==================== byte_word_packer_flat
==> byte_word_packer_flat/metal_stack.png <==
Two of the layers only.
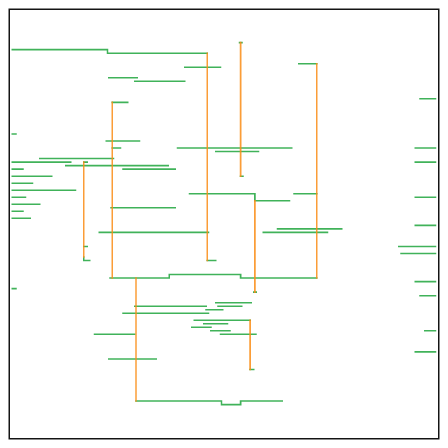
==> byte_word_packer_flat/final_placement.png <==
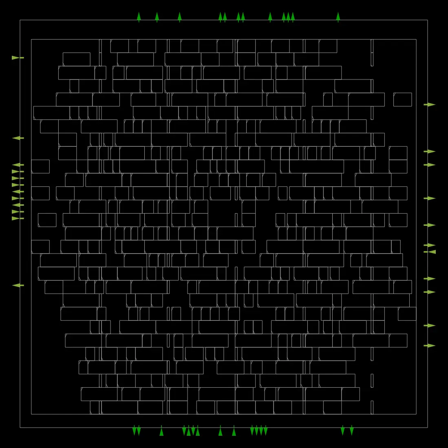
## config.mk

```make
export PLATFORM = sky130hd
export DESIGN_NAME = byte_word_packer_flat
export DESIGN_NICKNAME = d
export VERILOG_FILES = /design/src/rtl/byte_word_packer_if.sv /design/src/rtl/byte_word_packer.sv /design/src/flat_wrapper.sv
export SDC_FILE = /design/constraint.sdc
export NUM_CORES = 1
export LEC_CHECK = 0
export CAP_MARGIN = 20
export CORE_MARGIN = 2
export CORE_UTILIZATION = 50
export CTS_CLUSTER_SIZE = 30
export DETAILED_ROUTE_END_ITERATION = 16
export PLACE_DENSITY = 0.75
export SYNTH_ARGS = -nofsm -noshare
export SYNTH_HDL_FRONTEND = slang
export SYNTH_SLANG_ARGS = --single-unit
```

## constraint.sdc

```tcl
create_clock -name clk -period 3 [get_ports clk]
set_input_delay 0.9 -clock clk [delete_from_list [all_inputs] [get_ports clk]]
set_output_delay 0.9 -clock clk [all_outputs]
set_load 0.02 [all_outputs]
```

## src/rtl/byte_word_packer_if.sv

```systemverilog
// Beat-in / word-out handshake bundle for byte_word_packer.
// "slave" is the packer's view; "master" is the surrounding source/sink.
interface byte_word_packer_if #(
    parameter int unsigned IN_W  = 8,
    parameter int unsigned LANES = 4
);
    localparam int unsigned OUT_W = IN_W * LANES;
    localparam int unsigned CNT_W = $clog2(LANES + 1);

    logic             en;
    logic [IN_W-1:0]  in1;
    logic             in_ready;
    logic             flush;
    logic [OUT_W-1:0] out1;
    logic [CNT_W-1:0] out_count;
    logic             out_valid;
    logic             out_ready;

    modport master (
        output en, in1, flush, out_ready,
        input  in_ready, out1, out_count, out_valid
    );

    modport slave (
        input  en, in1, flush, out_ready,
        output in_ready, out1, out_count, out_valid
    );
endinterface

```

## src/rtl/byte_word_packer.sv

```systemverilog
// Packs LANES narrow beats (lane 0 least significant) into one wide word.
// The word is held under valid/ready, and a partial word can be flushed out.
module byte_word_packer #(
    parameter int unsigned IN_W  = 8,
    parameter int unsigned LANES = 4
) (
    input logic clk,
    input logic rst,
    byte_word_packer_if.slave bus
);
    localparam int unsigned OUT_W = IN_W * LANES;
    localparam int unsigned CNT_W = $clog2(LANES + 1);

    logic [OUT_W-1:0] acc_q, acc_d;
    logic [CNT_W-1:0] cnt_q, cnt_d;
    logic [OUT_W-1:0] out_q, out_d;
    logic [CNT_W-1:0] count_q, count_d;
    logic             valid_q, valid_d;

    logic             slot_free;
    logic             last_lane;
    logic             in_ready;
    logic             accept;
    logic             load;
    logic [OUT_W-1:0] acc_ins;
    logic [CNT_W-1:0] cnt_inc;

    always_comb begin
        slot_free = !valid_q || bus.out_ready;
        last_lane = (cnt_q == CNT_W'(LANES - 1));
        in_ready  = !last_lane || slot_free;
        accept    = bus.en && in_ready;
        cnt_inc   = cnt_q + CNT_W'(1);

        // Accumulator with the incoming beat merged into its lane; lanes above
        // cnt are always zero, so this is also the zero-padded flush word.
        acc_ins = acc_q;
        for (int i = 0; i < int'(LANES); i++) begin
            if (accept && (cnt_q == CNT_W'(i))) begin
                acc_ins[i*IN_W +: IN_W] = bus.in1;
            end
        end

        load = (accept && last_lane)
            || (bus.flush && slot_free && ((cnt_q != '0) || accept));

        acc_d   = acc_q;
        cnt_d   = cnt_q;
        out_d   = out_q;
        count_d = count_q;
        valid_d = valid_q;

        if (load) begin
            out_d   = acc_ins;
            count_d = accept ? cnt_inc : cnt_q;
            valid_d = 1'b1;
            acc_d   = '0;
            cnt_d   = '0;
        end else begin
            if (accept) begin
                acc_d = acc_ins;
                cnt_d = cnt_inc;
            end
            if (bus.out_ready) begin
                valid_d = 1'b0;
            end
        end
    end

    always_ff @(posedge clk) begin
        if (rst) begin
            acc_q   <= '0;
            cnt_q   <= '0;
            out_q   <= '0;
            count_q <= '0;
            valid_q <= 1'b0;
        end else begin
            acc_q   <= acc_d;
            cnt_q   <= cnt_d;
            out_q   <= out_d;
            count_q <= count_d;
            valid_q <= valid_d;
        end
    end

    assign bus.in_ready  = in_ready;
    assign bus.out1      = out_q;
    assign bus.out_count = count_q;
    assign bus.out_valid = valid_q;
endmodule

```

## src/flat_wrapper.sv

```systemverilog
// flat-port wrapper written by rule: the top's interface ports become plain ports
module byte_word_packer_flat 
#(
    parameter int unsigned IN_W  = 8,
    parameter int unsigned LANES = 4
)
  (clk, rst, bus_en, bus_in1, bus_flush, bus_out_ready, bus_in_ready, bus_out1, bus_out_count, bus_out_valid);
  byte_word_packer_if #(.IN_W(IN_W), .LANES(LANES)) bus_i ();
  input logic clk;
  input logic rst;
  input wire logic [$bits(bus_i.en)-1:0] bus_en;
  input wire logic [$bits(bus_i.in1)-1:0] bus_in1;
  input wire logic [$bits(bus_i.flush)-1:0] bus_flush;
  input wire logic [$bits(bus_i.out_ready)-1:0] bus_out_ready;
  output wire logic [$bits(bus_i.in_ready)-1:0] bus_in_ready;
  output wire logic [$bits(bus_i.out1)-1:0] bus_out1;
  output wire logic [$bits(bus_i.out_count)-1:0] bus_out_count;
  output wire logic [$bits(bus_i.out_valid)-1:0] bus_out_valid;
  assign bus_i.en = bus_en;
  assign bus_i.in1 = bus_in1;
  assign bus_i.flush = bus_flush;
  assign bus_i.out_ready = bus_out_ready;
  assign bus_in_ready = bus_i.in_ready;
  assign bus_out1 = bus_i.out1;
  assign bus_out_count = bus_i.out_count;
  assign bus_out_valid = bus_i.out_valid;
  byte_word_packer #(.IN_W(IN_W), .LANES(LANES)) u_core (.clk(clk), .rst(rst), .bus(bus_i));
endmodule
```

==> flow_results.xml <==
<?xml version="1.0" encoding="UTF-8"?>
<metrics>
  <group name="status">
    <metric name="run_status" unit="">completed</metric>
  </group>
  <group name="worst_setup_path">
    <metric name="cp_data_arrival_time" unit="ns">2.04</metric>
    <metric name="crit_type" unit="">input port to primary output</metric>
  </group>
  <group name="placement">
    <metric name="globalplace.congestion" unit="">0.805</metric>
  </group>
  <group name="logic_synthesis">
    <metric name="synth.cell_area" unit="um2">3110</metric>
    <metric name="ys_cells" unit="">313</metric>
    <metric name="yosys.area_share.aoi" unit="%">35.6</metric>
    <metric name="yosys_area" unit="um2">3110</metric>
    <metric name="seq_area_frac_synth" unit="%">45.8</metric>
    <metric name="synthDistinctLibCells" unit="">30</metric>
    <metric name="top_cell" unit="">sky130_fd_sc_hd__dfxtp_1</metric>
    <metric name="synth.top_cell.area_share" unit="%">45.8</metric>
  </group>
  <group name="sta">
    <metric name="number_of_endpoints_failing_setup_at_the_final_stage" unit="">0</metric>
    <metric name="timing.final.max_slew_violations" unit="">0</metric>
    <metric name="finalHoldViolCount" unit="">0</metric>
    <metric name="final.min_clock_period" unit="ns">2.94</metric>
  </group>
  <group name="layout">
    <metric name="layout-drive-gt1-share" unit="%">17.4</metric>
    <metric name="fillCellCount" unit="">528</metric>
    <metric name="nets_final" unit="">370</metric>
  </group>
  <group name="cts">
    <metric name="cts-hold-fix-buffers" unit="">0</metric>
    <metric name="clk_root_buffer_cell" unit="">sky130_fd_sc_hd__clkbuf_8</metric>
  </group>
  <group name="power_and_ir_drop">
    <metric name="clockNetworkPower" unit="uW">791</metric>
    <metric name="pg_seq" unit="mW">1.02</metric>
  </group>
  <group name="grt">
    <metric name="grt_util_met3" unit="%">5.86</metric>
  </group>
</metrics>
## Picture notes: byte_word_packer_flat/metal_stack.png
met4: marked orange, wire length 211 um. met3: marked green, wire length 499 um.
DR WL/cell: 18.7 um
global-route usage over all layers: 24.2%
Vias: 2,728

## Picture notes: byte_word_packer_flat/final_placement.png
tap cell count: 75
number of sequential cells in the layout: 71

-- through the flow --
| step | utilization (%) | TNS [ns] | hold slack [ns] | setup slack, ns | power (mW) |
|---|---|---|---|---|---|
| after floorplan | - | 0 | 0.470 | 0.437 | 1.29 |
| after global placement | 60.2 | -0.184 | 0.480 | -0.184 | 1.42 |
| after detailed placement | 60.2 | -0.187 | 0.487 | -0.187 | 1.43 |
| after CTS | 63.7 | 0 | 0.505 | 0.0632 | 2.21 |
| after global routing | 63.7 | 0 | 0.524 | 0.0153 | 2.28 |
| final | 63.7 | 0 | 0.511 | 0.0553 | 2.20 |

==================== pattern_sequencer
[src/rtl/pattern_sequencer.sv]
// pattern_sequencer
//
// Steps through a bank of one-hot selected pattern buffers and turns the
// selected pattern word into complementary P/N drive plus per-channel tweak
// controls. Every phase change passes through a dead time of at least
// dead_cycles+1 cycles during which both drive sides are off.
//
// Handshake: there is none. The pattern store is a combinational lookup
// addressed by buffer_select; pat_p_word/pat_n_word are sampled every cycle.
//
// Ports
//   clk                 sole clock, rising edge
//   reset               asynchronous, active-low
//   pwm                 phase request (1 = P phase, 0 = N phase)
//   enable              run; 0 forces IDLE on the next edge
//   dead_cycles         dead-time extension, loaded on DEAD entry/re-entry
//   seq_mode            0 = wrap buffer pointer, 1 = hold at top buffer
//   ssel, saddr         direct buffer-select request
//   pat_p_word          P-phase fields: [0]=drive, [1]=global delay, [2+k]=tweak k
//   pat_n_word          N-phase fields, same layout
//   buffer_select       one-hot buffer pointer to the pattern store
//   phase               FSM state: 00 IDLE, 01 DEAD, 10 DRIVE_P, 11 DRIVE_N
//   p_drive             P-side drive, active-low (all-ones = off)
//   n_drive             N-side drive, active-high (zero = off)
//   tweak_global_delay  global tweak delay
//   tweak_enable/sense  per-channel enable and sense
//   tweak_delay         per-channel delay, channel 0 in LSBs
//   tweak_duration      per-channel duration, channel 0 in LSBs
module pattern_sequencer #(
    parameter int BUF_WIDTH = 8,
    parameter int NO_BUFS   = 8,
    parameter int N_TWEAK   = 6,
    parameter int DELAY_W   = 3,
    parameter int DUR_W     = 2,
    parameter int DT_W      = 4,
    parameter int SA_W      = $clog2(NO_BUFS)
) (
    input  logic                           clk,
    input  logic                           reset,
    input  logic                           pwm,
    input  logic                           enable,
    input  logic [DT_W-1:0]                dead_cycles,
    input  logic                           seq_mode,
    input  logic                           ssel,
    input  logic [SA_W-1:0]                saddr,
    input  logic [(N_TWEAK+2)*BUF_WIDTH-1:0] pat_p_word,
    input  logic [(N_TWEAK+2)*BUF_WIDTH-1:0] pat_n_word,
    output logic [NO_BUFS-1:0]             buffer_select,
    output logic [1:0]                     phase,
    output logic [BUF_WIDTH-1:0]           p_drive,
    output logic [BUF_WIDTH-1:0]           n_drive,
    output logic [BUF_WIDTH-1:0]           tweak_global_delay,
    output logic [N_TWEAK-1:0]             tweak_enable,
    output logic [N_TWEAK-1:0]             tweak_sense,
    output logic [N_TWEAK*DELAY_W-1:0]     tweak_delay,
    output logic [N_TWEAK*DUR_W-1:0]       tweak_duration
);

    // A tweak field holds enable, delay, duration and sense packed from bit 0.
    if (DELAY_W + DUR_W + 2 > BUF_WIDTH) begin : g_bad_field_map
        $error("pattern_sequencer: DELAY_W+DUR_W+2 exceeds BUF_WIDTH");
    end
    if (NO_BUFS < 2) begin : g_bad_no_bufs
        $error("pattern_sequencer: NO_BUFS must be at least 2");
    end

    typedef enum logic [1:0] {
        IDLE    = 2'b00,
        DEAD    = 2'b01,
        DRIVE_P = 2'b10,
        DRIVE_N = 2'b11
    } state_t;

    localparam logic [NO_BUFS-1:0] FIRST_BUF = {{(NO_BUFS-1){1'b0}}, 1'b1};

    state_t             state, state_nxt;
    logic               pwm_prev;
    logic [DT_W-1:0]    cnt, cnt_nxt;
    logic [NO_BUFS-1:0] bs_nxt;
    logic               pwm_edge;
    logic               saddr_ok;

    logic [(N_TWEAK+2)*BUF_WIDTH-1:0] sel_word;
    logic [BUF_WIDTH-1:0]             p_nxt, n_nxt, gdel_nxt;
    logic [N_TWEAK-1:0]               ten_nxt, tsen_nxt;
    logic [N_TWEAK*DELAY_W-1:0]       tdel_nxt;
    logic [N_TWEAK*DUR_W-1:0]         tdur_nxt;

    // Bits of the tweak fields above the sense bit carry no meaning.
    logic unused_bits;
    assign unused_bits = ^sel_word;

    assign phase    = state;
    assign pwm_edge = (pwm != pwm_prev);

    // With a power-of-two buffer count every saddr value is a real buffer.
    if (NO_BUFS == (1 << SA_W)) begin : g_saddr_full
        assign saddr_ok = 1'b1;
    end else begin : g_saddr_range
        assign saddr_ok = (32'(saddr) < 32'(NO_BUFS));
    end

    // Next-state, dead-time counter and buffer pointer.
    always_comb begin
        state_nxt = state;
        cnt_nxt   = cnt;
        bs_nxt    = buffer_select;
        if (!enable) begin
            state_nxt = IDLE;
        end else begin
            case (state)
                IDLE: begin
                    state_nxt = DEAD;
                    cnt_nxt   = dead_cycles;
                end
                DEAD: begin
                    if (pwm_edge) begin
                        // A late edge restarts the whole dead time.
                        cnt_nxt = dead_cycles;
                    end else if (cnt == '0) begin
                        state_nxt = pwm_prev ? DRIVE_P : DRIVE_N;
                        bs_nxt    = FIRST_BUF;
                    end else begin
                        cnt_nxt = cnt - DT_W'(1);
                    end
                end
                default: begin // DRIVE_P, DRIVE_N
                    if (pwm_edge) begin
                        state_nxt = DEAD;
                        cnt_nxt   = dead_cycles;
                    end else if (ssel) begin
                        if (saddr_ok) begin
                            bs_nxt = FIRST_BUF << saddr;
                        end
                    end else if (buffer_select[NO_BUFS-1]) begin
                        if (!seq_mode) begin
                            bs_nxt = FIRST_BUF;
                        end
                    end else begin
                        bs_nxt = buffer_select << 1;
                    end
                end
            endcase
        end
    end

    // Output values are chosen from the state being entered, so drive and
    // phase change on the same edge and drive is always off when the next
    // state is DEAD or IDLE.
    always_comb begin
        sel_word = (state_nxt == DRIVE_N) ? pat_n_word : pat_p_word;
        p_nxt    = '1;
        n_nxt    = '0;
        ten_nxt  = '0;
        gdel_nxt = tweak_global_delay;
        tsen_nxt = tweak_sense;
        tdel_nxt = tweak_delay;
        tdur_nxt = tweak_duration;
        if (state_nxt == DRIVE_P || state_nxt == DRIVE_N) begin
            if (state_nxt == DRIVE_P) begin
                p_nxt = sel_word[BUF_WIDTH-1:0];
            end else begin
                n_nxt = sel_word[BUF_WIDTH-1:0];
            end
            gdel_nxt = sel_word[BUF_WIDTH +: BUF_WIDTH];
            for (int k = 0; k < N_TWEAK; k++) begin
                ten_nxt[k]                    = sel_word[(2+k)*BUF_WIDTH];
                tdel_nxt[k*DELAY_W +: DELAY_W] = sel_word[(2+k)*BUF_WIDTH + 1 +: DELAY_W];
                tdur_nxt[k*DUR_W +: DUR_W]     = sel_word[(2+k)*BUF_WIDTH + 1 + DELAY_W +: DUR_W];
                tsen_nxt[k]                   = sel_word[(2+k)*BUF_WIDTH + 1 + DELAY_W + DUR_W];
            end
        end
    end

    always_ff @(posedge clk or negedge reset) begin
        if (!reset) begin
            state              <= IDLE;
            pwm_prev           <= 1'b0;
            cnt                <= '0;
            buffer_select      <= FIRST_BUF;
            p_drive            <= '1;
            n_drive            <= '0;
            tweak_global_delay <= '0;
            tweak_enable       <= '0;
            tweak_sense        <= '0;
            tweak_delay        <= '0;
            tweak_duration     <= '0;
        end else begin
            state              <= state_nxt;
            pwm_prev           <= pwm;
            cnt                <= cnt_nxt;
            buffer_select      <= bs_nxt;
            p_drive            <= p_nxt;
            n_drive            <= n_nxt;
            tweak_global_delay <= gdel_nxt;
            tweak_enable       <= ten_nxt;
            tweak_sense        <= tsen_nxt;
            tweak_delay        <= tdel_nxt;
            tweak_duration     <= tdur_nxt;
        end
    end

endmodule

[config.mk]
export PLATFORM = sky130hd
export DESIGN_NAME = pattern_sequencer
export DESIGN_NICKNAME = d
export VERILOG_FILES = /design/src/rtl/pattern_sequencer.sv
export SDC_FILE = /design/constraint.sdc
export NUM_CORES = 1
export LEC_CHECK = 0
export CAP_MARGIN = 20
export CORE_ASPECT_RATIO = 0.7
export CORE_MARGIN = 8
export CORE_UTILIZATION = 38
export CTS_CLUSTER_SIZE = 16
export DETAILED_ROUTE_END_ITERATION = 10
export GPL_TIMING_DRIVEN = 0
export PLACE_DENSITY_LB_ADDON = 0.08
export SLEW_MARGIN = 10
export SYNTH_ARGS = -nofsm -noshare
export SYNTH_HDL_FRONTEND = slang
export SYNTH_SLANG_ARGS = --single-unit
[constraint.sdc]
create_clock -name clk -period 2.4 [get_ports clk]
set_input_delay 0.24 -clock clk [delete_from_list [all_inputs] [get_ports clk]]
set_output_delay 0.24 -clock clk [all_outputs]
set_load 0.005 [all_outputs]
==> pattern_sequencer/port_nets.png <==
The bar under the picture is 50 um long.
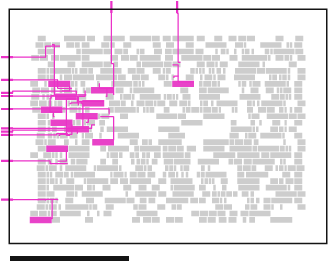
tweak_duration: marked magenta, direction output, edge 10 west, 2 north, end cells 12, buffers 12, wire 543 um.
count of buffers inserted at the top-level ports: 204
io pins: 217

==> flow_results.xml <==
<?xml version="1.0" encoding="UTF-8"?>
<metrics>
  <group name="logic_synthesis">
    <metric name="xor_share" unit="%">0.761</metric>
    <metric name="enable_flop_cells" unit="">0</metric>
    <metric name="synthesis.instances" unit="">380</metric>
    <metric name="ys.flops" unit="">81</metric>
    <metric name="synth-async-reset-ratio" unit="%">100</metric>
    <metric name="seq_area_frac_synth" unit="%">56.3</metric>
  </group>
  <group name="layout">
    <metric name="layout-area-overhead-vs-synth" unit="%">71.6</metric>
    <metric name="largestRegisters" unit="">tweak_delay: 18 flops, tweak_duration: 12 flops</metric>
    <metric name="dominant-cell-class" unit="">buffers</metric>
    <metric name="bufAreaShareNonClock" unit="%">35.8</metric>
  </group>
  <group name="flow_run">
    <metric name="stage_log_warnings" unit="">38</metric>
  </group>
  <group name="worst_setup_path">
    <metric name="crit_type" unit="">register to register</metric>
    <metric name="cpMaxStageDelayCell" unit="">sky130_fd_sc_hd__or3b_1</metric>
    <metric name="crit_path_cell_trace" unit="">inv_1, ha_1, or3b_1, o22a_2, buf_6, nor2_2, a22o_1</metric>
  </group>
  <group name="floorplanning">
    <metric name="die_y" unit="um">97.6</metric>
    <metric name="rows" unit="">29</metric>
  </group>
  <group name="status">
    <metric name="run_status" unit="">completed</metric>
  </group>
  <group name="detailed_routing">
    <metric name="postRouteAntennaNets" unit="">0</metric>
    <metric name="detailedRoute.firstPassIterationCount" unit="">4</metric>
  </group>
  <group name="cts">
    <metric name="worst_setup_hold_path_clk_slew" unit="ns">0.06</metric>
    <metric name="cts.htree.levels" unit="">3</metric>
  </group>
  <group name="sta">
    <metric name="final.min_clock_period" unit="ns">2.20</metric>
  </group>
  <group name="power_and_ir_drop">
    <metric name="power.share.switching" unit="%">26.9</metric>
  </group>
</metrics>
final timing paths:
check	slack (ns)	from	to	cells after the start
setup / recovery	0.20	cnt[0]	tweak_enable[2]	7
hold / removal	0.41	reset	tweak_duration[9]	2
min in group clk	0.46	pat_n_word[4]	n_drive[4]	2
setup reg to reg	0.20	cnt[0]	tweak_enable[2]	7
hold reg to reg	0.48	buffer_select[0]	buffer_select[0]	2
max in group asynchronous	1.32	reset	p_drive[6]	3

==================== param_cache_control
==> param_cache_control/registers.png <==
Other sequential cells in the stronger grey, the rest of the logic in the fainter grey.
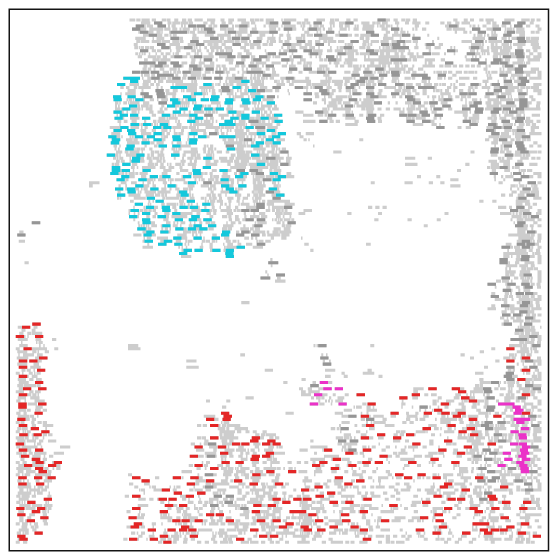
==> src/rtl/param_cache_pkg.sv <==
`default_nettype none
// ============================================================================
// Module  : param_cache_pkg
// Purpose : Shared types and constants for the direct-mapped cache controller.
// Rev     : 1.0  initial release
// ============================================================================
package param_cache_pkg;

    typedef enum logic [1:0] {
        IDLE      = 2'd0,
        COMPARE   = 2'd1,
        WRITEBACK = 2'd2,
        ALLOCATE  = 2'd3
    } cache_state_t;

    localparam int LINE_BITS     = 256;
    localparam int OFFSET_BITS   = 5;
    localparam int WORD_SEL_BITS = 3;

    function automatic logic [LINE_BITS-1:0] replicate_word(input logic [31:0] word);
        return {(LINE_BITS/32){word}};
    endfunction

endpackage
`default_nettype wire

==> src/rtl/param_tag_array.sv <==
`default_nettype none
// ============================================================================
// Module  : param_tag_array
// Purpose : Per-set tag, valid and dirty state; combinational read, sync write.
// Rev     : 1.0  initial release
// ============================================================================
module param_tag_array #(
    parameter int SETS  = 8,
    parameter int IDX_W = 3,
    parameter int TAG_W = 24
) (
    input  logic             clk,
    input  logic             rst,
    input  logic [IDX_W-1:0] index,
    output logic [TAG_W-1:0] rd_tag,
    output logic             rd_valid,
    output logic             rd_dirty,
    input  logic             fill_en,
    input  logic [TAG_W-1:0] fill_tag,
    input  logic             set_dirty,
    input  logic             clr_dirty
);

    logic [SETS-1:0][TAG_W-1:0] tag_q, tag_d;
    logic [SETS-1:0]            valid_q, valid_d;
    logic [SETS-1:0]            dirty_q, dirty_d;

    assign rd_tag   = tag_q[index];
    assign rd_valid = valid_q[index];
    assign rd_dirty = dirty_q[index];

    always_comb begin
        tag_d   = tag_q;
        valid_d = valid_q;
        dirty_d = dirty_q;
        if (fill_en) begin
            tag_d[index]   = fill_tag;
            valid_d[index] = 1'b1;
            dirty_d[index] = 1'b0;
        end
        if (set_dirty) dirty_d[index] = 1'b1;
        if (clr_dirty) dirty_d[index] = 1'b0;
    end

    always_ff @(posedge clk) begin
        if (rst) begin
            tag_q   <= '0;
            valid_q <= '0;
            dirty_q <= '0;
        end else begin
            tag_q   <= tag_d;
            valid_q <= valid_d;
            dirty_q <= dirty_d;
        end
    end

endmodule
`default_nettype wire

==> src/rtl/param_cache_control.sv <==
`default_nettype none
// ============================================================================
// Module  : param_cache_control
// Purpose : Direct-mapped write-back/write-allocate cache controller.
//           Optional CACHE_PERF_EN adds hit/miss/writeback counters.
// Rev     : 1.0  initial release
// ============================================================================
module param_cache_control
    import param_cache_pkg::*;
#(
    parameter  int Sets      = 8,
    localparam int Set_index = $clog2(Sets) - 1
) (
    input  logic                   clk,
    input  logic                   rst,
    input  logic                   mem_read,
    input  logic                   mem_write,
    input  logic [31:0]            mem_address,
    input  logic [31:0]            mem_wdata,
    input  logic [3:0]             mem_byte_enable,
    output logic [31:0]            mem_rdata,
    output logic                   mem_resp,
    output logic [31:0]            arr_write_en,
    output logic [Set_index:0]     arr_rindex,
    output logic [Set_index:0]     arr_windex,
    output logic [LINE_BITS-1:0]   arr_datain,
    input  logic [LINE_BITS-1:0]   arr_dataout,
    output logic                   pmem_read,
    output logic                   pmem_write,
    output logic [31:0]            pmem_address,
    output logic [LINE_BITS-1:0]   pmem_wdata,
    input  logic [LINE_BITS-1:0]   pmem_rdata,
    input  logic                   pmem_resp
`ifdef CACHE_PERF_EN
    ,
    output logic [31:0]            perf_hits,
    output logic [31:0]            perf_misses,
    output logic [31:0]            perf_writebacks
`endif
);

    localparam int IDX_W = Set_index + 1;
    localparam int TAG_W = 32 - OFFSET_BITS - IDX_W;

    cache_state_t         state_q, state_d;
    logic [31:2]          addr_q, addr_d;
    logic [31:0]          wdata_q, wdata_d;
    logic [3:0]           be_q, be_d;
    logic                 write_q, write_d;
    logic                 mem_resp_q, mem_resp_d;
    logic [31:0]          mem_rdata_q, mem_rdata_d;
    logic                 pmem_read_q, pmem_read_d;
    logic                 pmem_write_q, pmem_write_d;
    logic [31:0]          pmem_address_q, pmem_address_d;
    logic [LINE_BITS-1:0] pmem_wdata_q, pmem_wdata_d;
    logic [31:0]          arr_write_en_q, arr_write_en_d;
    logic [LINE_BITS-1:0] arr_datain_q, arr_datain_d;

    logic [IDX_W-1:0]         idx;
    logic [TAG_W-1:0]         tag_lat;
    logic [WORD_SEL_BITS-1:0] word;
    logic [TAG_W-1:0]         rd_tag;
    logic                     rd_valid, rd_dirty, hit;
    logic                     fill_en, set_dirty, clr_dirty;
    logic                     unused_addr_bits;

    assign idx              = addr_q[OFFSET_BITS+Set_index:OFFSET_BITS];
    assign tag_lat          = addr_q[31:OFFSET_BITS+IDX_W];
    assign word             = addr_q[4:2];
    assign hit              = rd_valid && (rd_tag == tag_lat);
    assign unused_addr_bits = ^mem_address[1:0];

    param_tag_array #(
        .SETS  (Sets),
        .IDX_W (IDX_W),
        .TAG_W (TAG_W)
    ) u_tags (
        .clk       (clk),
        .rst       (rst),
        .index     (idx),
        .rd_tag    (rd_tag),
        .rd_valid  (rd_valid),
        .rd_dirty  (rd_dirty),
        .fill_en   (fill_en),
        .fill_tag  (tag_lat),
        .set_dirty (set_dirty),
        .clr_dirty (clr_dirty)
    );

    always_comb begin
        state_d        = state_q;
        addr_d         = addr_q;
        wdata_d        = wdata_q;
        be_d           = be_q;
        write_d        = write_q;
        mem_resp_d     = 1'b0;
        mem_rdata_d    = mem_rdata_q;
        pmem_read_d    = 1'b0;
        pmem_write_d   = 1'b0;
        pmem_address_d = pmem_address_q;
        pmem_wdata_d   = pmem_wdata_q;
        arr_write_en_d = '0;
        arr_datain_d   = arr_datain_q;
        fill_en        = 1'b0;
        set_dirty      = 1'b0;
        clr_dirty      = 1'b0;

        case (state_q)
            IDLE: begin
                // The request is still held during the response cycle; skip it.
                if ((mem_read || mem_write) && !mem_resp_q) begin
                    addr_d  = mem_address[31:2];
                    wdata_d = mem_wdata;
                    be_d    = mem_byte_enable;
                    write_d = mem_write;
                    state_d = COMPARE;
                end
            end
            COMPARE: begin
                if (hit) begin
                    if (write_q) begin
                        arr_write_en_d = {28'd0, be_q} << {word, 2'b00};
                        arr_datain_d   = replicate_word(wdata_q);
                        set_dirty      = 1'b1;
                    end else begin
                        mem_rdata_d = arr_dataout[{word, 5'b00000} +: 32];
                    end
                    mem_resp_d = 1'b1;
                    state_d    = IDLE;
                end else if (rd_valid && rd_dirty) begin
                    pmem_write_d   = 1'b1;
                    pmem_address_d = {rd_tag, idx, 5'b00000};
                    pmem_wdata_d   = arr_dataout;
                    state_d        = WRITEBACK;
                end else begin
                    pmem_read_d    = 1'b1;
                    pmem_address_d = {tag_lat, idx, 5'b00000};
                    state_d        = ALLOCATE;
                end
            end
            WRITEBACK: begin
                if (pmem_resp) begin
                    clr_dirty      = 1'b1;
                    pmem_read_d    = 1'b1;
                    pmem_address_d = {tag_lat, idx, 5'b00000};
                    state_d        = ALLOCATE;
                end else begin
                    pmem_write_d = 1'b1;
                end
            end
            ALLOCATE: begin
                if (pmem_resp) begin
                    fill_en        = 1'b1;
                    arr_write_en_d = '1;
                    arr_datain_d   = pmem_rdata;
                    state_d        = COMPARE;
                end else begin
                    pmem_read_d = 1'b1;
                end
            end
            default: state_d = IDLE;
        endcase
    end

    always_ff @(posedge clk) begin
        if (rst) begin
            state_q        <= IDLE;
            addr_q         <= '0;
            wdata_q        <= '0;
            be_q           <= '0;
            write_q        <= 1'b0;
            mem_resp_q     <= 1'b0;
            mem_rdata_q    <= '0;
            pmem_read_q    <= 1'b0;
            pmem_write_q   <= 1'b0;
            pmem_address_q <= '0;
            pmem_wdata_q   <= '0;
            arr_write_en_q <= '0;
            arr_datain_q   <= '0;
        end else begin
            state_q        <= state_d;
            addr_q         <= addr_d;
            wdata_q        <= wdata_d;
            be_q           <= be_d;
            write_q        <= write_d;
            mem_resp_q     <= mem_resp_d;
            mem_rdata_q    <= mem_rdata_d;
            pmem_read_q    <= pmem_read_d;
            pmem_write_q   <= pmem_write_d;
            pmem_address_q <= pmem_address_d;
            pmem_wdata_q   <= pmem_wdata_d;
            arr_write_en_q <= arr_write_en_d;
            arr_datain_q   <= arr_datain_d;
        end
    end

    assign mem_resp     = mem_resp_q;
    assign mem_rdata    = mem_rdata_q;
    assign pmem_read    = pmem_read_q;
    assign pmem_write   = pmem_write_q;
    assign pmem_address = pmem_address_q;
    assign pmem_wdata   = pmem_wdata_q;
    assign arr_write_en = arr_write_en_q;
    assign arr_datain   = arr_datain_q;
    assign arr_rindex   = idx;
    assign arr_windex   = idx;

`ifdef CACHE_PERF_EN
    logic        refill_q, refill_d;
    logic [31:0] perf_hits_q, perf_hits_d;
    logic [31:0] perf_misses_q, perf_misses_d;
    logic [31:0] perf_writebacks_q, perf_writebacks_d;

    // refill marks the guaranteed-hit re-compare that follows a line fill.
    always_comb begin
        refill_d          = refill_q;
        perf_hits_d       = perf_hits_q;
        perf_misses_d     = perf_misses_q;
        perf_writebacks_d = perf_writebacks_q;
        case (state_q)
            COMPARE: begin
                if (hit) begin
                    refill_d = 1'b0;
                    if (!refill_q) perf_hits_d = perf_hits_q + 32'd1;
                end else begin
                    perf_misses_d = perf_misses_q + 32'd1;
                end
            end
            WRITEBACK: if (pmem_resp) perf_writebacks_d = perf_writebacks_q + 32'd1;
            ALLOCATE:  if (pmem_resp) refill_d = 1'b1;
            default: ;
        endcase
    end

    always_ff @(posedge clk) begin
        if (rst) begin
            refill_q          <= 1'b0;
            perf_hits_q       <= '0;
            perf_misses_q     <= '0;
            perf_writebacks_q <= '0;
        end else begin
            refill_q          <= refill_d;
            perf_hits_q       <= perf_hits_d;
            perf_misses_q     <= perf_misses_d;
            perf_writebacks_q <= perf_writebacks_d;
        end
    end

    assign perf_hits       = perf_hits_q;
    assign perf_misses     = perf_misses_q;
    assign perf_writebacks = perf_writebacks_q;
`endif

endmodule
`default_nettype wire

==> config.mk <==
export PLATFORM = sky130hd
export DESIGN_NAME = param_cache_control
export DESIGN_NICKNAME = d
export VERILOG_FILES = /design/src/rtl/param_cache_pkg.sv /design/src/rtl/param_tag_array.sv /design/src/rtl/param_cache_control.sv
export SDC_FILE = /design/constraint.sdc
export NUM_CORES = 2
export LEC_CHECK = 0
export CORE_AREA = 5 5 471 473
export DETAILED_ROUTE_END_ITERATION = 6
export DIE_AREA = 0 0 476 478
export SLEW_MARGIN = 15
export SYNTH_ARGS = -nofsm -noshare
export SYNTH_HDL_FRONTEND = slang
export SYNTH_SLANG_ARGS = --single-unit
==> constraint.sdc <==
create_clock -name clk -period 3.1 [get_ports clk]
set_input_delay 0.62 -clock clk [delete_from_list [all_inputs] [get_ports clk]]
set_output_delay 0.62 -clock clk [all_outputs]
set_load 0.01 [all_outputs]
==> flow_results.xml <==
<?xml version="1.0" encoding="UTF-8"?>
<metrics>
  <group name="worst_setup_path">
    <metric name="reg_to_reg_end" unit="">arr_datain[147]</metric>
    <metric name="stages_on_worst_setup_path" unit="">17</metric>
    <metric name="crit_path_max_fanout" unit="">8</metric>
    <metric name="cp_data_arrival_time" unit="ns">4.33</metric>
    <metric name="cpMaxStageDelayCell" unit="">sky130_fd_sc_hd__or4b_4</metric>
    <metric name="r2r_cells" unit="">17</metric>
    <metric name="startpoint_type" unit="">register</metric>
    <metric name="worst-r2r-setup-slack" unit="ns">-0.61</metric>
    <metric name="crit_path_frequent_cell" unit="">sky130_fd_sc_hd__buf_12</metric>
  </group>
  <group name="sta">
    <metric name="finalWorstSetupSlack" unit="ns">-0.613</metric>
    <metric name="number_of_endpoints_failing_setup_at_the_final_stage" unit="">615</metric>
    <metric name="final.setup_skew" unit="ns">0.0717</metric>
  </group>
  <group name="logic_synthesis">
    <metric name="ys.warnings.count" unit="">0</metric>
    <metric name="adder_share" unit="%">0.167</metric>
    <metric name="top_cell" unit="">sky130_fd_sc_hd__nand2_1</metric>
    <metric name="yosysTopAreaCell" unit="">sky130_fd_sc_hd__dfxtp_1</metric>
    <metric name="area_leaders" unit="">sky130_fd_sc_hd__dfxtp_1 47%, sky130_fd_sc_hd__nand2_1 14%, sky130_fd_sc_hd__mux2i_1 8.2%</metric>
    <metric name="synthesis.instances" unit="">4313</metric>
    <metric name="mux_share" unit="%">15.2</metric>
  </group>
  <group name="detailed_routing">
    <metric name="dr_total_vias" unit="">39900</metric>
    <metric name="highest-signal-layer" unit="">met5</metric>
    <metric name="postRouteAntennaNets" unit="">0</metric>
    <metric name="drt-vias-per-instance" unit="">4.66</metric>
  </group>
  <group name="layout">
    <metric name="clock_buffer_count_in_the_final_layout" unit="">141</metric>
    <metric name="nMultiInputCombCells" unit="">3026</metric>
    <metric name="area.share.sequential" unit="%">28.8</metric>
    <metric name="nets_final" unit="">6169</metric>
  </group>
  <group name="floorplanning">
    <metric name="die_y" unit="um">478</metric>
    <metric name="io-pin-count" unit="">1202</metric>
    <metric name="core" unit="um2">217000</metric>
    <metric name="die_x" unit="um">476</metric>
  </group>
  <group name="grt">
    <metric name="grt_usage" unit="%">20.4</metric>
    <metric name="first_pass_grt_wire_length" unit="um">324000</metric>
    <metric name="grt_most_used_layer" unit="">met2</metric>
    <metric name="grt.overflow.total" unit="">0</metric>
  </group>
  <group name="status">
    <metric name="violations" unit="">negative setup slack</metric>
    <metric name="run_status" unit="">finished with violations</metric>
  </group>
  <group name="placement">
    <metric name="buffer_ports.inserted" unit="">1194</metric>
    <metric name="globalplace.congestion" unit="">0.959</metric>
    <metric name="placement.cell_area" unit="um2">53800</metric>
    <metric name="place_worst_setup_slack" unit="ns">-0.770</metric>
  </group>
  <group name="cts">
    <metric name="cts_repair_resized_insts" unit="">213</metric>
  </group>
  <group name="power_and_ir_drop">
    <metric name="switching_power" unit="mW">15.9</metric>
  </group>
  <group name="min_path">
    <metric name="min-delay-path-class" unit="">input port to register</metric>
  </group>
</metrics>
## Picture notes: param_cache_control/registers.png
pmem_wdata: marked red, sequential cells 256, where a band across the bottom. arr_write_en: marked magenta, sequential cells 32. u_tags.tag_q: marked cyan, sequential cells 192.

power by group through the flow:
stage / combinational, mW / clock [mW] / sequential, mW
3_5_place_dp: 12.9 / 0 / 14.5
6_report: 15.4 / 13.4 / 14.3
5_1_grt: 16.0 / 14.1 / 14.4
3_3_place_gp: 12.9 / 0 / 14.4
4_1_cts: 14.3 / 13.7 / 14.2
2_1_floorplan: 4.45 / 0 / 14.4

==================== sram_window_framegrab
==> sram_window_framegrab/port_nets.png <==
The bar under the picture is 20 um long.
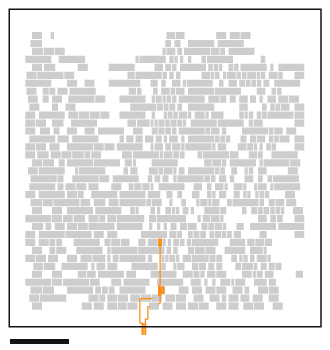
==> sram_window_framegrab/met2.png <==
The bar under the picture is 20 um long.
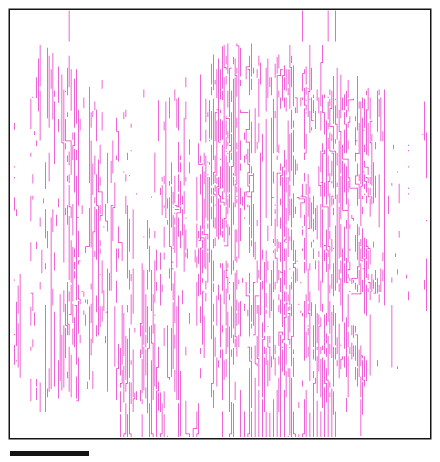
### src/rtl/sram_window_framegrab.sv
// sram_window_framegrab
// Captures a rectangular window of the VGA scan into external SRAM during one
// frame, then replays it on later frames (once, or looping). It can also pass
// live pixels through. o_pix feeds the VGA colour mux.
//
// Ports
//   i_clk, i_rst_n        pixel clock, asynchronous active-low reset
//   i_H_Cont, i_V_Cont    VGA scan counters (13 bit)
//   i_pix_vld, i_pix      incoming RGB555 pixel and its valid flag
//   i_mode                0 one-shot playback, 1 loop playback, 2/3 live
//   i_start               start pulse, sampled only while idle
//   i_abort               synchronous abort back to idle
//   i_s_data              SRAM read data; asynchronous SRAM, sampled one edge
//                         after o_s_addr is presented
//   o_s_data, o_s_wen,    SRAM write data {1'b0,pix}, write enable (active low)
//   o_s_addr              and address
//   o_pix                 display pixel (registered)
//   o_busy                high whenever the engine is not idle
//   o_done                one-cycle pulse when a one-shot playback completes
//   o_frames              completed playback frames, wraps at 255
module sram_window_framegrab #(
  parameter int          X_START  = 144,
  parameter int          Y_START  = 35,
  parameter int          WIN_W    = 640,
  parameter int          WIN_H    = 100,
  parameter int          ADDR_W   = 20,
  parameter logic [14:0] BG_COLOR = 15'h7fff
) (
  input  logic              i_clk,
  input  logic              i_rst_n,
  input  logic [12:0]       i_H_Cont,
  input  logic [12:0]       i_V_Cont,
  input  logic              i_pix_vld,
  input  logic [14:0]       i_pix,
  input  logic [1:0]        i_mode,
  input  logic              i_start,
  input  logic              i_abort,
  input  logic [15:0]       i_s_data,
  output logic [15:0]       o_s_data,
  output logic              o_s_wen,
  output logic [ADDR_W-1:0] o_s_addr,
  output logic [14:0]       o_pix,
  output logic              o_busy,
  output logic              o_done,
  output logic [7:0]        o_frames
);

  localparam logic [12:0] LP_X0   = 13'(X_START);
  localparam logic [12:0] LP_X1   = 13'(X_START + WIN_W - 1);
  localparam logic [12:0] LP_XPRE = 13'(X_START - 1);
  localparam logic [12:0] LP_Y0   = 13'(Y_START);
  localparam logic [12:0] LP_Y1   = 13'(Y_START + WIN_H - 1);

  typedef enum logic [2:0] {
    ST_IDLE,
    ST_ARM,
    ST_CAPT,
    ST_WAITP,
    ST_PLAY,
    ST_LIVE
  } state_t;

  state_t              r_state, w_state_next;
  logic                r_loop, w_loop_next;
  logic [ADDR_W-1:0]   r_idx, w_idx_next;     // next capture pixel index
  logic [ADDR_W-1:0]   r_s_addr, w_addr_next;
  logic [15:0]         r_s_data, w_data_next;
  logic                r_s_wen, w_wen_next;
  logic [14:0]         r_pix, w_pix_next;
  logic                r_done, w_done_next;
  logic [7:0]          r_frames, w_frames_next;

  logic w_in_win, w_last, w_at_start, w_at_pre;
  logic w_unused;

  // Bit 15 of the SRAM word is always written as zero and never displayed.
  assign w_unused = i_s_data[15];

  assign w_in_win   = (i_H_Cont >= LP_X0) && (i_H_Cont <= LP_X1) &&
                      (i_V_Cont >= LP_Y0) && (i_V_Cont <= LP_Y1);
  assign w_last     = (i_H_Cont == LP_X1) && (i_V_Cont == LP_Y1);
  assign w_at_start = (i_H_Cont == LP_X0) && (i_V_Cont == LP_Y0);
  assign w_at_pre   = (i_H_Cont == LP_XPRE) && (i_V_Cont == LP_Y0);

  always_ff @(posedge i_clk or negedge i_rst_n) begin
    if (!i_rst_n) begin
      r_state  <= ST_IDLE;
      r_loop   <= 1'b0;
      r_idx    <= '0;
      r_s_addr <= '0;
      r_s_data <= '0;
      r_s_wen  <= 1'b1;
      r_pix    <= '0;
      r_done   <= 1'b0;
      r_frames <= '0;
    end else begin
      r_state  <= w_state_next;
      r_loop   <= w_loop_next;
      r_idx    <= w_idx_next;
      r_s_addr <= w_addr_next;
      r_s_data <= w_data_next;
      r_s_wen  <= w_wen_next;
      r_pix    <= w_pix_next;
      r_done   <= w_done_next;
      r_frames <= w_frames_next;
    end
  end

  always_comb begin
    w_state_next  = r_state;
    w_loop_next   = r_loop;
    w_idx_next    = r_idx;
    w_addr_next   = r_s_addr;
    w_data_next   = r_s_data;
    w_wen_next    = 1'b1;
    w_pix_next    = BG_COLOR;
    w_done_next   = 1'b0;
    w_frames_next = r_frames;

    case (r_state)
      ST_IDLE: begin
        if (i_start) begin
          w_loop_next  = (i_mode == 2'd1);
          w_state_next = i_mode[1] ? ST_LIVE : ST_ARM;
        end
      end

      // The first window pixel arrives on the same cycle that ARM recognises
      // the window origin, so it is written here rather than lost.
      ST_ARM: begin
        if (w_at_start) begin
          w_addr_next  = '0;
          w_idx_next   = ADDR_W'(1);
          w_data_next  = {1'b0, i_pix};
          w_wen_next   = ~i_pix_vld;
          w_state_next = w_last ? ST_WAITP : ST_CAPT;
        end
      end

      // Pixels inside the window arrive in raster order, so a running index
      // equals (V-Y_START)*WIN_W + (H-X_START) without a multiplier. Invalid
      // pixels still consume an index, leaving a hole in SRAM.
      ST_CAPT: begin
        if (w_in_win) begin
          w_addr_next = r_idx;
          w_idx_next  = r_idx + ADDR_W'(1);
          w_data_next = {1'b0, i_pix};
          w_wen_next  = ~i_pix_vld;
        end
        if (w_last) begin
          w_state_next = ST_WAITP;
        end
      end

      // Address 0 is loaded one column before the window so it is already
      // presented to the SRAM when the first window pixel is displayed.
      ST_WAITP: begin
        w_addr_next = '0;
        if (w_at_pre) begin
          w_state_next = ST_PLAY;
        end
      end

      // o_s_addr always holds the index of the pixel being displayed this
      // cycle. After a row's last column, +1 is the next row's start and it
      // is held through blanking until that row begins.
      ST_PLAY: begin
        w_pix_next = w_in_win ? i_s_data[14:0] : BG_COLOR;
        if (w_in_win) begin
          w_addr_next = r_s_addr + ADDR_W'(1);
        end
        if (w_last) begin
          w_addr_next   = '0;
          w_frames_next = r_frames + 8'd1;
          if (r_loop) begin
            w_state_next = ST_WAITP;
          end else begin
            w_state_next = ST_IDLE;
            w_done_next  = 1'b1;
          end
        end
      end

      ST_LIVE: begin
        w_pix_next = (w_in_win && i_pix_vld) ? i_pix : BG_COLOR;
      end

      default: begin
        w_state_next = ST_IDLE;
      end
    endcase

    // Abort wins over everything, including a write or frame end on the
    // same cycle: no write, no frame count, no done pulse.
    if (i_abort) begin
      w_state_next  = ST_IDLE;
      w_wen_next    = 1'b1;
      w_addr_next   = '0;
      w_done_next   = 1'b0;
      w_frames_next = r_frames;
    end
  end

  assign o_s_data = r_s_data;
  assign o_s_wen  = r_s_wen;
  assign o_s_addr = r_s_addr;
  assign o_pix    = r_pix;
  assign o_busy   = (r_state != ST_IDLE);
  assign o_done   = r_done;
  assign o_frames = r_frames;

endmodule
### config.mk
export PLATFORM = sky130hd
export DESIGN_NAME = sram_window_framegrab
export DESIGN_NICKNAME = d
export VERILOG_FILES = /design/src/rtl/sram_window_framegrab.sv
export SDC_FILE = /design/constraint.sdc
export NUM_CORES = 1
export LEC_CHECK = 0
export ABC_CLOCK_PERIOD_IN_PS = 4850
export CORE_AREA = 5 5 101 103
export CTS_BUF_LIST = sky130_fd_sc_hd__clkbuf_16
export CTS_CLUSTER_DIAMETER = 200
export DETAILED_ROUTE_END_ITERATION = 16
export DIE_AREA = 0 0 106 108
export PLACE_DENSITY = 0.84
export SYNTH_ARGS = -nofsm -noshare
export SYNTH_HDL_FRONTEND = slang
export SYNTH_SLANG_ARGS = --single-unit
### constraint.sdc
create_clock -name i_clk -period 4.85 [get_ports i_clk]
set_clock_uncertainty 0.1 [all_clocks]
set_input_delay 0.485 -clock i_clk [delete_from_list [all_inputs] [get_ports i_clk]]
set_output_delay 0.485 -clock i_clk [all_outputs]
set_load 0.02 [all_outputs]
==> flow_results.xml <==
<?xml version="1.0" encoding="UTF-8"?>
<metrics>
  <group name="status">
    <metric name="run_status" unit="">completed</metric>
  </group>
  <group name="layout">
    <metric name="layout-area-overhead-vs-synth" unit="%">33.1</metric>
    <metric name="final_util" unit="%">69.8</metric>
    <metric name="comb-cell-share" unit="%">38.7</metric>
    <metric name="final_area" unit="um2">6360</metric>
    <metric name="layout-drive-gt1-share" unit="%">7.78</metric>
    <metric name="fillCellCount" unit="">715</metric>
    <metric name="area.share.sequential" unit="%">33.1</metric>
    <metric name="clock_buffer_count_in_the_final_layout" unit="">9</metric>
  </group>
  <group name="sta">
    <metric name="timing_worst_slew_pin_value" unit="ns">1.04</metric>
    <metric name="number_of_endpoints_failing_setup_at_the_final_stage" unit="">0</metric>
    <metric name="relSlewSlack" unit="%">30.7</metric>
    <metric name="timing.final.max_slew_violations" unit="">0</metric>
  </group>
  <group name="logic_synthesis">
    <metric name="ys.warnings.count" unit="">0</metric>
    <metric name="yosys.area_share.aoi" unit="%">21.7</metric>
    <metric name="adder_share" unit="%">0.786</metric>
    <metric name="seq_area_frac_synth" unit="%">44.0</metric>
    <metric name="top_cell" unit="">sky130_fd_sc_hd__dfrtp_1</metric>
    <metric name="area_leaders" unit="">sky130_fd_sc_hd__dfrtp_1 43%, sky130_fd_sc_hd__mux2_2 4.0%, sky130_fd_sc_hd__a21oi_1 3.4%</metric>
  </group>
  <group name="placement">
    <metric name="number_of_instances_in_the_placed_design" unit="">712</metric>
  </group>
  <group name="cts">
    <metric name="cts-hold-fix-buffers" unit="">0</metric>
    <metric name="cts.sink_count" unit="">84</metric>
  </group>
  <group name="detailed_routing">
    <metric name="detailedRoute.firstPassIterationCount" unit="">5</metric>
    <metric name="postRouteAntennaNets" unit="">0</metric>
    <metric name="wire_per_inst" unit="um">19.0</metric>
    <metric name="drt_iter0_drc" unit="">278</metric>
  </group>
  <group name="grt">
    <metric name="globalRouteMet1Util" unit="%">31.4</metric>
  </group>
  <group name="power_and_ir_drop">
    <metric name="pg_seq" unit="uW">780</metric>
    <metric name="cell_internal_power_dissipation" unit="mW">1.28</metric>
  </group>
  <group name="worst_setup_path">
    <metric name="r2r_cells" unit="">7</metric>
    <metric name="worst_reg2reg_path_startpoint" unit="">r_state[2]</metric>
    <metric name="startpoint_type" unit="">input port</metric>
    <metric name="worstPathRequired" unit="ns">5.00</metric>
  </group>
</metrics>
## Picture notes: sram_window_framegrab/port_nets.png
i_mode: marked orange, direction input, edge south, end cells 2, buffers 2, wire 46.8 um.

## Picture notes: sram_window_framegrab/met2.png
The layer holds 48% of the routed length. The layer carries 6,690 um of wire. The longest straight run is 54.4 um. The wires run mostly vertical.
sum of routed wire length over all layers: 13,800 um
met2 Use GR: 40.3%
Vias: 4,640

==> worst max path at each step <==
stage | to | startpoint | cells past startpoint | slack, ns
finish | r_idx[15] | i_V_Cont[3] | 7 | 1.45
CTS | r_idx[15] | i_V_Cont[3] | 7 | 1.48
global placement | r_idx[15] | i_V_Cont[3] | 7 | 1.22
detailed placement | r_idx[15] | i_V_Cont[3] | 7 | 1.15
global route | o_s_data[3] | i_V_Cont[10] | 6 | 1.27
floorplan | o_s_addr[1] | i_V_Cont[3] | 9 | 2.24

==================== dm_store_buffer
==> dm_store_buffer/metal_stack.png <==
Two of the layers only.
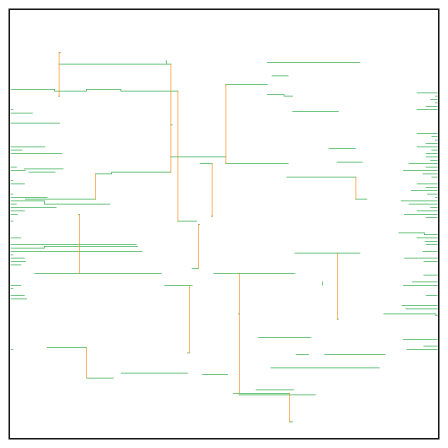
==> dm_store_buffer/final_placement.png <==
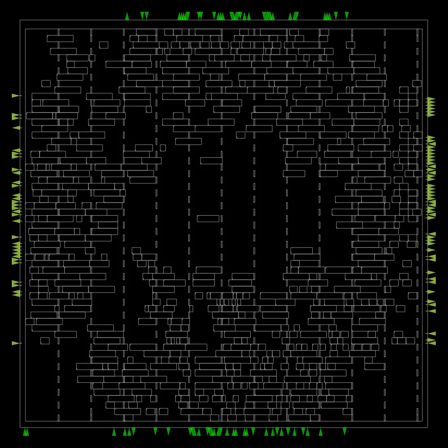
==> config.mk <==
export PLATFORM = sky130hd
export DESIGN_NAME = dm_store_buffer
export DESIGN_NICKNAME = d
export VERILOG_FILES = /design/src/rtl/dm_store_buffer.sv
export SDC_FILE = /design/constraint.sdc
export NUM_CORES = 1
export LEC_CHECK = 0
export CORE_MARGIN = 2
export CORE_UTILIZATION = 32
export CTS_CLUSTER_DIAMETER = 40
export DETAILED_ROUTE_END_ITERATION = 10
export PLACE_DENSITY = 0.61
export SETUP_SLACK_MARGIN = 0.3
export SLEW_MARGIN = 0
export SYNTH_ARGS = -nofsm -noshare
export SYNTH_HDL_FRONTEND = slang
export SYNTH_SLANG_ARGS = --single-unit
==> constraint.sdc <==
create_clock -name Clk -period 4.6 [get_ports Clk]
set_input_delay 0.69 -clock Clk [delete_from_list [all_inputs] [get_ports Clk]]
set_output_delay 0.69 -clock Clk [all_outputs]
set_load 0.01 [all_outputs]
==> src/rtl/dm_store_buffer.sv <==
// dm_store_buffer: posted-write FIFO feeding the data-memory write port.
//   Clk, Rst                      clock, async active-high reset
//   st_valid/st_op/st_addr/st_data  store request from MEM; st_ready = not full
//   ld_valid/ld_addr -> ld_hazard  load hits a pending or incoming store word
//   port_free -> dm_wr             head entry drained when the DM port is free
//   dm_op/dm_addr/dm_in32/16/8     head entry contents (zero when empty)
//   count                          occupied entries
//   err_misalign                   one-cycle pulse after an illegal store is dropped
module dm_store_buffer #(
   parameter int         DEPTH = 4,
   parameter int         PTRW  = $clog2(DEPTH),
   parameter logic [5:0] OP_SB = 6'b101000,
   parameter logic [5:0] OP_SH = 6'b101001,
   parameter logic [5:0] OP_SW = 6'b101011
) (
   input  logic            Clk,
   input  logic            Rst,
   input  logic            st_valid,
   input  logic [5:0]      st_op,
   input  logic [11:0]     st_addr,
   input  logic [31:0]     st_data,
   output logic            st_ready,
   input  logic            ld_valid,
   input  logic [11:0]     ld_addr,
   output logic            ld_hazard,
   input  logic            port_free,
   output logic            dm_wr,
   output logic [5:0]      dm_op,
   output logic [11:0]     dm_addr,
   output logic [31:0]     dm_in32,
   output logic [15:0]     dm_in16,
   output logic [7:0]      dm_in8,
   output logic [PTRW:0]   count,
   output logic            err_misalign
);
   logic [5:0]       op_q   [DEPTH];
   logic [11:0]      addr_q [DEPTH];
   logic [31:0]      data_q [DEPTH];
   logic [DEPTH-1:0] vld_q;
   logic [DEPTH-1:0] hit;
   logic [PTRW-1:0]  head, tail;
   logic             legal, push, pop, bad, empty;

   always_comb begin
      legal = (st_op == OP_SB) | ((st_op == OP_SH) & ~st_addr[0]) |
              ((st_op == OP_SW) & (st_addr[1:0] == 2'b00));
      empty = (count == '0);
      st_ready = (count != (PTRW+1)'(DEPTH));
      push = st_valid & st_ready & legal;
      bad = st_valid & st_ready & ~legal;
      pop = port_free & ~empty;
      dm_wr = pop;
      dm_op = empty ? '0 : op_q[head];
      dm_addr = empty ? '0 : addr_q[head];
      dm_in32 = empty ? '0 : data_q[head];
      dm_in16 = dm_in32[15:0];
      dm_in8 = dm_in32[7:0];
      // an entry popped this cycle still has its valid set, so it still hazards
      ld_hazard = ld_valid & ((|hit) | (push & (st_addr[11:2] == ld_addr[11:2])));
   end

   for (genvar i = 0; i < DEPTH; i++) begin : g_hit
      assign hit[i] = vld_q[i] & (addr_q[i][11:2] == ld_addr[11:2]);
   end

   always_ff @(posedge Clk or posedge Rst) begin
      if (Rst) begin
         head <= '0;
         tail <= '0;
         count <= '0;
         vld_q <= '0;
         err_misalign <= 1'b0;
      end else begin
         err_misalign <= bad;
         if (pop) head <= head + 1'b1;
         if (push) tail <= tail + 1'b1;
         // push and pop never share an index: that needs empty (no pop) or full (no push)
         if (pop) vld_q[head] <= 1'b0;
         if (push) vld_q[tail] <= 1'b1;
         count <= (push & ~pop) ? count + 1'b1 : (~push & pop) ? count - 1'b1 : count;
      end
   end

   always_ff @(posedge Clk) begin
      if (push) begin
         op_q[tail] <= st_op;
         addr_q[tail] <= st_addr;
         data_q[tail] <= st_data;
      end
   end
endmodule

==> flow_results.xml <==
<?xml version="1.0" encoding="UTF-8"?>
<metrics>
  <group name="worst_setup_path">
    <metric name="cp_data_arrival_time" unit="ns">2.93</metric>
    <metric name="cpMaxStageDelayCell" unit="">sky130_fd_sc_hd__clkdlybuf4s50_1</metric>
    <metric name="crit_path_end_kind" unit="">primary output</metric>
    <metric name="crit_path_max_fanout" unit="">5</metric>
    <metric name="crit_path_start" unit="">ld_addr[4]</metric>
    <metric name="worst_reg2reg_path_startpoint" unit="">count[0]</metric>
  </group>
  <group name="grt">
    <metric name="grt_usage" unit="%">12.9</metric>
    <metric name="grt_antenna_before_repair" unit="">0</metric>
    <metric name="first_pass_grt_wire_length" unit="um">28800</metric>
  </group>
  <group name="logic_synthesis">
    <metric name="synthesis.instances" unit="">482</metric>
    <metric name="seq_area_frac_synth" unit="%">69.5</metric>
    <metric name="yosysTopAreaCell" unit="">sky130_fd_sc_hd__edfxtp_1</metric>
  </group>
  <group name="detailed_routing">
    <metric name="met2RoutedLength" unit="um">9510</metric>
    <metric name="detailedRoute.firstPassIterationCount" unit="">4</metric>
    <metric name="drt-vias-per-instance" unit="">4.58</metric>
    <metric name="met3_routed_wirelength" unit="um">1460</metric>
  </group>
  <group name="layout">
    <metric name="finish.cell_count_without_fillers" unit="">1012</metric>
    <metric name="largestRegisters" unit="">data_q: 128 flops, addr_q: 48 flops, op_q: 24 flops</metric>
    <metric name="final_area" unit="um2">11700</metric>
    <metric name="mostFrequentLayoutCells" unit="">200 x sky130_fd_sc_hd__edfxtp_1, 145 x sky130_fd_sc_hd__clkdlybuf4s50_1, 52 x sky130_fd_sc_hd__nor2b_1, 50 x sky130_fd_sc_hd__mux4_2, 31 x sky130_fd_sc_hd__clkbuf_16</metric>
    <metric name="layout_top_cell_excl_fill_tap" unit="">sky130_fd_sc_hd__edfxtp_1</metric>
  </group>
  <group name="power_and_ir_drop">
    <metric name="power-top-group" unit="">sequential cells</metric>
    <metric name="power.share.switching" unit="%">28.3</metric>
    <metric name="seqPwrFrac" unit="%">33.8</metric>
    <metric name="ir_worst_vdd" unit="mV">0.345</metric>
    <metric name="pg_seq" unit="mW">2.33</metric>
    <metric name="combinationalPowerShare" unit="%">33.1</metric>
    <metric name="clock_power_share" unit="%">33.2</metric>
  </group>
  <group name="sta">
    <metric name="relSlewSlack" unit="%">42.8</metric>
    <metric name="finalWorstSetupSlack" unit="ns">0.981</metric>
    <metric name="final.setup_skew" unit="ns">0.00830</metric>
    <metric name="setup-tns-final" unit="ns">0</metric>
    <metric name="max_clock_freq" unit="GHz">0.276</metric>
    <metric name="final.min_clock_period" unit="ns">3.62</metric>
    <metric name="setup_repair_after_global_routing_missed_its_margin" unit="">no</metric>
  </group>
  <group name="floorplanning">
    <metric name="die_x" unit="um">172</metric>
    <metric name="floorplan.initialDensity" unit="%">32.6</metric>
  </group>
  <group name="cts">
    <metric name="cts-hold-fix-buffers" unit="">0</metric>
    <metric name="postCtsSetupBuffers" unit="">0</metric>
    <metric name="cts.htree.levels" unit="">1</metric>
  </group>
  <group name="status">
    <metric name="run_status" unit="">completed</metric>
  </group>
</metrics>
## Picture notes: dm_store_buffer/metal_stack.png
met4: marked orange, wire length 353 um. met3: marked green, wire length 1,470 um.
Vias: 4,640
DR WL/cell: 18.9 um
sum of routed wire length over all layers: 19,200 um

## Picture notes: dm_store_buffer/final_placement.png
number of placement rows: 61
placeable core region: 27,900 um2
Final Core Density: 42.0%
number of sequential cells in the layout: 212

==> cells by family after synthesis <==
family / Yosys count
AOI/OAI and AO/OA: 10
and+or+nand+nor: 85
xor gates and xnor gates: 55
buffers and inverters: 59
adders and majority gates: 10
muxes: 51
DFF: 212
==> cell type report <==
class	instances	area, um2
repair buffers	149	1510
well taps	378	473
clock buffers	36	795
inverters	7	26.3
clock inverters	19	216
fillers	2480	16200
flip-flops and latches	212	6310
multi-input cells	211	2380

==================== incrementer_arbiter
`src/rtl/incrementer_arbiter.sv`:
```
// incrementer_arbiter
// Round-robin front end for a single shared (WIDTH)-bit incrementer. Each
// requester has its own valid/ready request channel. Results come back on one
// valid/ready response channel tagged with the owning requester's index.
// Only one transaction is in flight at a time: IDLE -> EXEC -> RESP -> IDLE.
module incrementer_arbiter #(
    parameter int NUM_REQ = 4,
    parameter int WIDTH   = 4,
    localparam int IDW    = (NUM_REQ > 1) ? $clog2(NUM_REQ) : 1
) (
    input  logic                     clk,
    input  logic                     rst,
    input  logic [NUM_REQ-1:0]       req_valid,
    input  logic [NUM_REQ*WIDTH-1:0] req_data,
    output logic [NUM_REQ-1:0]       req_ready,
    output logic                     rsp_valid,
    input  logic                     rsp_ready,
    output logic [IDW-1:0]           rsp_id,
    output logic [WIDTH-1:0]         rsp_data,
    output logic                     rsp_overflow,
    output logic                     busy
);

    typedef enum logic [1:0] {
        IDLE = 2'd0,
        EXEC = 2'd1,
        RESP = 2'd2
    } state_t;

    state_t           state_reg;
    state_t           state_next;
    logic [IDW-1:0]   rr_ptr_reg;
    logic [IDW-1:0]   rr_ptr_next;
    logic [WIDTH-1:0] op_reg;
    logic [IDW-1:0]   id_reg;
    logic             rsp_valid_reg;
    logic [IDW-1:0]   rsp_id_reg;
    logic [WIDTH-1:0] rsp_data_reg;
    logic             rsp_overflow_reg;

    logic [WIDTH-1:0] op_arr [NUM_REQ];
    logic [IDW-1:0]   winner;
    logic             found;
    logic             grant_en;
    logic [WIDTH:0]   sum;

    // Unpack the flat operand bus into one entry per requester.
    generate
        for (genvar gi = 0; gi < NUM_REQ; gi++) begin : g_unpack
            assign op_arr[gi] = req_data[gi*WIDTH +: WIDTH];
        end
    endgenerate

    // Round-robin search starting at rr_ptr. Scanning from the farthest offset
    // down to zero lets the nearest valid requester overwrite the result last.
    always_comb begin
        winner = '0;
        found  = 1'b0;
        for (int k = NUM_REQ - 1; k >= 0; k--) begin
            if (req_valid[IDW'((int'(rr_ptr_reg) + k) % NUM_REQ)]) begin
                winner = IDW'((int'(rr_ptr_reg) + k) % NUM_REQ);
                found  = 1'b1;
            end
        end
    end

    // A grant is only offered in IDLE and never while reset is asserted, so a
    // requester can never see a handshake that the register stage then drops.
    assign grant_en = (state_reg == IDLE) && found && !rst;

    // One-hot ready toward the winning requester.
    generate
        for (genvar gi = 0; gi < NUM_REQ; gi++) begin : g_ready
            assign req_ready[gi] = grant_en && (winner == IDW'(gi));
        end
    endgenerate

    // Pointer advances to the requester after the winner, wrapping at NUM_REQ.
    assign rr_ptr_next = (winner == IDW'(NUM_REQ - 1)) ? '0 : winner + IDW'(1);

    // The shared incrementer, one bit wider so the carry becomes the overflow flag.
    assign sum = {1'b0, op_reg} + {{WIDTH{1'b0}}, 1'b1};

    // Next-state logic for the single-transaction sequencer.
    always_comb begin
        state_next = state_reg;
        case (state_reg)
            IDLE:    if (grant_en)  state_next = EXEC;
            EXEC:                   state_next = RESP;
            RESP:    if (rsp_ready) state_next = IDLE;
            default:                state_next = IDLE;
        endcase
    end

    // State, arbitration pointer, captured request and registered response.
    always_ff @(posedge clk) begin
        if (rst) begin
            state_reg        <= IDLE;
            rr_ptr_reg       <= '0;
            op_reg           <= '0;
            id_reg           <= '0;
            rsp_valid_reg    <= 1'b0;
            rsp_id_reg       <= '0;
            rsp_data_reg     <= '0;
            rsp_overflow_reg <= 1'b0;
        end else begin
            state_reg <= state_next;
            if (grant_en) begin
                op_reg     <= op_arr[winner];
                id_reg     <= winner;
                rr_ptr_reg <= rr_ptr_next;
            end
            if (state_reg == EXEC) begin
                {rsp_overflow_reg, rsp_data_reg} <= sum;
                rsp_id_reg                       <= id_reg;
                rsp_valid_reg                    <= 1'b1;
            end
            if ((state_reg == RESP) && rsp_ready) begin
                rsp_valid_reg <= 1'b0;
            end
        end
    end

    assign rsp_valid    = rsp_valid_reg;
    assign rsp_id       = rsp_id_reg;
    assign rsp_data     = rsp_data_reg;
    assign rsp_overflow = rsp_overflow_reg;
    assign busy         = (state_reg != IDLE);

endmodule

```
`config.mk`:
```
export PLATFORM = sky130hd
export DESIGN_NAME = incrementer_arbiter
export DESIGN_NICKNAME = d
export VERILOG_FILES = /design/src/rtl/incrementer_arbiter.sv
export SDC_FILE = /design/constraint.sdc
export NUM_CORES = 1
export LEC_CHECK = 0
export ABC_CLOCK_PERIOD_IN_PS = 3700
export CAP_MARGIN = 15
export CORE_UTILIZATION = 49
export CTS_BUF_LIST = sky130_fd_sc_hd__clkbuf_2
export DETAILED_ROUTE_END_ITERATION = 16
export PLACE_DENSITY = 0.87
export SYNTH_ARGS = -nofsm -noshare
export SYNTH_HDL_FRONTEND = slang
export SYNTH_SLANG_ARGS = --single-unit
```
`constraint.sdc`:
```
create_clock -name clk -period 3.7 [get_ports clk]
set_clock_uncertainty 0.15 [all_clocks]
set_input_delay 0.555 -clock clk [delete_from_list [all_inputs] [get_ports clk]]
set_output_delay 0.555 -clock clk [all_outputs]
set_load 0.01 [all_outputs]
```
==> incrementer_arbiter/met2.png <==
The bar under the picture is 10 um long.
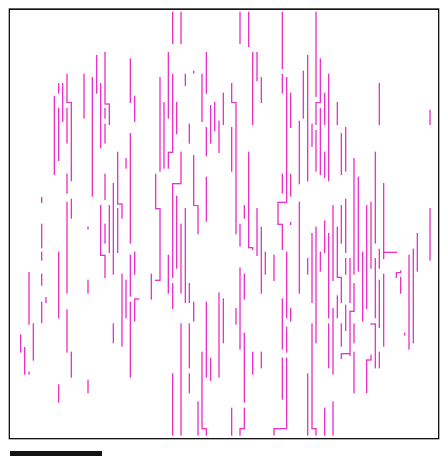
The layer carries 980 um of wire. The longest straight run is 14.3 um.
met2 Use GR: 36.7%
Vias: 866
sum of routed wire length over all layers: 2020 um

==> flow_results.xml <==
<?xml version="1.0" encoding="UTF-8"?>
<metrics>
  <group name="status">
    <metric name="run_status" unit="">completed</metric>
  </group>
  <group name="placement">
    <metric name="buffer_ports.inserted" unit="">35</metric>
  </group>
  <group name="cts">
    <metric name="cts_repair_resized_insts" unit="">0</metric>
    <metric name="worst_setup_hold_path_clk_slew" unit="ns">0.15</metric>
  </group>
  <group name="logic_synthesis">
    <metric name="mux_share" unit="%">11.3</metric>
    <metric name="synth.top_cell.area_share" unit="%">36.9</metric>
    <metric name="yosys.area_share.aoi" unit="%">13.7</metric>
    <metric name="ys_cells" unit="">106</metric>
    <metric name="synth-async-reset-ratio" unit="%">0</metric>
    <metric name="yosys_area" unit="um2">976</metric>
  </group>
  <group name="worst_setup_path">
    <metric name="crit_buf_inv" unit="">3</metric>
    <metric name="startpoint_type" unit="">input port</metric>
    <metric name="stages_on_worst_setup_path" unit="">8</metric>
  </group>
  <group name="sta">
    <metric name="finalHoldViolCount" unit="">0</metric>
    <metric name="timing_worst_slew_pin_value" unit="ns">0.348</metric>
  </group>
</metrics>
## power groups by stage
stage / Clock [mW] / Combinational [mW] / Sequential [mW]
after floorplan: 0 / 0.131 / 0.245
after global placement: 0 / 0.198 / 0.246
after detailed placement: 0 / 0.202 / 0.247
after CTS: 0.0883 / 0.203 / 0.243
after global routing: 0.0936 / 0.224 / 0.247
final: 0.0836 / 0.202 / 0.243
## area by class of cell
class / count / area (um2)
inverter: 5 / 18.8
fill: 139 / 437
clock buffer: 3 / 15.0
sequential: 18 / 360
tap: 25 / 31.3
timing repair buffer: 38 / 373
clock inverter: 1 / 3.75
multi-input combinational: 78 / 563

==================== step_controller
==> step_controller/final_placement.png <==
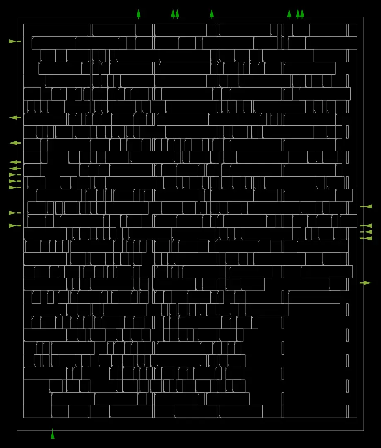
==> step_controller/registers.png <==
Other sequential cells in the stronger grey, the rest of the logic in the fainter grey.
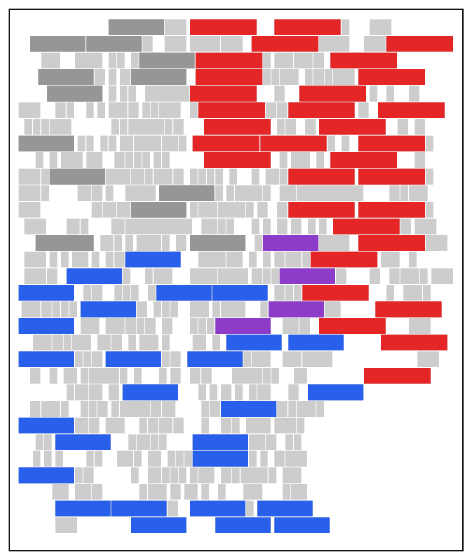
File: src/rtl/step_controller.sv
// Steps an external next-state FSM on rotary detents or a periodic auto-tick,
// with a bounded circular LIFO of past states so backward detents can undo steps.
module step_controller #(
  parameter int                   STATE_W     = 4,
  parameter int                   IN_W        = 2,
  parameter int                   PERIOD      = 100000000,
  parameter int                   DEPTH       = 8,
  parameter logic [STATE_W-1:0]   RESET_STATE = '0
) (
  input  logic                         clk,
  input  logic                         rst_n,
  input  logic                         evt,
  input  logic                         evt_dir,
  input  logic                         auto_en,
  input  logic [IN_W-1:0]              inp,
  input  logic [STATE_W-1:0]           next_state,
  output logic [STATE_W-1:0]           curr_state,
  output logic [IN_W-1:0]              y,
  output logic [$clog2(DEPTH+1)-1:0]   hist_cnt,
  output logic                         step_pulse,
  output logic                         undo_fail
);

  localparam int TW = (PERIOD > 1) ? $clog2(PERIOD) : 1;
  localparam int PW = (DEPTH > 1) ? $clog2(DEPTH) : 1;
  localparam int HW = $clog2(DEPTH + 1);

  localparam logic [TW-1:0] TICK_LAST = TW'(PERIOD - 1);
  localparam logic [PW-1:0] PTR_LAST  = PW'(DEPTH - 1);
  localparam logic [HW-1:0] HIST_FULL = HW'(DEPTH);

  typedef enum logic {IDLE, LOAD} ctl_t;

  ctl_t                ctl_state, ctl_state_nxt;
  logic                evt_q;
  logic                detent;
  logic [TW-1:0]       tick_cnt;
  logic [STATE_W-1:0]  hist_mem [DEPTH];
  logic [PW-1:0]       top;
  logic [PW-1:0]       top_inc, top_dec;

  logic load_y, push, pop, fail, step;

  assign detent = evt & ~evt_q;
  assign step   = push | pop;

  // top is the next write slot; the most recent entry sits one below it
  always_comb begin
    top_inc = (top == PTR_LAST) ? '0 : top + PW'(1);
    top_dec = (top == '0) ? PTR_LAST : top - PW'(1);
  end

  always_ff @(posedge clk or negedge rst_n) begin
    if (!rst_n) ctl_state <= IDLE;
    else        ctl_state <= ctl_state_nxt;
  end

  always_comb begin
    ctl_state_nxt = ctl_state;
    load_y        = 1'b0;
    push          = 1'b0;
    pop           = 1'b0;
    fail          = 1'b0;
    case (ctl_state)
      IDLE: begin
        if (detent) begin
          if (evt_dir) begin
            load_y        = 1'b1;
            ctl_state_nxt = LOAD;
          end else if (hist_cnt != '0) begin
            pop = 1'b1;
          end else begin
            fail = 1'b1;
          end
        end else if (auto_en && tick_cnt == TICK_LAST) begin
          push = 1'b1;
        end
      end
      LOAD: begin
        push          = 1'b1;
        ctl_state_nxt = IDLE;
      end
      default: ctl_state_nxt = IDLE;
    endcase
  end

  always_ff @(posedge clk or negedge rst_n) begin
    if (!rst_n) begin
      evt_q      <= 1'b1;
      curr_state <= RESET_STATE;
      y          <= '0;
      hist_cnt   <= '0;
      top        <= '0;
      tick_cnt   <= '0;
      step_pulse <= 1'b0;
      undo_fail  <= 1'b0;
    end else begin
      evt_q      <= evt;
      step_pulse <= step;
      undo_fail  <= fail;
      if (load_y) y <= inp;
      if (push) begin
        curr_state <= next_state;
        top        <= top_inc;
        if (hist_cnt != HIST_FULL) hist_cnt <= hist_cnt + HW'(1);
      end else if (pop) begin
        curr_state <= hist_mem[top_dec];
        top        <= top_dec;
        hist_cnt   <= hist_cnt - HW'(1);
      end
      // a detent cycle or the LOAD phase freezes the tick count; steps restart it
      if (!auto_en || step)                    tick_cnt <= '0;
      else if (ctl_state == IDLE && !detent)   tick_cnt <= tick_cnt + TW'(1);
    end
  end

  always_ff @(posedge clk) begin
    if (push) hist_mem[top] <= curr_state;
  end

endmodule
File: config.mk
export PLATFORM = sky130hd
export DESIGN_NAME = step_controller
export DESIGN_NICKNAME = d
export VERILOG_FILES = /design/src/rtl/step_controller.sv
export SDC_FILE = /design/constraint.sdc
export NUM_CORES = 1
export LEC_CHECK = 0
export ABC_AREA = 1
export CAP_MARGIN = 10
export CORE_ASPECT_RATIO = 1.2
export CORE_MARGIN = 1
export CORE_UTILIZATION = 59
export CTS_CLUSTER_DIAMETER = 80
export DETAILED_ROUTE_END_ITERATION = 6
export MAX_ROUTING_LAYER = met4
export PLACE_DENSITY = 0.84
export SLEW_MARGIN = 25
export SYNTH_ARGS = -nofsm -noshare
export SYNTH_HDL_FRONTEND = slang
export SYNTH_SLANG_ARGS = --single-unit
File: constraint.sdc
create_clock -name clk -period 2.65 [get_ports clk]
set_clock_uncertainty 0.2 [all_clocks]
set_input_delay 0.265 -clock clk [delete_from_list [all_inputs] [get_ports clk]]
set_output_delay 0.265 -clock clk [all_outputs]
set_load 0.02 [all_outputs]
==> flow_results.xml <==
<?xml version="1.0" encoding="UTF-8"?>
<metrics>
  <group name="status">
    <metric name="run_status" unit="">completed</metric>
  </group>
  <group name="grt">
    <metric name="first_pass_grt_wire_length" unit="um">12400</metric>
    <metric name="grt_antenna_before_repair" unit="">0</metric>
    <metric name="grt_util_met3" unit="%">6.49</metric>
  </group>
  <group name="worst_setup_path">
    <metric name="stages_on_worst_setup_path" unit="">16</metric>
    <metric name="crit_path_frequent_cell" unit="">sky130_fd_sc_hd__nand2_1</metric>
    <metric name="crit_path_start" unit="">tick_cnt[0]</metric>
    <metric name="crit_path_end_kind" unit="">register</metric>
    <metric name="crit_path_end" unit="">hist_cnt[3]</metric>
    <metric name="crit_buf_inv" unit="">3</metric>
    <metric name="reg_to_reg_end" unit="">hist_cnt[3]</metric>
    <metric name="crit_type" unit="">register to register</metric>
  </group>
  <group name="detailed_routing">
    <metric name="drc" unit="">0</metric>
    <metric name="detailedRoute.firstPassIterationCount" unit="">5</metric>
    <metric name="postRouteAntennaNets" unit="">0</metric>
  </group>
  <group name="sta">
    <metric name="timing_worst_slew_pin_value" unit="ns">0.546</metric>
    <metric name="final.min_clock_period" unit="ns">2.44</metric>
    <metric name="timing.final.max_slew_violations" unit="">0</metric>
    <metric name="max_clock_freq" unit="GHz">0.409</metric>
  </group>
  <group name="power_and_ir_drop">
    <metric name="combinationalPowerShare" unit="%">33.2</metric>
    <metric name="seqPwrFrac" unit="%">41.3</metric>
    <metric name="pwr.group.combinational" unit="mW">1.25</metric>
    <metric name="clock_power_share" unit="%">25.5</metric>
    <metric name="clockNetworkPower" unit="uW">956</metric>
  </group>
  <group name="floorplanning">
    <metric name="io-pin-count" unit="">23</metric>
    <metric name="floorplan.initialDensity" unit="%">61.2</metric>
  </group>
  <group name="logic_synthesis">
    <metric name="yosys.area_share.aoi" unit="%">9.28</metric>
    <metric name="area_leaders" unit="">sky130_fd_sc_hd__dfrtp_1 29%, sky130_fd_sc_hd__edfxtp_1 26%, sky130_fd_sc_hd__nand2_1 7.0%</metric>
    <metric name="ys_cells" unit="">389</metric>
    <metric name="enable_flop_cells" unit="">32</metric>
    <metric name="synth.top_cells.by_count" unit="">69 x sky130_fd_sc_hd__nand2_1, 54 x sky130_fd_sc_hd__nor2_1, 45 x sky130_fd_sc_hd__inv_1</metric>
    <metric name="adder_share" unit="%">2.38</metric>
    <metric name="dominantRegCellSynth" unit="">sky130_fd_sc_hd__dfrtp_1</metric>
    <metric name="synthesis.instances" unit="">389</metric>
  </group>
  <group name="min_path">
    <metric name="min-delay-path-class" unit="">input port to register</metric>
    <metric name="min_delay_worst_endpoint" unit="">evt_q</metric>
  </group>
  <group name="cts">
    <metric name="worst_setup_hold_path_clk_slew" unit="ns">0.08</metric>
    <metric name="number_of_clock_buffers_inserted_by_tritoncts" unit="">9</metric>
    <metric name="postCtsSetupBuffers" unit="">0</metric>
    <metric name="cts.htree.levels" unit="">3</metric>
    <metric name="cts.sink_count" unit="">76</metric>
  </group>
  <group name="placement">
    <metric name="detailed_place_hpwl" unit="um">5290</metric>
  </group>
  <group name="layout">
    <metric name="largest_register_ffs" unit="">32</metric>
    <metric name="final_area" unit="um2">4260</metric>
  </group>
</metrics>
Notes on step_controller/final_placement.png above:
number of fill cells: 446
number of placement rows: 31
placeable core region: 6010 um2
Final Core Density: 70.8%

Notes on step_controller/registers.png above:
curr_state: marked purple, sequential cells 4. hist_mem: marked red, sequential cells 32. tick_cnt: marked blue, sequential cells 27.
Another 13 sequential cells are not coloured.

## area by class of cell
| type | instances | area share [%] |
|---|---|---|
| clock inverters | 6 | 2.09 |
| well taps | 82 | 2.41 |
| inverters | 48 | 4.35 |
| clock buffers | 10 | 3.00 |
| repair buffers | 32 | 6.94 |
| flip-flops and latches | 76 | 48.5 |
| multi-input cells | 260 | 32.8 |
## per-stage QoR
stage	setup TNS [ns]	utilization, %	cells
2_1_floorplan	0	-	389
3_3_place_gp	0	66.2	492
3_5_place_dp	0	66.2	492
4_1_cts	0	70.0	509
5_1_grt	-0.0234	70.8	514
6_report	0	70.8	514

==================== s_term_sram_if
<file path="src/rtl/s_term_sram_if.sv">
// South-terminal SRAM bridge: frame-configured 4-phase fabric request to an SRAM macro.
// Define S_TERM_SRAM_PARITY_EN to add an even-parity bit on SRAM_D/SRAM_Q.
module s_term_sram_if #(
  parameter int ADDR_WIDTH      = 10,
  parameter int DATA_WIDTH      = 32,
  parameter int READ_LATENCY    = 1,
  parameter int MaxFramesPerCol = 20,
  parameter int FrameBitsPerRow = 32,
  parameter int CFG_FRAME       = 0,
`ifdef S_TERM_SRAM_PARITY_EN
  localparam int SramW = DATA_WIDTH + 1
`else
  localparam int SramW = DATA_WIDTH
`endif
) (
  input  logic                       UserCLK,
  input  logic                       Reset,
  output logic                       UserCLKo,
  input  logic [FrameBitsPerRow-1:0] FrameData,
  output logic [FrameBitsPerRow-1:0] FrameData_O,
  input  logic [MaxFramesPerCol-1:0] FrameStrobe,
  output logic [MaxFramesPerCol-1:0] FrameStrobe_O,
  input  logic                       FAB_REQ,
  input  logic                       FAB_WE,
  input  logic [ADDR_WIDTH-1:0]      FAB_ADDR,
  input  logic [DATA_WIDTH-1:0]      FAB_WDATA,
  output logic                       FAB_ACK,
  output logic                       FAB_ERR,
  output logic [DATA_WIDTH-1:0]      FAB_RDATA,
  output logic                       FAB_BUSY,
  output logic                       SRAM_CEN,
  output logic                       SRAM_WEN,
  output logic [ADDR_WIDTH-1:0]      SRAM_A,
  output logic [SramW-1:0]           SRAM_D,
  input  logic [SramW-1:0]           SRAM_Q
);

  // state  | meaning
  // IDLE   | waiting for an enabled request
  // ACCESS | SRAM strobed (unless write-protected)
  // WAIT   | counting down SRAM read latency
  // RESP   | one-cycle FAB_ACK
  // DONE   | waiting for FAB_REQ to drop
  typedef enum logic [2:0] {IDLE, ACCESS, WAIT, RESP, DONE} stateT;

  localparam logic [1:0] CntInit = 2'(READ_LATENCY - 1);

  stateT                 state, nextState;
  logic [1:0]            cfg;
  logic [ADDR_WIDTH-1:0] addrQ;
  logic [DATA_WIDTH-1:0] wdataQ;
  logic [DATA_WIDTH-1:0] rdataQ;
  logic                  weQ;
  logic                  errQ;
  logic [1:0]            cnt;
  logic                  en, wp, wpBlock;

  assign UserCLKo      = UserCLK;
  assign FrameData_O   = FrameData;
  assign FrameStrobe_O = FrameStrobe;

  // Transparent while the config frame strobe is high.
  always_latch begin
    if (Reset)
      cfg <= 2'b00;
    else if (FrameStrobe[CFG_FRAME])
      cfg <= FrameData[1:0];
  end

  assign en      = cfg[0];
  assign wp      = cfg[1];
  assign wpBlock = weQ & wp;

  always_ff @(posedge UserCLK or posedge Reset) begin
    if (Reset) begin
      state  <= IDLE;
      addrQ  <= '0;
      wdataQ <= '0;
      weQ    <= 1'b0;
      errQ   <= 1'b0;
      cnt    <= '0;
      rdataQ <= '0;
    end else begin
      state <= nextState;
      case (state)
        IDLE: begin
          if (FAB_REQ && en) begin
            addrQ  <= FAB_ADDR;
            wdataQ <= FAB_WDATA;
            weQ    <= FAB_WE;
          end
        end
        ACCESS: begin
          if (wpBlock) errQ <= 1'b1;
          cnt <= CntInit;
        end
        WAIT: begin
          if (cnt == 2'd0) begin
            rdataQ <= SRAM_Q[DATA_WIDTH-1:0];
`ifdef S_TERM_SRAM_PARITY_EN
            if (SRAM_Q[DATA_WIDTH] != ^SRAM_Q[DATA_WIDTH-1:0]) errQ <= 1'b1;
`endif
          end else begin
            cnt <= cnt - 2'd1;
          end
        end
        DONE: begin
          if (!FAB_REQ) errQ <= 1'b0;
        end
        default: ;
      endcase
    end
  end

  always_comb begin
    nextState = state;
    case (state)
      IDLE:    if (FAB_REQ && en) nextState = ACCESS;
      ACCESS:  nextState = weQ ? RESP : WAIT;
      WAIT:    if (cnt == 2'd0) nextState = RESP;
      RESP:    nextState = DONE;
      DONE:    if (!FAB_REQ) nextState = IDLE;
      default: nextState = IDLE;
    endcase
  end

  assign FAB_ACK   = (state == RESP);
  assign FAB_ERR   = (state == RESP) & errQ;
  assign FAB_BUSY  = (state != IDLE);
  assign FAB_RDATA = rdataQ;

  // Request registers drive the macro directly, so address/data hold between accesses.
  assign SRAM_CEN = ~((state == ACCESS) & ~wpBlock);
  assign SRAM_WEN = SRAM_CEN | ~weQ;
  assign SRAM_A   = addrQ;
`ifdef S_TERM_SRAM_PARITY_EN
  assign SRAM_D   = {^wdataQ, wdataQ};
`else
  assign SRAM_D   = wdataQ;
`endif

endmodule

</file>
<file path="config.mk">
export PLATFORM = sky130hd
export DESIGN_NAME = s_term_sram_if
export DESIGN_NICKNAME = d
export VERILOG_FILES = /design/src/rtl/s_term_sram_if.sv
export SDC_FILE = /design/constraint.sdc
export NUM_CORES = 1
export LEC_CHECK = 0
export CORE_UTILIZATION = 36
export DETAILED_ROUTE_END_ITERATION = 10
export PLACE_DENSITY = 0.77
export SETUP_SLACK_MARGIN = 0.3
export SLEW_MARGIN = 20
export SYNTH_ARGS = -nofsm -noshare
export SYNTH_HDL_FRONTEND = slang
export SYNTH_SLANG_ARGS = --single-unit
</file>
<file path="constraint.sdc">
create_clock -name UserCLK -period 3.3 [get_ports UserCLK]
set_clock_uncertainty 0.1 [all_clocks]
set_input_delay 0.33 -clock UserCLK [delete_from_list [all_inputs] [get_ports UserCLK]]
set_output_delay 0.33 -clock UserCLK [all_outputs]
set_load 0.05 [all_outputs]
</file>
==> s_term_sram_if/registers.png <==
Other sequential cells in the stronger grey, the rest of the logic in the fainter grey.
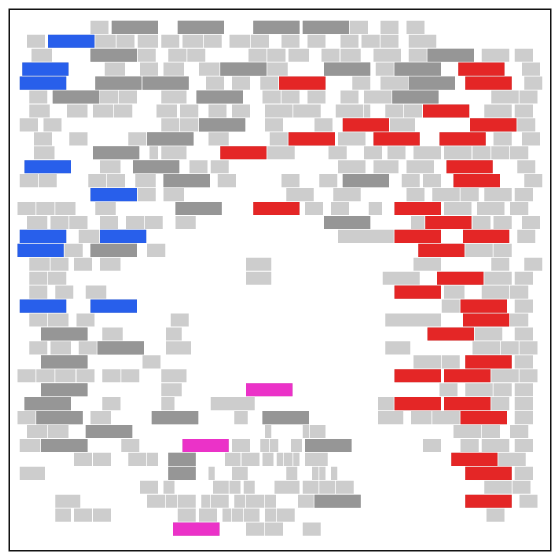
SRAM_A: marked blue, sequential cells 10. state: marked magenta, sequential cells 3. FAB_RDATA: marked red, sequential cells 32.
Another 38 sequential cells are not coloured.
Final Core Density: 52.5%
power of the sequential group: 1.79 mW
sequential fraction of total cell area: 38.0%

==> s_term_sram_if/port_nets.png <==
The bar under the picture is 20 um long.
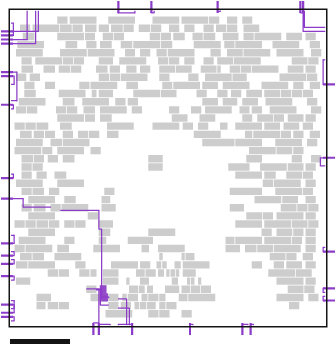
FrameData: marked purple, direction input, edge 16 west, 6 south, 5 north, 5 east, end cells 2, buffers 4, wire 290 um.
count of buffers inserted at the top-level ports: 163
io pins: 262

==> flow_results.xml <==
<?xml version="1.0" encoding="UTF-8"?>
<metrics>
  <group name="status">
    <metric name="run_status" unit="">completed</metric>
  </group>
  <group name="logic_synthesis">
    <metric name="yosys.area_share.aoi" unit="%">2.11</metric>
    <metric name="synth.cell_area" unit="um2">3850</metric>
    <metric name="top_cell" unit="">sky130_fd_sc_hd__dfrtp_1</metric>
    <metric name="area_leaders" unit="">sky130_fd_sc_hd__dfrtp_1 53%, sky130_fd_sc_hd__mux2_4 14%, sky130_fd_sc_hd__mux2_2 11%</metric>
    <metric name="fp_nets" unit="">392</metric>
    <metric name="xor_share" unit="%">0.228</metric>
  </group>
  <group name="power_and_ir_drop">
    <metric name="clockNetworkPower" unit="uW">957</metric>
    <metric name="ir_worst_vdd" unit="mV">0.585</metric>
    <metric name="switching_power" unit="mW">3.05</metric>
  </group>
  <group name="floorplanning">
    <metric name="tapcell.inserted" unit="">136</metric>
  </group>
  <group name="worst_setup_path">
    <metric name="cp_data_arrival_time" unit="ns">2.28</metric>
    <metric name="cpMaxStageDelayCell" unit="">sky130_fd_sc_hd__dlygate4sd2_1</metric>
    <metric name="worst_reg2reg_path_startpoint" unit="">state[1]</metric>
    <metric name="r2r_cells" unit="">4</metric>
    <metric name="crit_path_end" unit="">UserCLKo</metric>
    <metric name="crit_path_frequent_cell" unit="">sky130_fd_sc_hd__clkbuf_8</metric>
    <metric name="crit_path_max_fanout" unit="">2</metric>
    <metric name="reg_to_reg_end" unit="">FAB_RDATA[28]</metric>
  </group>
  <group name="sta">
    <metric name="finalWorstSetupSlack" unit="ns">0.585</metric>
    <metric name="unclocked_regs" unit="">2</metric>
    <metric name="count_of_endpoints_without_a_timing_constraint" unit="">2</metric>
  </group>
  <group name="grt">
    <metric name="grt_usage" unit="%">15.8</metric>
  </group>
  <group name="cts">
    <metric name="cts-hold-fix-buffers" unit="">0</metric>
  </group>
  <group name="layout">
    <metric name="buffers" unit="">166</metric>
    <metric name="fillCellCount" unit="">868</metric>
    <metric name="nMultiInputCombCells" unit="">111</metric>
    <metric name="layout-area-overhead-vs-synth" unit="%">40.8</metric>
  </group>
  <group name="flow_run">
    <metric name="max_cap_violations" unit="">0</metric>
    <metric name="stage_log_warnings" unit="">27</metric>
  </group>
</metrics>
## per-layer routing
metal  vias to the layer above  GRT usage, %  share of wire, %
li1                       1068             -                 -
met1                      1143          17.1                40
met2                       113          26.0                49
met3                        26          5.19               8.0
met4                         0          11.5               2.9
met5                         -             0                 0
## flip-flops by register name, summed over array words and instances, names as in the netlist
name and flops:
FAB_RDATA 32, SRAM_D 32, SRAM_A 10, state 3, cnt 2, en 1
errQ 1, weQ 1, wp 1

==================== hazard_ctrl_mc_flat
==> hazard_ctrl_mc_flat/wire_density.png <==
The die is cut into 13 by 13 equal tiles; white is low, dark blue is high, scaled to the fullest tile. Values are wire area over tile area, all layers added.
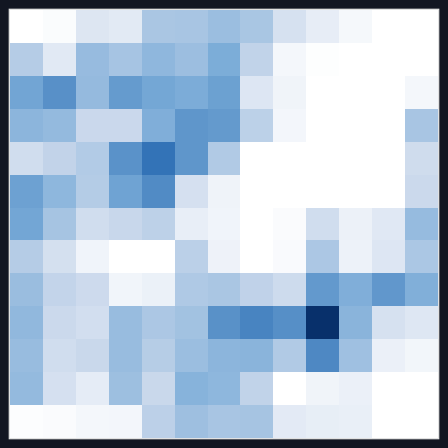
==> hazard_ctrl_mc_flat/metal_stack.png <==
Two of the layers only.
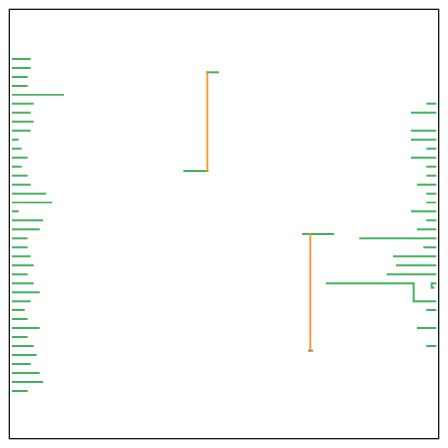
<file path="src/rtl/hazard_if.sv">
// hazard_if: groups the datapath-facing signals of hazard_ctrl_mc.
//   master : datapath side (drives register indices/controls, consumes stall/flush/forward)
//   slave  : hazard controller side
// Parameter REG_W sets the register index width.
interface hazard_if #(
  parameter int unsigned REG_W = 5
);
  logic [REG_W-1:0] Rs1D, Rs2D, Rs1E, Rs2E, RdE, RdM, RdW;
  logic             RegWriteM, RegWriteW;
  logic [2:0]       ResultSrcE;
  logic [1:0]       PCSrcE;
  logic             MduStartE;
  logic             StallF, StallD, StallE;
  logic             FlushD, FlushE, FlushM;
  logic [1:0]       ForwardAE, ForwardBE;
  logic             MduBusy;
  logic [31:0]      StallCnt, FlushCnt;

  modport master (
    output Rs1D, Rs2D, Rs1E, Rs2E, RdE, RdM, RdW, RegWriteM, RegWriteW,
           ResultSrcE, PCSrcE, MduStartE,
    input  StallF, StallD, StallE, FlushD, FlushE, FlushM,
           ForwardAE, ForwardBE, MduBusy, StallCnt, FlushCnt
  );

  modport slave (
    input  Rs1D, Rs2D, Rs1E, Rs2E, RdE, RdM, RdW, RegWriteM, RegWriteW,
           ResultSrcE, PCSrcE, MduStartE,
    output StallF, StallD, StallE, FlushD, FlushE, FlushM,
           ForwardAE, ForwardBE, MduBusy, StallCnt, FlushCnt
  );
endinterface

</file>
<file path="src/rtl/hazard_ctrl_mc.sv">
// hazard_ctrl_mc: pipeline hazard controller for the 5-stage core with
// multi-cycle BRAM loads and a fixed-latency mul/div unit.
// Ports:
//   clk, reset : clock, synchronous active-high reset
//   hz         : hazard_if.slave (D/E/M/W register indices and controls in;
//                stall/flush/forward selects, MduBusy and perf counters out)
// Stall/flush/forward outputs are combinational: the datapath uses them in
// the same cycle. Optional macro HAZ_PERF_EN adds stall/redirect counters.
module hazard_ctrl_mc #(
  parameter int unsigned REG_W    = 5,
  parameter int unsigned LOAD_LAT = 1,
  parameter int unsigned MDU_LAT  = 4,
  parameter logic [2:0]  RES_LOAD = 3'b100
) (
  input  logic     clk,
  input  logic     reset,
  hazard_if.slave  hz
);

  localparam int unsigned MAX_LAT = (LOAD_LAT > MDU_LAT) ? LOAD_LAT : MDU_LAT;
  localparam int unsigned CNT_W   = $clog2(MAX_LAT + 1);

  typedef enum logic [1:0] {IDLE, LOAD_STALL, MDU_BUSY} state_e;

  state_e           state_q, state_d;
  logic [CNT_W-1:0] cnt_q, cnt_d;

  logic       stall_f, stall_d, stall_e;
  logic       flush_d, flush_e, flush_m;
  logic       redirect_c, ld_haz_c;
  logic [1:0] fwd_a, fwd_b;

  // Operand forwarding: M result beats W result; x0 is never forwarded.
  always_comb begin
    fwd_a = 2'b00;
    fwd_b = 2'b00;
    if (!reset) begin
      if (hz.RegWriteM && hz.Rs1E == hz.RdM && hz.Rs1E != REG_W'(0))      fwd_a = 2'b10;
      else if (hz.RegWriteW && hz.Rs1E == hz.RdW && hz.Rs1E != REG_W'(0)) fwd_a = 2'b01;
      if (hz.RegWriteM && hz.Rs2E == hz.RdM && hz.Rs2E != REG_W'(0))      fwd_b = 2'b10;
      else if (hz.RegWriteW && hz.Rs2E == hz.RdW && hz.Rs2E != REG_W'(0)) fwd_b = 2'b01;
    end
  end

  assign ld_haz_c = (hz.ResultSrcE == RES_LOAD) && (hz.RdE != REG_W'(0)) &&
                    ((hz.Rs1D == hz.RdE) || (hz.Rs2D == hz.RdE));

  // Next-state and stall/flush decode.
  always_comb begin
    state_d    = state_q;
    cnt_d      = cnt_q;
    stall_f    = 1'b0;
    stall_d    = 1'b0;
    stall_e    = 1'b0;
    flush_d    = 1'b0;
    flush_e    = 1'b0;
    flush_m    = 1'b0;
    redirect_c = 1'b0;
    if (reset) begin
      state_d = IDLE;
      cnt_d   = '0;
      flush_d = 1'b1;
      flush_e = 1'b1;
      flush_m = 1'b1;
    end else begin
      case (state_q)
        IDLE: begin
          if (hz.PCSrcE != 2'b00) begin
            // Redirect wins over a simultaneous load-use hazard.
            flush_d    = 1'b1;
            flush_e    = 1'b1;
            redirect_c = 1'b1;
          end else if (ld_haz_c) begin
            stall_f = 1'b1;
            stall_d = 1'b1;
            flush_e = 1'b1;
            if (LOAD_LAT > 1) begin
              state_d = LOAD_STALL;
              cnt_d   = CNT_W'(LOAD_LAT - 1);
            end
          end else if (hz.MduStartE && (MDU_LAT > 1)) begin
            stall_f = 1'b1;
            stall_d = 1'b1;
            stall_e = 1'b1;
            flush_m = 1'b1;
            state_d = MDU_BUSY;
            cnt_d   = CNT_W'(MDU_LAT - 2);
          end
        end
        LOAD_STALL: begin
          stall_f = 1'b1;
          stall_d = 1'b1;
          flush_e = 1'b1;
          cnt_d   = cnt_q - CNT_W'(1);
          if (cnt_q <= CNT_W'(1)) begin
            state_d = IDLE;
            cnt_d   = '0;
          end
        end
        MDU_BUSY: begin
          stall_f = 1'b1;
          stall_d = 1'b1;
          stall_e = 1'b1;
          flush_m = 1'b1;
          // A zero count (MDU_LAT=2) still spends one cycle here.
          if (cnt_q <= CNT_W'(1)) begin
            state_d = IDLE;
            cnt_d   = '0;
          end else begin
            cnt_d = cnt_q - CNT_W'(1);
          end
        end
        default: begin
          state_d = IDLE;
          cnt_d   = '0;
        end
      endcase
    end
  end

  // State and count registers (reset handled in the next-state logic).
  always_ff @(posedge clk) begin
    state_q <= state_d;
    cnt_q   <= cnt_d;
  end

  assign hz.StallF    = stall_f;
  assign hz.StallD    = stall_d;
  assign hz.StallE    = stall_e;
  assign hz.FlushD    = flush_d;
  assign hz.FlushE    = flush_e;
  assign hz.FlushM    = flush_m;
  assign hz.ForwardAE = fwd_a;
  assign hz.ForwardBE = fwd_b;
  assign hz.MduBusy   = (state_q == MDU_BUSY) && !reset;

`ifdef HAZ_PERF_EN
  logic [31:0] stall_cnt_q, stall_cnt_d;
  logic [31:0] flush_cnt_q, flush_cnt_d;

  // Free-running perf counters, wrap at 2^32.
  always_comb begin
    stall_cnt_d = stall_cnt_q + 32'(stall_f);
    flush_cnt_d = flush_cnt_q + 32'(redirect_c);
    if (reset) begin
      stall_cnt_d = '0;
      flush_cnt_d = '0;
    end
  end

  always_ff @(posedge clk) begin
    stall_cnt_q <= stall_cnt_d;
    flush_cnt_q <= flush_cnt_d;
  end

  assign hz.StallCnt = stall_cnt_q;
  assign hz.FlushCnt = flush_cnt_q;
`else
  assign hz.StallCnt = 32'd0;
  assign hz.FlushCnt = 32'd0;
`endif

endmodule

</file>
<file path="src/flat_wrapper.sv">
// flat-port wrapper written by rule: the top's interface ports become plain ports
module hazard_ctrl_mc_flat 
#(
  parameter int unsigned REG_W    = 5,
  parameter int unsigned LOAD_LAT = 1,
  parameter int unsigned MDU_LAT  = 4,
  parameter logic [2:0]  RES_LOAD = 3'b100
)
  (clk, reset, hz_Rs1D, hz_Rs2D, hz_Rs1E, hz_Rs2E, hz_RdE, hz_RdM, hz_RdW, hz_RegWriteM, hz_RegWriteW, hz_ResultSrcE, hz_PCSrcE, hz_MduStartE, hz_StallF, hz_StallD, hz_StallE, hz_FlushD, hz_FlushE, hz_FlushM, hz_ForwardAE, hz_ForwardBE, hz_MduBusy, hz_StallCnt, hz_FlushCnt);
  hazard_if #(.REG_W(REG_W)) hz_i ();
  input  logic clk;
  input  logic reset;
  input wire logic [$bits(hz_i.Rs1D)-1:0] hz_Rs1D;
  input wire logic [$bits(hz_i.Rs2D)-1:0] hz_Rs2D;
  input wire logic [$bits(hz_i.Rs1E)-1:0] hz_Rs1E;
  input wire logic [$bits(hz_i.Rs2E)-1:0] hz_Rs2E;
  input wire logic [$bits(hz_i.RdE)-1:0] hz_RdE;
  input wire logic [$bits(hz_i.RdM)-1:0] hz_RdM;
  input wire logic [$bits(hz_i.RdW)-1:0] hz_RdW;
  input wire logic [$bits(hz_i.RegWriteM)-1:0] hz_RegWriteM;
  input wire logic [$bits(hz_i.RegWriteW)-1:0] hz_RegWriteW;
  input wire logic [$bits(hz_i.ResultSrcE)-1:0] hz_ResultSrcE;
  input wire logic [$bits(hz_i.PCSrcE)-1:0] hz_PCSrcE;
  input wire logic [$bits(hz_i.MduStartE)-1:0] hz_MduStartE;
  output wire logic [$bits(hz_i.StallF)-1:0] hz_StallF;
  output wire logic [$bits(hz_i.StallD)-1:0] hz_StallD;
  output wire logic [$bits(hz_i.StallE)-1:0] hz_StallE;
  output wire logic [$bits(hz_i.FlushD)-1:0] hz_FlushD;
  output wire logic [$bits(hz_i.FlushE)-1:0] hz_FlushE;
  output wire logic [$bits(hz_i.FlushM)-1:0] hz_FlushM;
  output wire logic [$bits(hz_i.ForwardAE)-1:0] hz_ForwardAE;
  output wire logic [$bits(hz_i.ForwardBE)-1:0] hz_ForwardBE;
  output wire logic [$bits(hz_i.MduBusy)-1:0] hz_MduBusy;
  output wire logic [$bits(hz_i.StallCnt)-1:0] hz_StallCnt;
  output wire logic [$bits(hz_i.FlushCnt)-1:0] hz_FlushCnt;
  assign hz_i.Rs1D = hz_Rs1D;
  assign hz_i.Rs2D = hz_Rs2D;
  assign hz_i.Rs1E = hz_Rs1E;
  assign hz_i.Rs2E = hz_Rs2E;
  assign hz_i.RdE = hz_RdE;
  assign hz_i.RdM = hz_RdM;
  assign hz_i.RdW = hz_RdW;
  assign hz_i.RegWriteM = hz_RegWriteM;
  assign hz_i.RegWriteW = hz_RegWriteW;
  assign hz_i.ResultSrcE = hz_ResultSrcE;
  assign hz_i.PCSrcE = hz_PCSrcE;
  assign hz_i.MduStartE = hz_MduStartE;
  assign hz_StallF = hz_i.StallF;
  assign hz_StallD = hz_i.StallD;
  assign hz_StallE = hz_i.StallE;
  assign hz_FlushD = hz_i.FlushD;
  assign hz_FlushE = hz_i.FlushE;
  assign hz_FlushM = hz_i.FlushM;
  assign hz_ForwardAE = hz_i.ForwardAE;
  assign hz_ForwardBE = hz_i.ForwardBE;
  assign hz_MduBusy = hz_i.MduBusy;
  assign hz_StallCnt = hz_i.StallCnt;
  assign hz_FlushCnt = hz_i.FlushCnt;
  hazard_ctrl_mc #(.REG_W(REG_W), .LOAD_LAT(LOAD_LAT), .MDU_LAT(MDU_LAT), .RES_LOAD(RES_LOAD)) u_core (.clk(clk), .reset(reset), .hz(hz_i));
endmodule
</file>
<file path="config.mk">
export PLATFORM = sky130hd
export DESIGN_NAME = hazard_ctrl_mc_flat
export DESIGN_NICKNAME = d
export VERILOG_FILES = /design/src/rtl/hazard_if.sv /design/src/rtl/hazard_ctrl_mc.sv /design/src/flat_wrapper.sv
export SDC_FILE = /design/constraint.sdc
export NUM_CORES = 1
export LEC_CHECK = 0
export CORE_UTILIZATION = 30
export CTS_CLUSTER_DIAMETER = 80
export DETAILED_ROUTE_END_ITERATION = 8
export PLACE_DENSITY = 0.86
export SYNTH_ARGS = -nofsm -noshare
export SYNTH_HDL_FRONTEND = slang
export SYNTH_SLANG_ARGS = --single-unit
</file>
<file path="constraint.sdc">
create_clock -name clk -period 1.8 [get_ports clk]
set_input_delay 0.36 -clock clk [delete_from_list [all_inputs] [get_ports clk]]
set_output_delay 0.36 -clock clk [all_outputs]
set_load 0.01 [all_outputs]
</file>
==> flow_results.xml <==
<?xml version="1.0" encoding="UTF-8"?>
<metrics>
  <group name="status">
    <metric name="run_status" unit="">finished with violations</metric>
    <metric name="violations" unit="">negative setup slack</metric>
  </group>
  <group name="logic_synthesis">
    <metric name="ys.warnings.count" unit="">0</metric>
    <metric name="enable_flop_cells" unit="">0</metric>
    <metric name="synth.top_cells.by_count" unit="">65 x sky130_fd_sc_hd__buf_4, 27 x sky130_fd_sc_hd__xnor2_1, 6 x sky130_fd_sc_hd__nand2_1</metric>
    <metric name="dominantRegCellSynth" unit="">sky130_fd_sc_hd__dfxtp_1</metric>
    <metric name="adder_share" unit="%">2.11</metric>
  </group>
  <group name="power_and_ir_drop">
    <metric name="pg_seq" unit="uW">94.0</metric>
    <metric name="powerDensity" unit="nW/um2">345</metric>
    <metric name="power-top-group" unit="">combinational cells</metric>
  </group>
  <group name="floorplanning">
    <metric name="die_area" unit="um2">4210</metric>
    <metric name="floorplan.initialDensity" unit="%">31.9</metric>
    <metric name="die_y" unit="um">64.9</metric>
  </group>
  <group name="sta">
    <metric name="finalWorstSetupSlack" unit="ns">-0.246</metric>
    <metric name="number_of_endpoints_failing_setup_at_the_final_stage" unit="">7</metric>
  </group>
  <group name="layout">
    <metric name="final_area" unit="um2">1820</metric>
    <metric name="layout-area-overhead-vs-synth" unit="%">53.6</metric>
    <metric name="bufAreaShareNonClock" unit="%">37.1</metric>
    <metric name="buffers" unit="">84</metric>
    <metric name="largest_register_ffs" unit="">3</metric>
    <metric name="nets_final" unit="">289</metric>
    <metric name="finish.cell_count_without_fillers" unit="">288</metric>
  </group>
  <group name="cts">
    <metric name="worst_setup_hold_path_clk_slew" unit="ns">0.03</metric>
    <metric name="clock_insertion_delay_worst_skew" unit="ns">0.22</metric>
    <metric name="ctsLongestPathBuffers" unit="">2</metric>
  </group>
  <group name="worst_setup_path">
    <metric name="cpMaxStageDelayCell" unit="">sky130_fd_sc_hd__or4_4</metric>
  </group>
  <group name="detailed_routing">
    <metric name="drt_iter0_drc" unit="">37</metric>
    <metric name="dr_total_vias" unit="">1118</metric>
  </group>
  <group name="min_path">
    <metric name="hold_path_depth" unit="">2</metric>
  </group>
  <group name="grt">
    <metric name="grt_most_used_layer" unit="">met2</metric>
    <metric name="grt_util_met3" unit="%">2.11</metric>
    <metric name="grtUsageMet2" unit="%">23.7</metric>
  </group>
  <group name="flow_run">
    <metric name="max_cap_violations" unit="">0</metric>
  </group>
  <group name="placement">
    <metric name="globalplace.congestion" unit="">0.777</metric>
  </group>
</metrics>
## Picture notes: hazard_ctrl_mc_flat/wire_density.png
The mean over all tiles is 0.10. The emptiest ninth of the die: north-east. The fullest tile reaches 0.42. 12% of the tiles are over half the peak. 20% of the tiles are nearly empty.

## Picture notes: hazard_ctrl_mc_flat/metal_stack.png
met3: marked green, wire length 207 um. met4: marked orange, wire length 32.6 um.

-- final timing paths --
| kind | startpoint | to | slack [ns] |
|---|---|---|---|
| max | hz_Rs2E[1] | hz_ForwardBE[0] | -0.25 |
| min | u_core.cnt_q[1] | u_core.cnt_q[1] | 0.48 |
| max reg2reg | u_core.cnt_q[1] | u_core.cnt_q[1] | 0.52 |
| min reg2reg | u_core.cnt_q[1] | u_core.cnt_q[1] | 0.48 |

==================== multicycle_controller
==> multicycle_controller/met2.png <==
The bar under the picture is 20 um long.
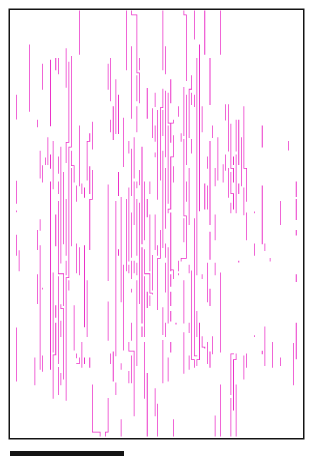
==> multicycle_controller/port_nets.png <==
The bar under the picture is 20 um long.
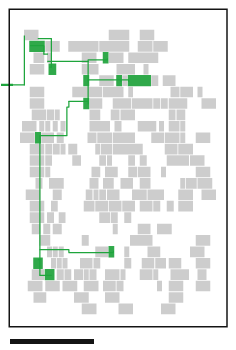
==> multicycle_controller/wire_density.png <==
The die is cut into 10 by 15 equal tiles; white is low, dark blue is high, scaled to the fullest tile. Values are wire area over tile area, all layers added.
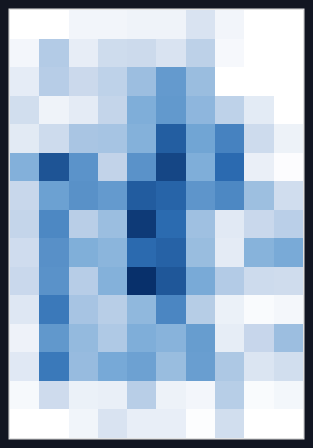
==> src/rtl/multicycle_controller.sv <==
// Multicycle RV32 subset control FSM: fetch, decode, execute, memory and
// writeback sequencing with optional memory handshake and blt/bge support.
module multicycle_controller #(
    parameter int MEM_HANDSHAKE = 1,
    parameter int EN_BLT_BGE    = 1
) (
    input  logic       clk,
    input  logic       rst,
    input  logic [6:0] op,
    input  logic [2:0] func3,
    input  logic [6:0] func7,
    input  logic       zero,
    input  logic       negative,
    input  logic       mem_ready,
    output logic       pc_write,
    output logic       ir_write,
    output logic       old_pc_write,
    output logic       reg_write,
    output logic       mem_read,
    output logic       mem_write,
    output logic       adr_sel,
    output logic [2:0] extend_func,
    output logic [1:0] alu_sel_a,
    output logic [1:0] alu_sel_b,
    output logic [2:0] aluop,
    output logic [1:0] result_sel,
    output logic [3:0] state,
    output logic       instr_done,
    output logic       illegal
);

    typedef enum logic [3:0] {
        S_FETCH    = 4'd0,
        S_DECODE   = 4'd1,
        S_EXEC_R   = 4'd2,
        S_EXEC_I   = 4'd3,
        S_MEM_ADDR = 4'd4,
        S_MEM_RD   = 4'd5,
        S_MEM_WB   = 4'd6,
        S_MEM_WR   = 4'd7,
        S_ALU_WB   = 4'd8,
        S_BRANCH   = 4'd9,
        S_JAL      = 4'd10,
        S_JALR     = 4'd11,
        S_LINK     = 4'd12,
        S_LUI      = 4'd13,
        S_TRAP     = 4'd14
    } state_t;

    localparam logic [6:0] OP_R     = 7'b0110011;
    localparam logic [6:0] OP_I     = 7'b0010011;
    localparam logic [6:0] OP_LOAD  = 7'b0000011;
    localparam logic [6:0] OP_STORE = 7'b0100011;
    localparam logic [6:0] OP_BR    = 7'b1100011;
    localparam logic [6:0] OP_JAL   = 7'b1101111;
    localparam logic [6:0] OP_JALR  = 7'b1100111;
    localparam logic [6:0] OP_LUI   = 7'b0110111;

    localparam logic [2:0] ALU_ADD = 3'b000;
    localparam logic [2:0] ALU_SUB = 3'b001;
    localparam logic [2:0] ALU_AND = 3'b010;
    localparam logic [2:0] ALU_OR  = 3'b011;
    localparam logic [2:0] ALU_SLT = 3'b100;
    localparam logic [2:0] ALU_XOR = 3'b110;

    localparam logic [2:0] EXT_I = 3'b000;
    localparam logic [2:0] EXT_S = 3'b001;
    localparam logic [2:0] EXT_B = 3'b010;
    localparam logic [2:0] EXT_J = 3'b011;
    localparam logic [2:0] EXT_U = 3'b100;

    state_t     r_state;
    logic       r_illegal;
    state_t     w_next;
    logic       w_mem_done;
    logic       w_pc_write;
    logic       w_ir_write;
    logic       w_old_pc_write;
    logic       w_reg_write;
    logic       w_mem_read;
    logic       w_mem_write;
    logic       w_adr_sel;
    logic [2:0] w_extend;
    logic [1:0] w_sel_a;
    logic [1:0] w_sel_b;
    logic [2:0] w_aluop;
    logic [1:0] w_result;

    assign w_mem_done = (MEM_HANDSHAKE == 0) ? 1'b1 : mem_ready;

    always_comb begin
        w_next         = r_state;
        w_pc_write     = 1'b0;
        w_ir_write     = 1'b0;
        w_old_pc_write = 1'b0;
        w_reg_write    = 1'b0;
        w_mem_read     = 1'b0;
        w_mem_write    = 1'b0;
        w_adr_sel      = 1'b0;
        w_extend       = EXT_I;
        w_sel_a        = 2'b00;
        w_sel_b        = 2'b00;
        w_aluop        = ALU_ADD;
        w_result       = 2'b00;
        case (r_state)
            S_FETCH: begin
                w_mem_read = 1'b1;
                w_sel_b    = 2'b10;
                w_result   = 2'b10;
                if (w_mem_done) begin
                    w_ir_write     = 1'b1;
                    w_old_pc_write = 1'b1;
                    w_pc_write     = 1'b1;
                    w_next         = S_DECODE;
                end
            end
            S_DECODE: begin
                w_sel_a  = 2'b01;
                w_sel_b  = 2'b01;
                w_extend = (op == OP_BR) ? EXT_B : EXT_J;
                case (op)
                    OP_R:     w_next = S_EXEC_R;
                    OP_I:     w_next = S_EXEC_I;
                    OP_LOAD,
                    OP_STORE: w_next = S_MEM_ADDR;
                    OP_BR:    w_next = S_BRANCH;
                    OP_JAL:   w_next = S_JAL;
                    OP_JALR:  w_next = S_JALR;
                    OP_LUI:   w_next = S_LUI;
                    default:  w_next = S_TRAP;
                endcase
            end
            S_EXEC_R: begin
                w_sel_a = 2'b10;
                w_next  = S_ALU_WB;
                if (func7 == 7'b0000000) begin
                    case (func3)
                        3'b000:  w_aluop = ALU_ADD;
                        3'b010:  w_aluop = ALU_SLT;
                        3'b100:  w_aluop = ALU_XOR;
                        3'b110:  w_aluop = ALU_OR;
                        3'b111:  w_aluop = ALU_AND;
                        default: w_next  = S_TRAP;
                    endcase
                end else if (func7 == 7'b0100000 && func3 == 3'b000) begin
                    w_aluop = ALU_SUB;
                end else begin
                    w_next = S_TRAP;
                end
            end
            S_EXEC_I: begin
                w_sel_a = 2'b10;
                w_sel_b = 2'b01;
                w_next  = S_ALU_WB;
                case (func3)
                    3'b000:  w_aluop = ALU_ADD;
                    3'b010:  w_aluop = ALU_SLT;
                    3'b100:  w_aluop = ALU_XOR;
                    3'b110:  w_aluop = ALU_OR;
                    3'b111:  w_aluop = ALU_AND;
                    default: w_next  = S_TRAP;
                endcase
            end
            S_MEM_ADDR: begin
                w_sel_a  = 2'b10;
                w_sel_b  = 2'b01;
                w_extend = (op == OP_STORE) ? EXT_S : EXT_I;
                if (func3 != 3'b010)
                    w_next = S_TRAP;
                else if (op == OP_STORE)
                    w_next = S_MEM_WR;
                else
                    w_next = S_MEM_RD;
            end
            S_MEM_RD: begin
                w_mem_read = 1'b1;
                w_adr_sel  = 1'b1;
                if (w_mem_done)
                    w_next = S_MEM_WB;
            end
            S_MEM_WB: begin
                w_reg_write = 1'b1;
                w_result    = 2'b01;
                w_next      = S_FETCH;
            end
            S_MEM_WR: begin
                w_mem_write = 1'b1;
                w_adr_sel   = 1'b1;
                if (w_mem_done)
                    w_next = S_FETCH;
            end
            S_ALU_WB: begin
                w_reg_write = 1'b1;
                w_next      = S_FETCH;
            end
            S_BRANCH: begin
                w_sel_a = 2'b10;
                w_aluop = ALU_SUB;
                w_next  = S_FETCH;
                case (func3)
                    3'b000: w_pc_write = zero;
                    3'b001: w_pc_write = ~zero;
                    3'b100: begin
                        if (EN_BLT_BGE != 0)
                            w_pc_write = negative;
                        else
                            w_next = S_TRAP;
                    end
                    3'b101: begin
                        if (EN_BLT_BGE != 0)
                            w_pc_write = ~negative;
                        else
                            w_next = S_TRAP;
                    end
                    default: w_next = S_TRAP;
                endcase
            end
            S_JAL: begin
                w_pc_write = 1'b1;
                w_next     = S_LINK;
            end
            S_JALR: begin
                w_sel_a  = 2'b10;
                w_sel_b  = 2'b01;
                w_result = 2'b10;
                // An illegal jalr must not redirect the pc on its way to TRAP
                if (func3 == 3'b000) begin
                    w_pc_write = 1'b1;
                    w_next     = S_LINK;
                end else begin
                    w_next = S_TRAP;
                end
            end
            S_LINK: begin
                w_sel_a     = 2'b01;
                w_sel_b     = 2'b10;
                w_result    = 2'b10;
                w_reg_write = 1'b1;
                w_next      = S_FETCH;
            end
            S_LUI: begin
                w_extend    = EXT_U;
                w_result    = 2'b11;
                w_reg_write = 1'b1;
                w_next      = S_FETCH;
            end
            S_TRAP:  w_next = S_TRAP;
            default: w_next = S_FETCH;
        endcase
    end

    always_ff @(posedge clk) begin
        if (rst) begin
            r_state   <= S_FETCH;
            r_illegal <= 1'b0;
        end else begin
            r_state <= w_next;
            if (w_next == S_TRAP)
                r_illegal <= 1'b1;
        end
    end

    // Reset overrides every side-effecting enable so an abandoned
    // instruction cannot write anything while rst is held.
    assign pc_write     = w_pc_write & ~rst;
    assign ir_write     = w_ir_write & ~rst;
    assign old_pc_write = w_old_pc_write & ~rst;
    assign reg_write    = w_reg_write & ~rst;
    assign mem_read     = w_mem_read & ~rst;
    assign mem_write    = w_mem_write & ~rst;
    assign instr_done   = ~rst & (r_state != S_FETCH) & (w_next == S_FETCH);
    assign adr_sel      = w_adr_sel;
    assign extend_func  = w_extend;
    assign alu_sel_a    = w_sel_a;
    assign alu_sel_b    = w_sel_b;
    assign aluop        = w_aluop;
    assign result_sel   = w_result;
    assign state        = r_state;
    assign illegal      = r_illegal;

endmodule

==> config.mk <==
export PLATFORM = sky130hd
export DESIGN_NAME = multicycle_controller
export DESIGN_NICKNAME = d
export VERILOG_FILES = /design/src/rtl/multicycle_controller.sv
export SDC_FILE = /design/constraint.sdc
export NUM_CORES = 1
export LEC_CHECK = 0
export CAP_MARGIN = 20
export CELL_PAD_IN_SITES_DETAIL_PLACEMENT = 0
export CELL_PAD_IN_SITES_GLOBAL_PLACEMENT = 1
export CORE_ASPECT_RATIO = 1.5
export CORE_MARGIN = 2
export CORE_UTILIZATION = 30
export CTS_BUF_LIST = sky130_fd_sc_hd__clkbuf_4 sky130_fd_sc_hd__clkbuf_8 sky130_fd_sc_hd__clkbuf_16
export CTS_CLUSTER_SIZE = 14
export DETAILED_ROUTE_END_ITERATION = 8
export GPL_TIMING_DRIVEN = 0
export PLACE_DENSITY_LB_ADDON = 0.12
export SETUP_SLACK_MARGIN = 0.02
export SLEW_MARGIN = 20
export SYNTH_ARGS = -nofsm -noshare
export SYNTH_HDL_FRONTEND = slang
export SYNTH_SLANG_ARGS = --single-unit
==> constraint.sdc <==
create_clock -name clk -period 4.39 [get_ports clk]
set_input_delay 0.6585 -clock clk [delete_from_list [all_inputs] [get_ports clk]]
set_output_delay 0.6585 -clock clk [all_outputs]
set_load 0.02 [all_outputs]
==> flow_results.xml <==
<?xml version="1.0" encoding="UTF-8"?>
<metrics>
  <group name="layout">
    <metric name="layout-area-overhead-vs-synth" unit="%">54.0</metric>
    <metric name="nets_final" unit="">216</metric>
  </group>
  <group name="sta">
    <metric name="final.min_clock_period" unit="ns">3.79</metric>
    <metric name="setup_repair_after_global_routing_missed_its_margin" unit="">no</metric>
    <metric name="final.setup_skew" unit="ns">0.00233</metric>
    <metric name="setup-tns-final" unit="ns">0</metric>
  </group>
  <group name="cts">
    <metric name="cts-hold-fix-buffers" unit="">0</metric>
    <metric name="clk_root_buffer_cell" unit="">sky130_fd_sc_hd__clkbuf_8</metric>
    <metric name="clock_insertion_delay_worst_skew" unit="ns">0.22</metric>
    <metric name="cts.htree.levels" unit="">1</metric>
  </group>
  <group name="grt">
    <metric name="grt_antenna_before_repair" unit="">0</metric>
    <metric name="first_pass_grt_wire_length" unit="um">5710</metric>
  </group>
  <group name="logic_synthesis">
    <metric name="synthesis.instances" unit="">144</metric>
    <metric name="dominantRegCellSynth" unit="">sky130_fd_sc_hd__dfxtp_1</metric>
    <metric name="area_leaders" unit="">sky130_fd_sc_hd__dfxtp_1 9.8%, sky130_fd_sc_hd__nor2_1 7.0%, sky130_fd_sc_hd__nor3_1 4.4%</metric>
    <metric name="synth-async-reset-ratio" unit="%">0</metric>
    <metric name="ys.flops" unit="">5</metric>
    <metric name="synth.top_cells.by_count" unit="">19 x sky130_fd_sc_hd__nor2_1, 11 x sky130_fd_sc_hd__nand2_1, 9 x sky130_fd_sc_hd__nor3_1</metric>
    <metric name="adder_share" unit="%">0</metric>
    <metric name="yosysTopAreaCell" unit="">sky130_fd_sc_hd__dfxtp_1</metric>
  </group>
  <group name="placement">
    <metric name="number_of_instances_in_the_placed_design" unit="">229</metric>
    <metric name="placement.cell_area" unit="um2">1520</metric>
  </group>
  <group name="power_and_ir_drop">
    <metric name="clock_power_share" unit="%">9.8</metric>
    <metric name="seqPwrFrac" unit="%">9.3</metric>
  </group>
  <group name="worst_setup_path">
    <metric name="r2r_cells" unit="">6</metric>
    <metric name="cp_data_arrival_time" unit="ns">3.13</metric>
    <metric name="cp_top_family" unit="">buffers and inverters</metric>
    <metric name="crit_path_cell_trace" unit="">clkdlybuf4s50_1, buf_2, nand2_1, o221ai_1, o2111ai_2, nor4_2, and4_1, clkdlybuf4s50_1</metric>
  </group>
  <group name="status">
    <metric name="run_status" unit="">completed</metric>
  </group>
  <group name="detailed_routing">
    <metric name="detailedRoute.firstPassIterationCount" unit="">4</metric>
    <metric name="drt_iter0_drc" unit="">16</metric>
  </group>
</metrics>
Notes on multicycle_controller/met2.png above:
The wires run mostly vertical. The layer carries 1,790 um of wire. The longest straight run is 38.1 um.
Vias: 1,248
met2 Use GR: 36.0%
sum of routed wire length over all layers: 3500 um

Notes on multicycle_controller/port_nets.png above:
rst: marked green, direction input, edge west, end cells 11, buffers 2, wire 142 um.
count of buffers inserted at the top-level ports: 45
io pins: 47

Notes on multicycle_controller/wire_density.png above:
11% of the tiles are nearly empty. The densest ninth of the die: centre. The fullest tile reaches 0.45. The mean over all tiles is 0.14. 23% of the tiles are over half the peak. The emptiest ninth of the die: north-east.

==> cell type report <==
cell class	instances	area, um2
Inverter	5	20.0
Sequential cell	5	100
Multi-Input combinational cell	120	821
Fill cell	359	1620
Tap cell	40	50.0
Timing Repair Buffer	45	450
Clock buffer	4	48.8
Buffer	14	76.3
==> layer usage <==
layer	wire, um	global-route usage [%]	up-vias
met5	0	0	-
met4	31	5.85	0
li1	-	-	633
met2	1790	36.0	39
met3	156	2.16	2
met1	1520	21.6	574


## Gallery

Nets reached from selected ports.
(a)
The bar under the picture is 10 um long.
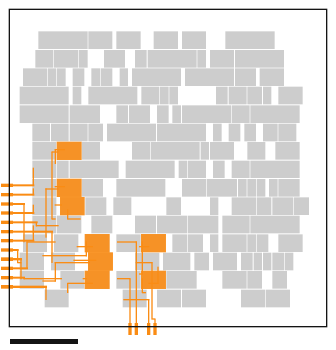
(b)
The bar under the picture is 50 um long.
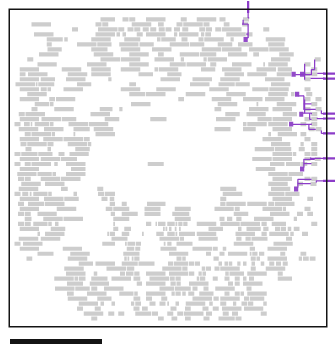
(c)
The bar under the picture is 20 um long.
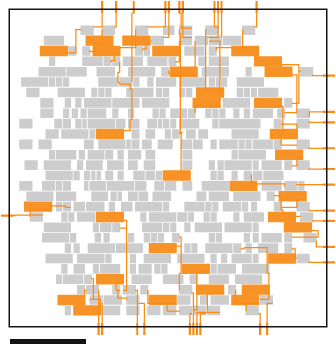
(d)
The bar under the picture is 20 um long.
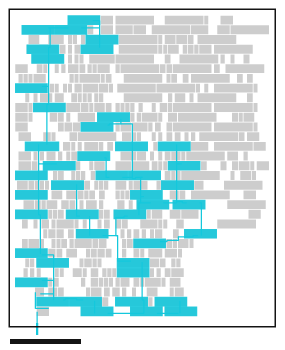
(e)
The bar under the picture is 100 um long.
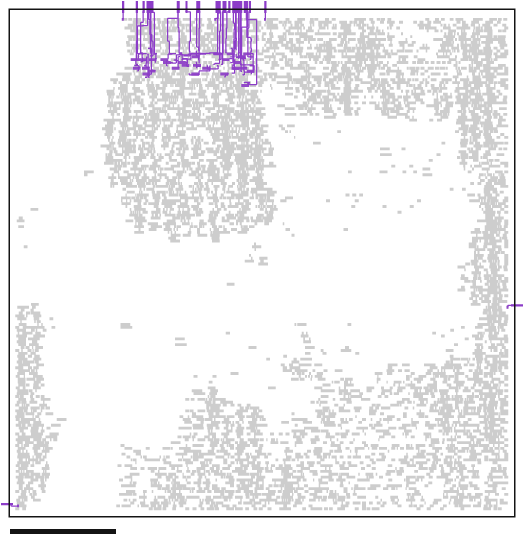
(f)
The bar under the picture is 20 um long.
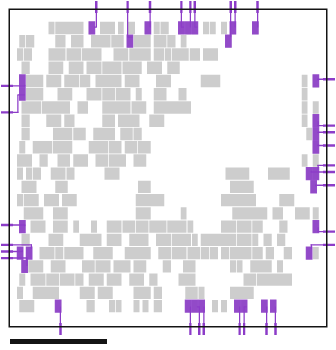
| from | picture |
|---|---|
| param_cache_control | (e) |
| incrementer_arbiter | (a) |
| dm_store_buffer | (b) |
| hazard_ctrl_mc_flat | (f) |
| byte_word_packer_flat | (c) |
| step_controller | (d) |
- largest die: (e)

Key to (a):
req_data: marked orange, direction input, edge 12 west, 4 south, end cells 8, buffers 16, wire 188 um.


==> layout pictures side by side <==
Sequential cells grouped by signal name.
Other sequential cells in the stronger grey, the rest of the logic in the fainter grey.
picture 1
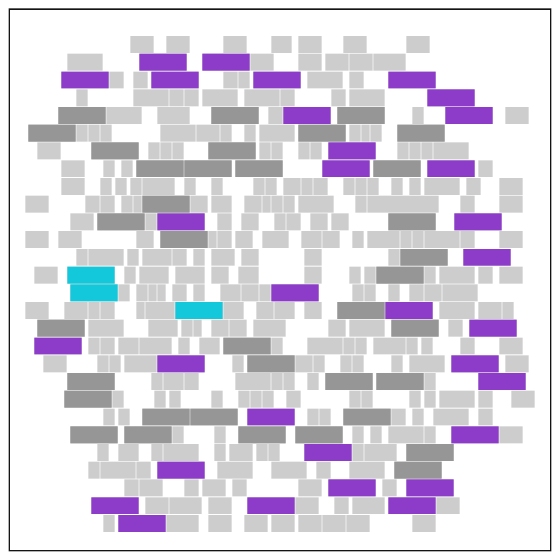
picture 2
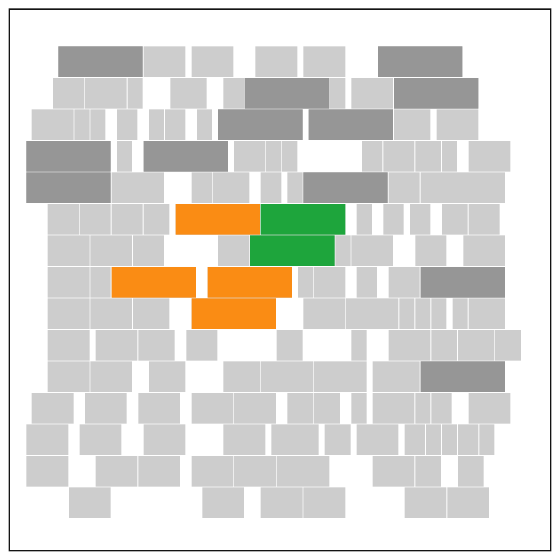
picture 3
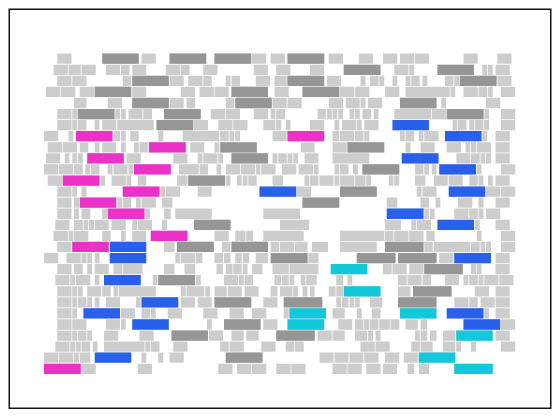
picture 4
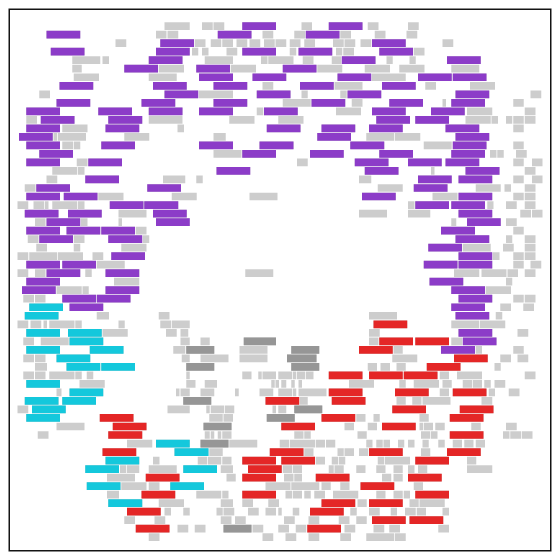
picture 5
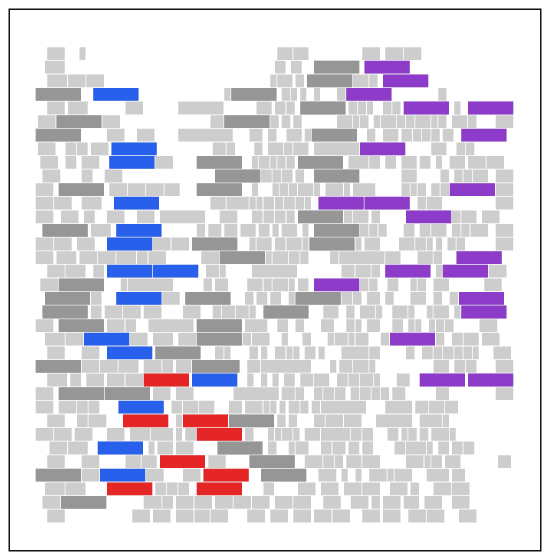
byte_word_packer_flat is picture 1.
sram_window_framegrab is picture 5.
incrementer_arbiter is picture 2.
pattern_sequencer is picture 3.
dm_store_buffer is picture 4.

Key to picture 4:
addr_q: marked red, sequential cells 48. data_q: marked purple, sequential cells 128. op_q: marked cyan, sequential cells 24.

No activity file was given, so power comes from the tool's default toggle rates.
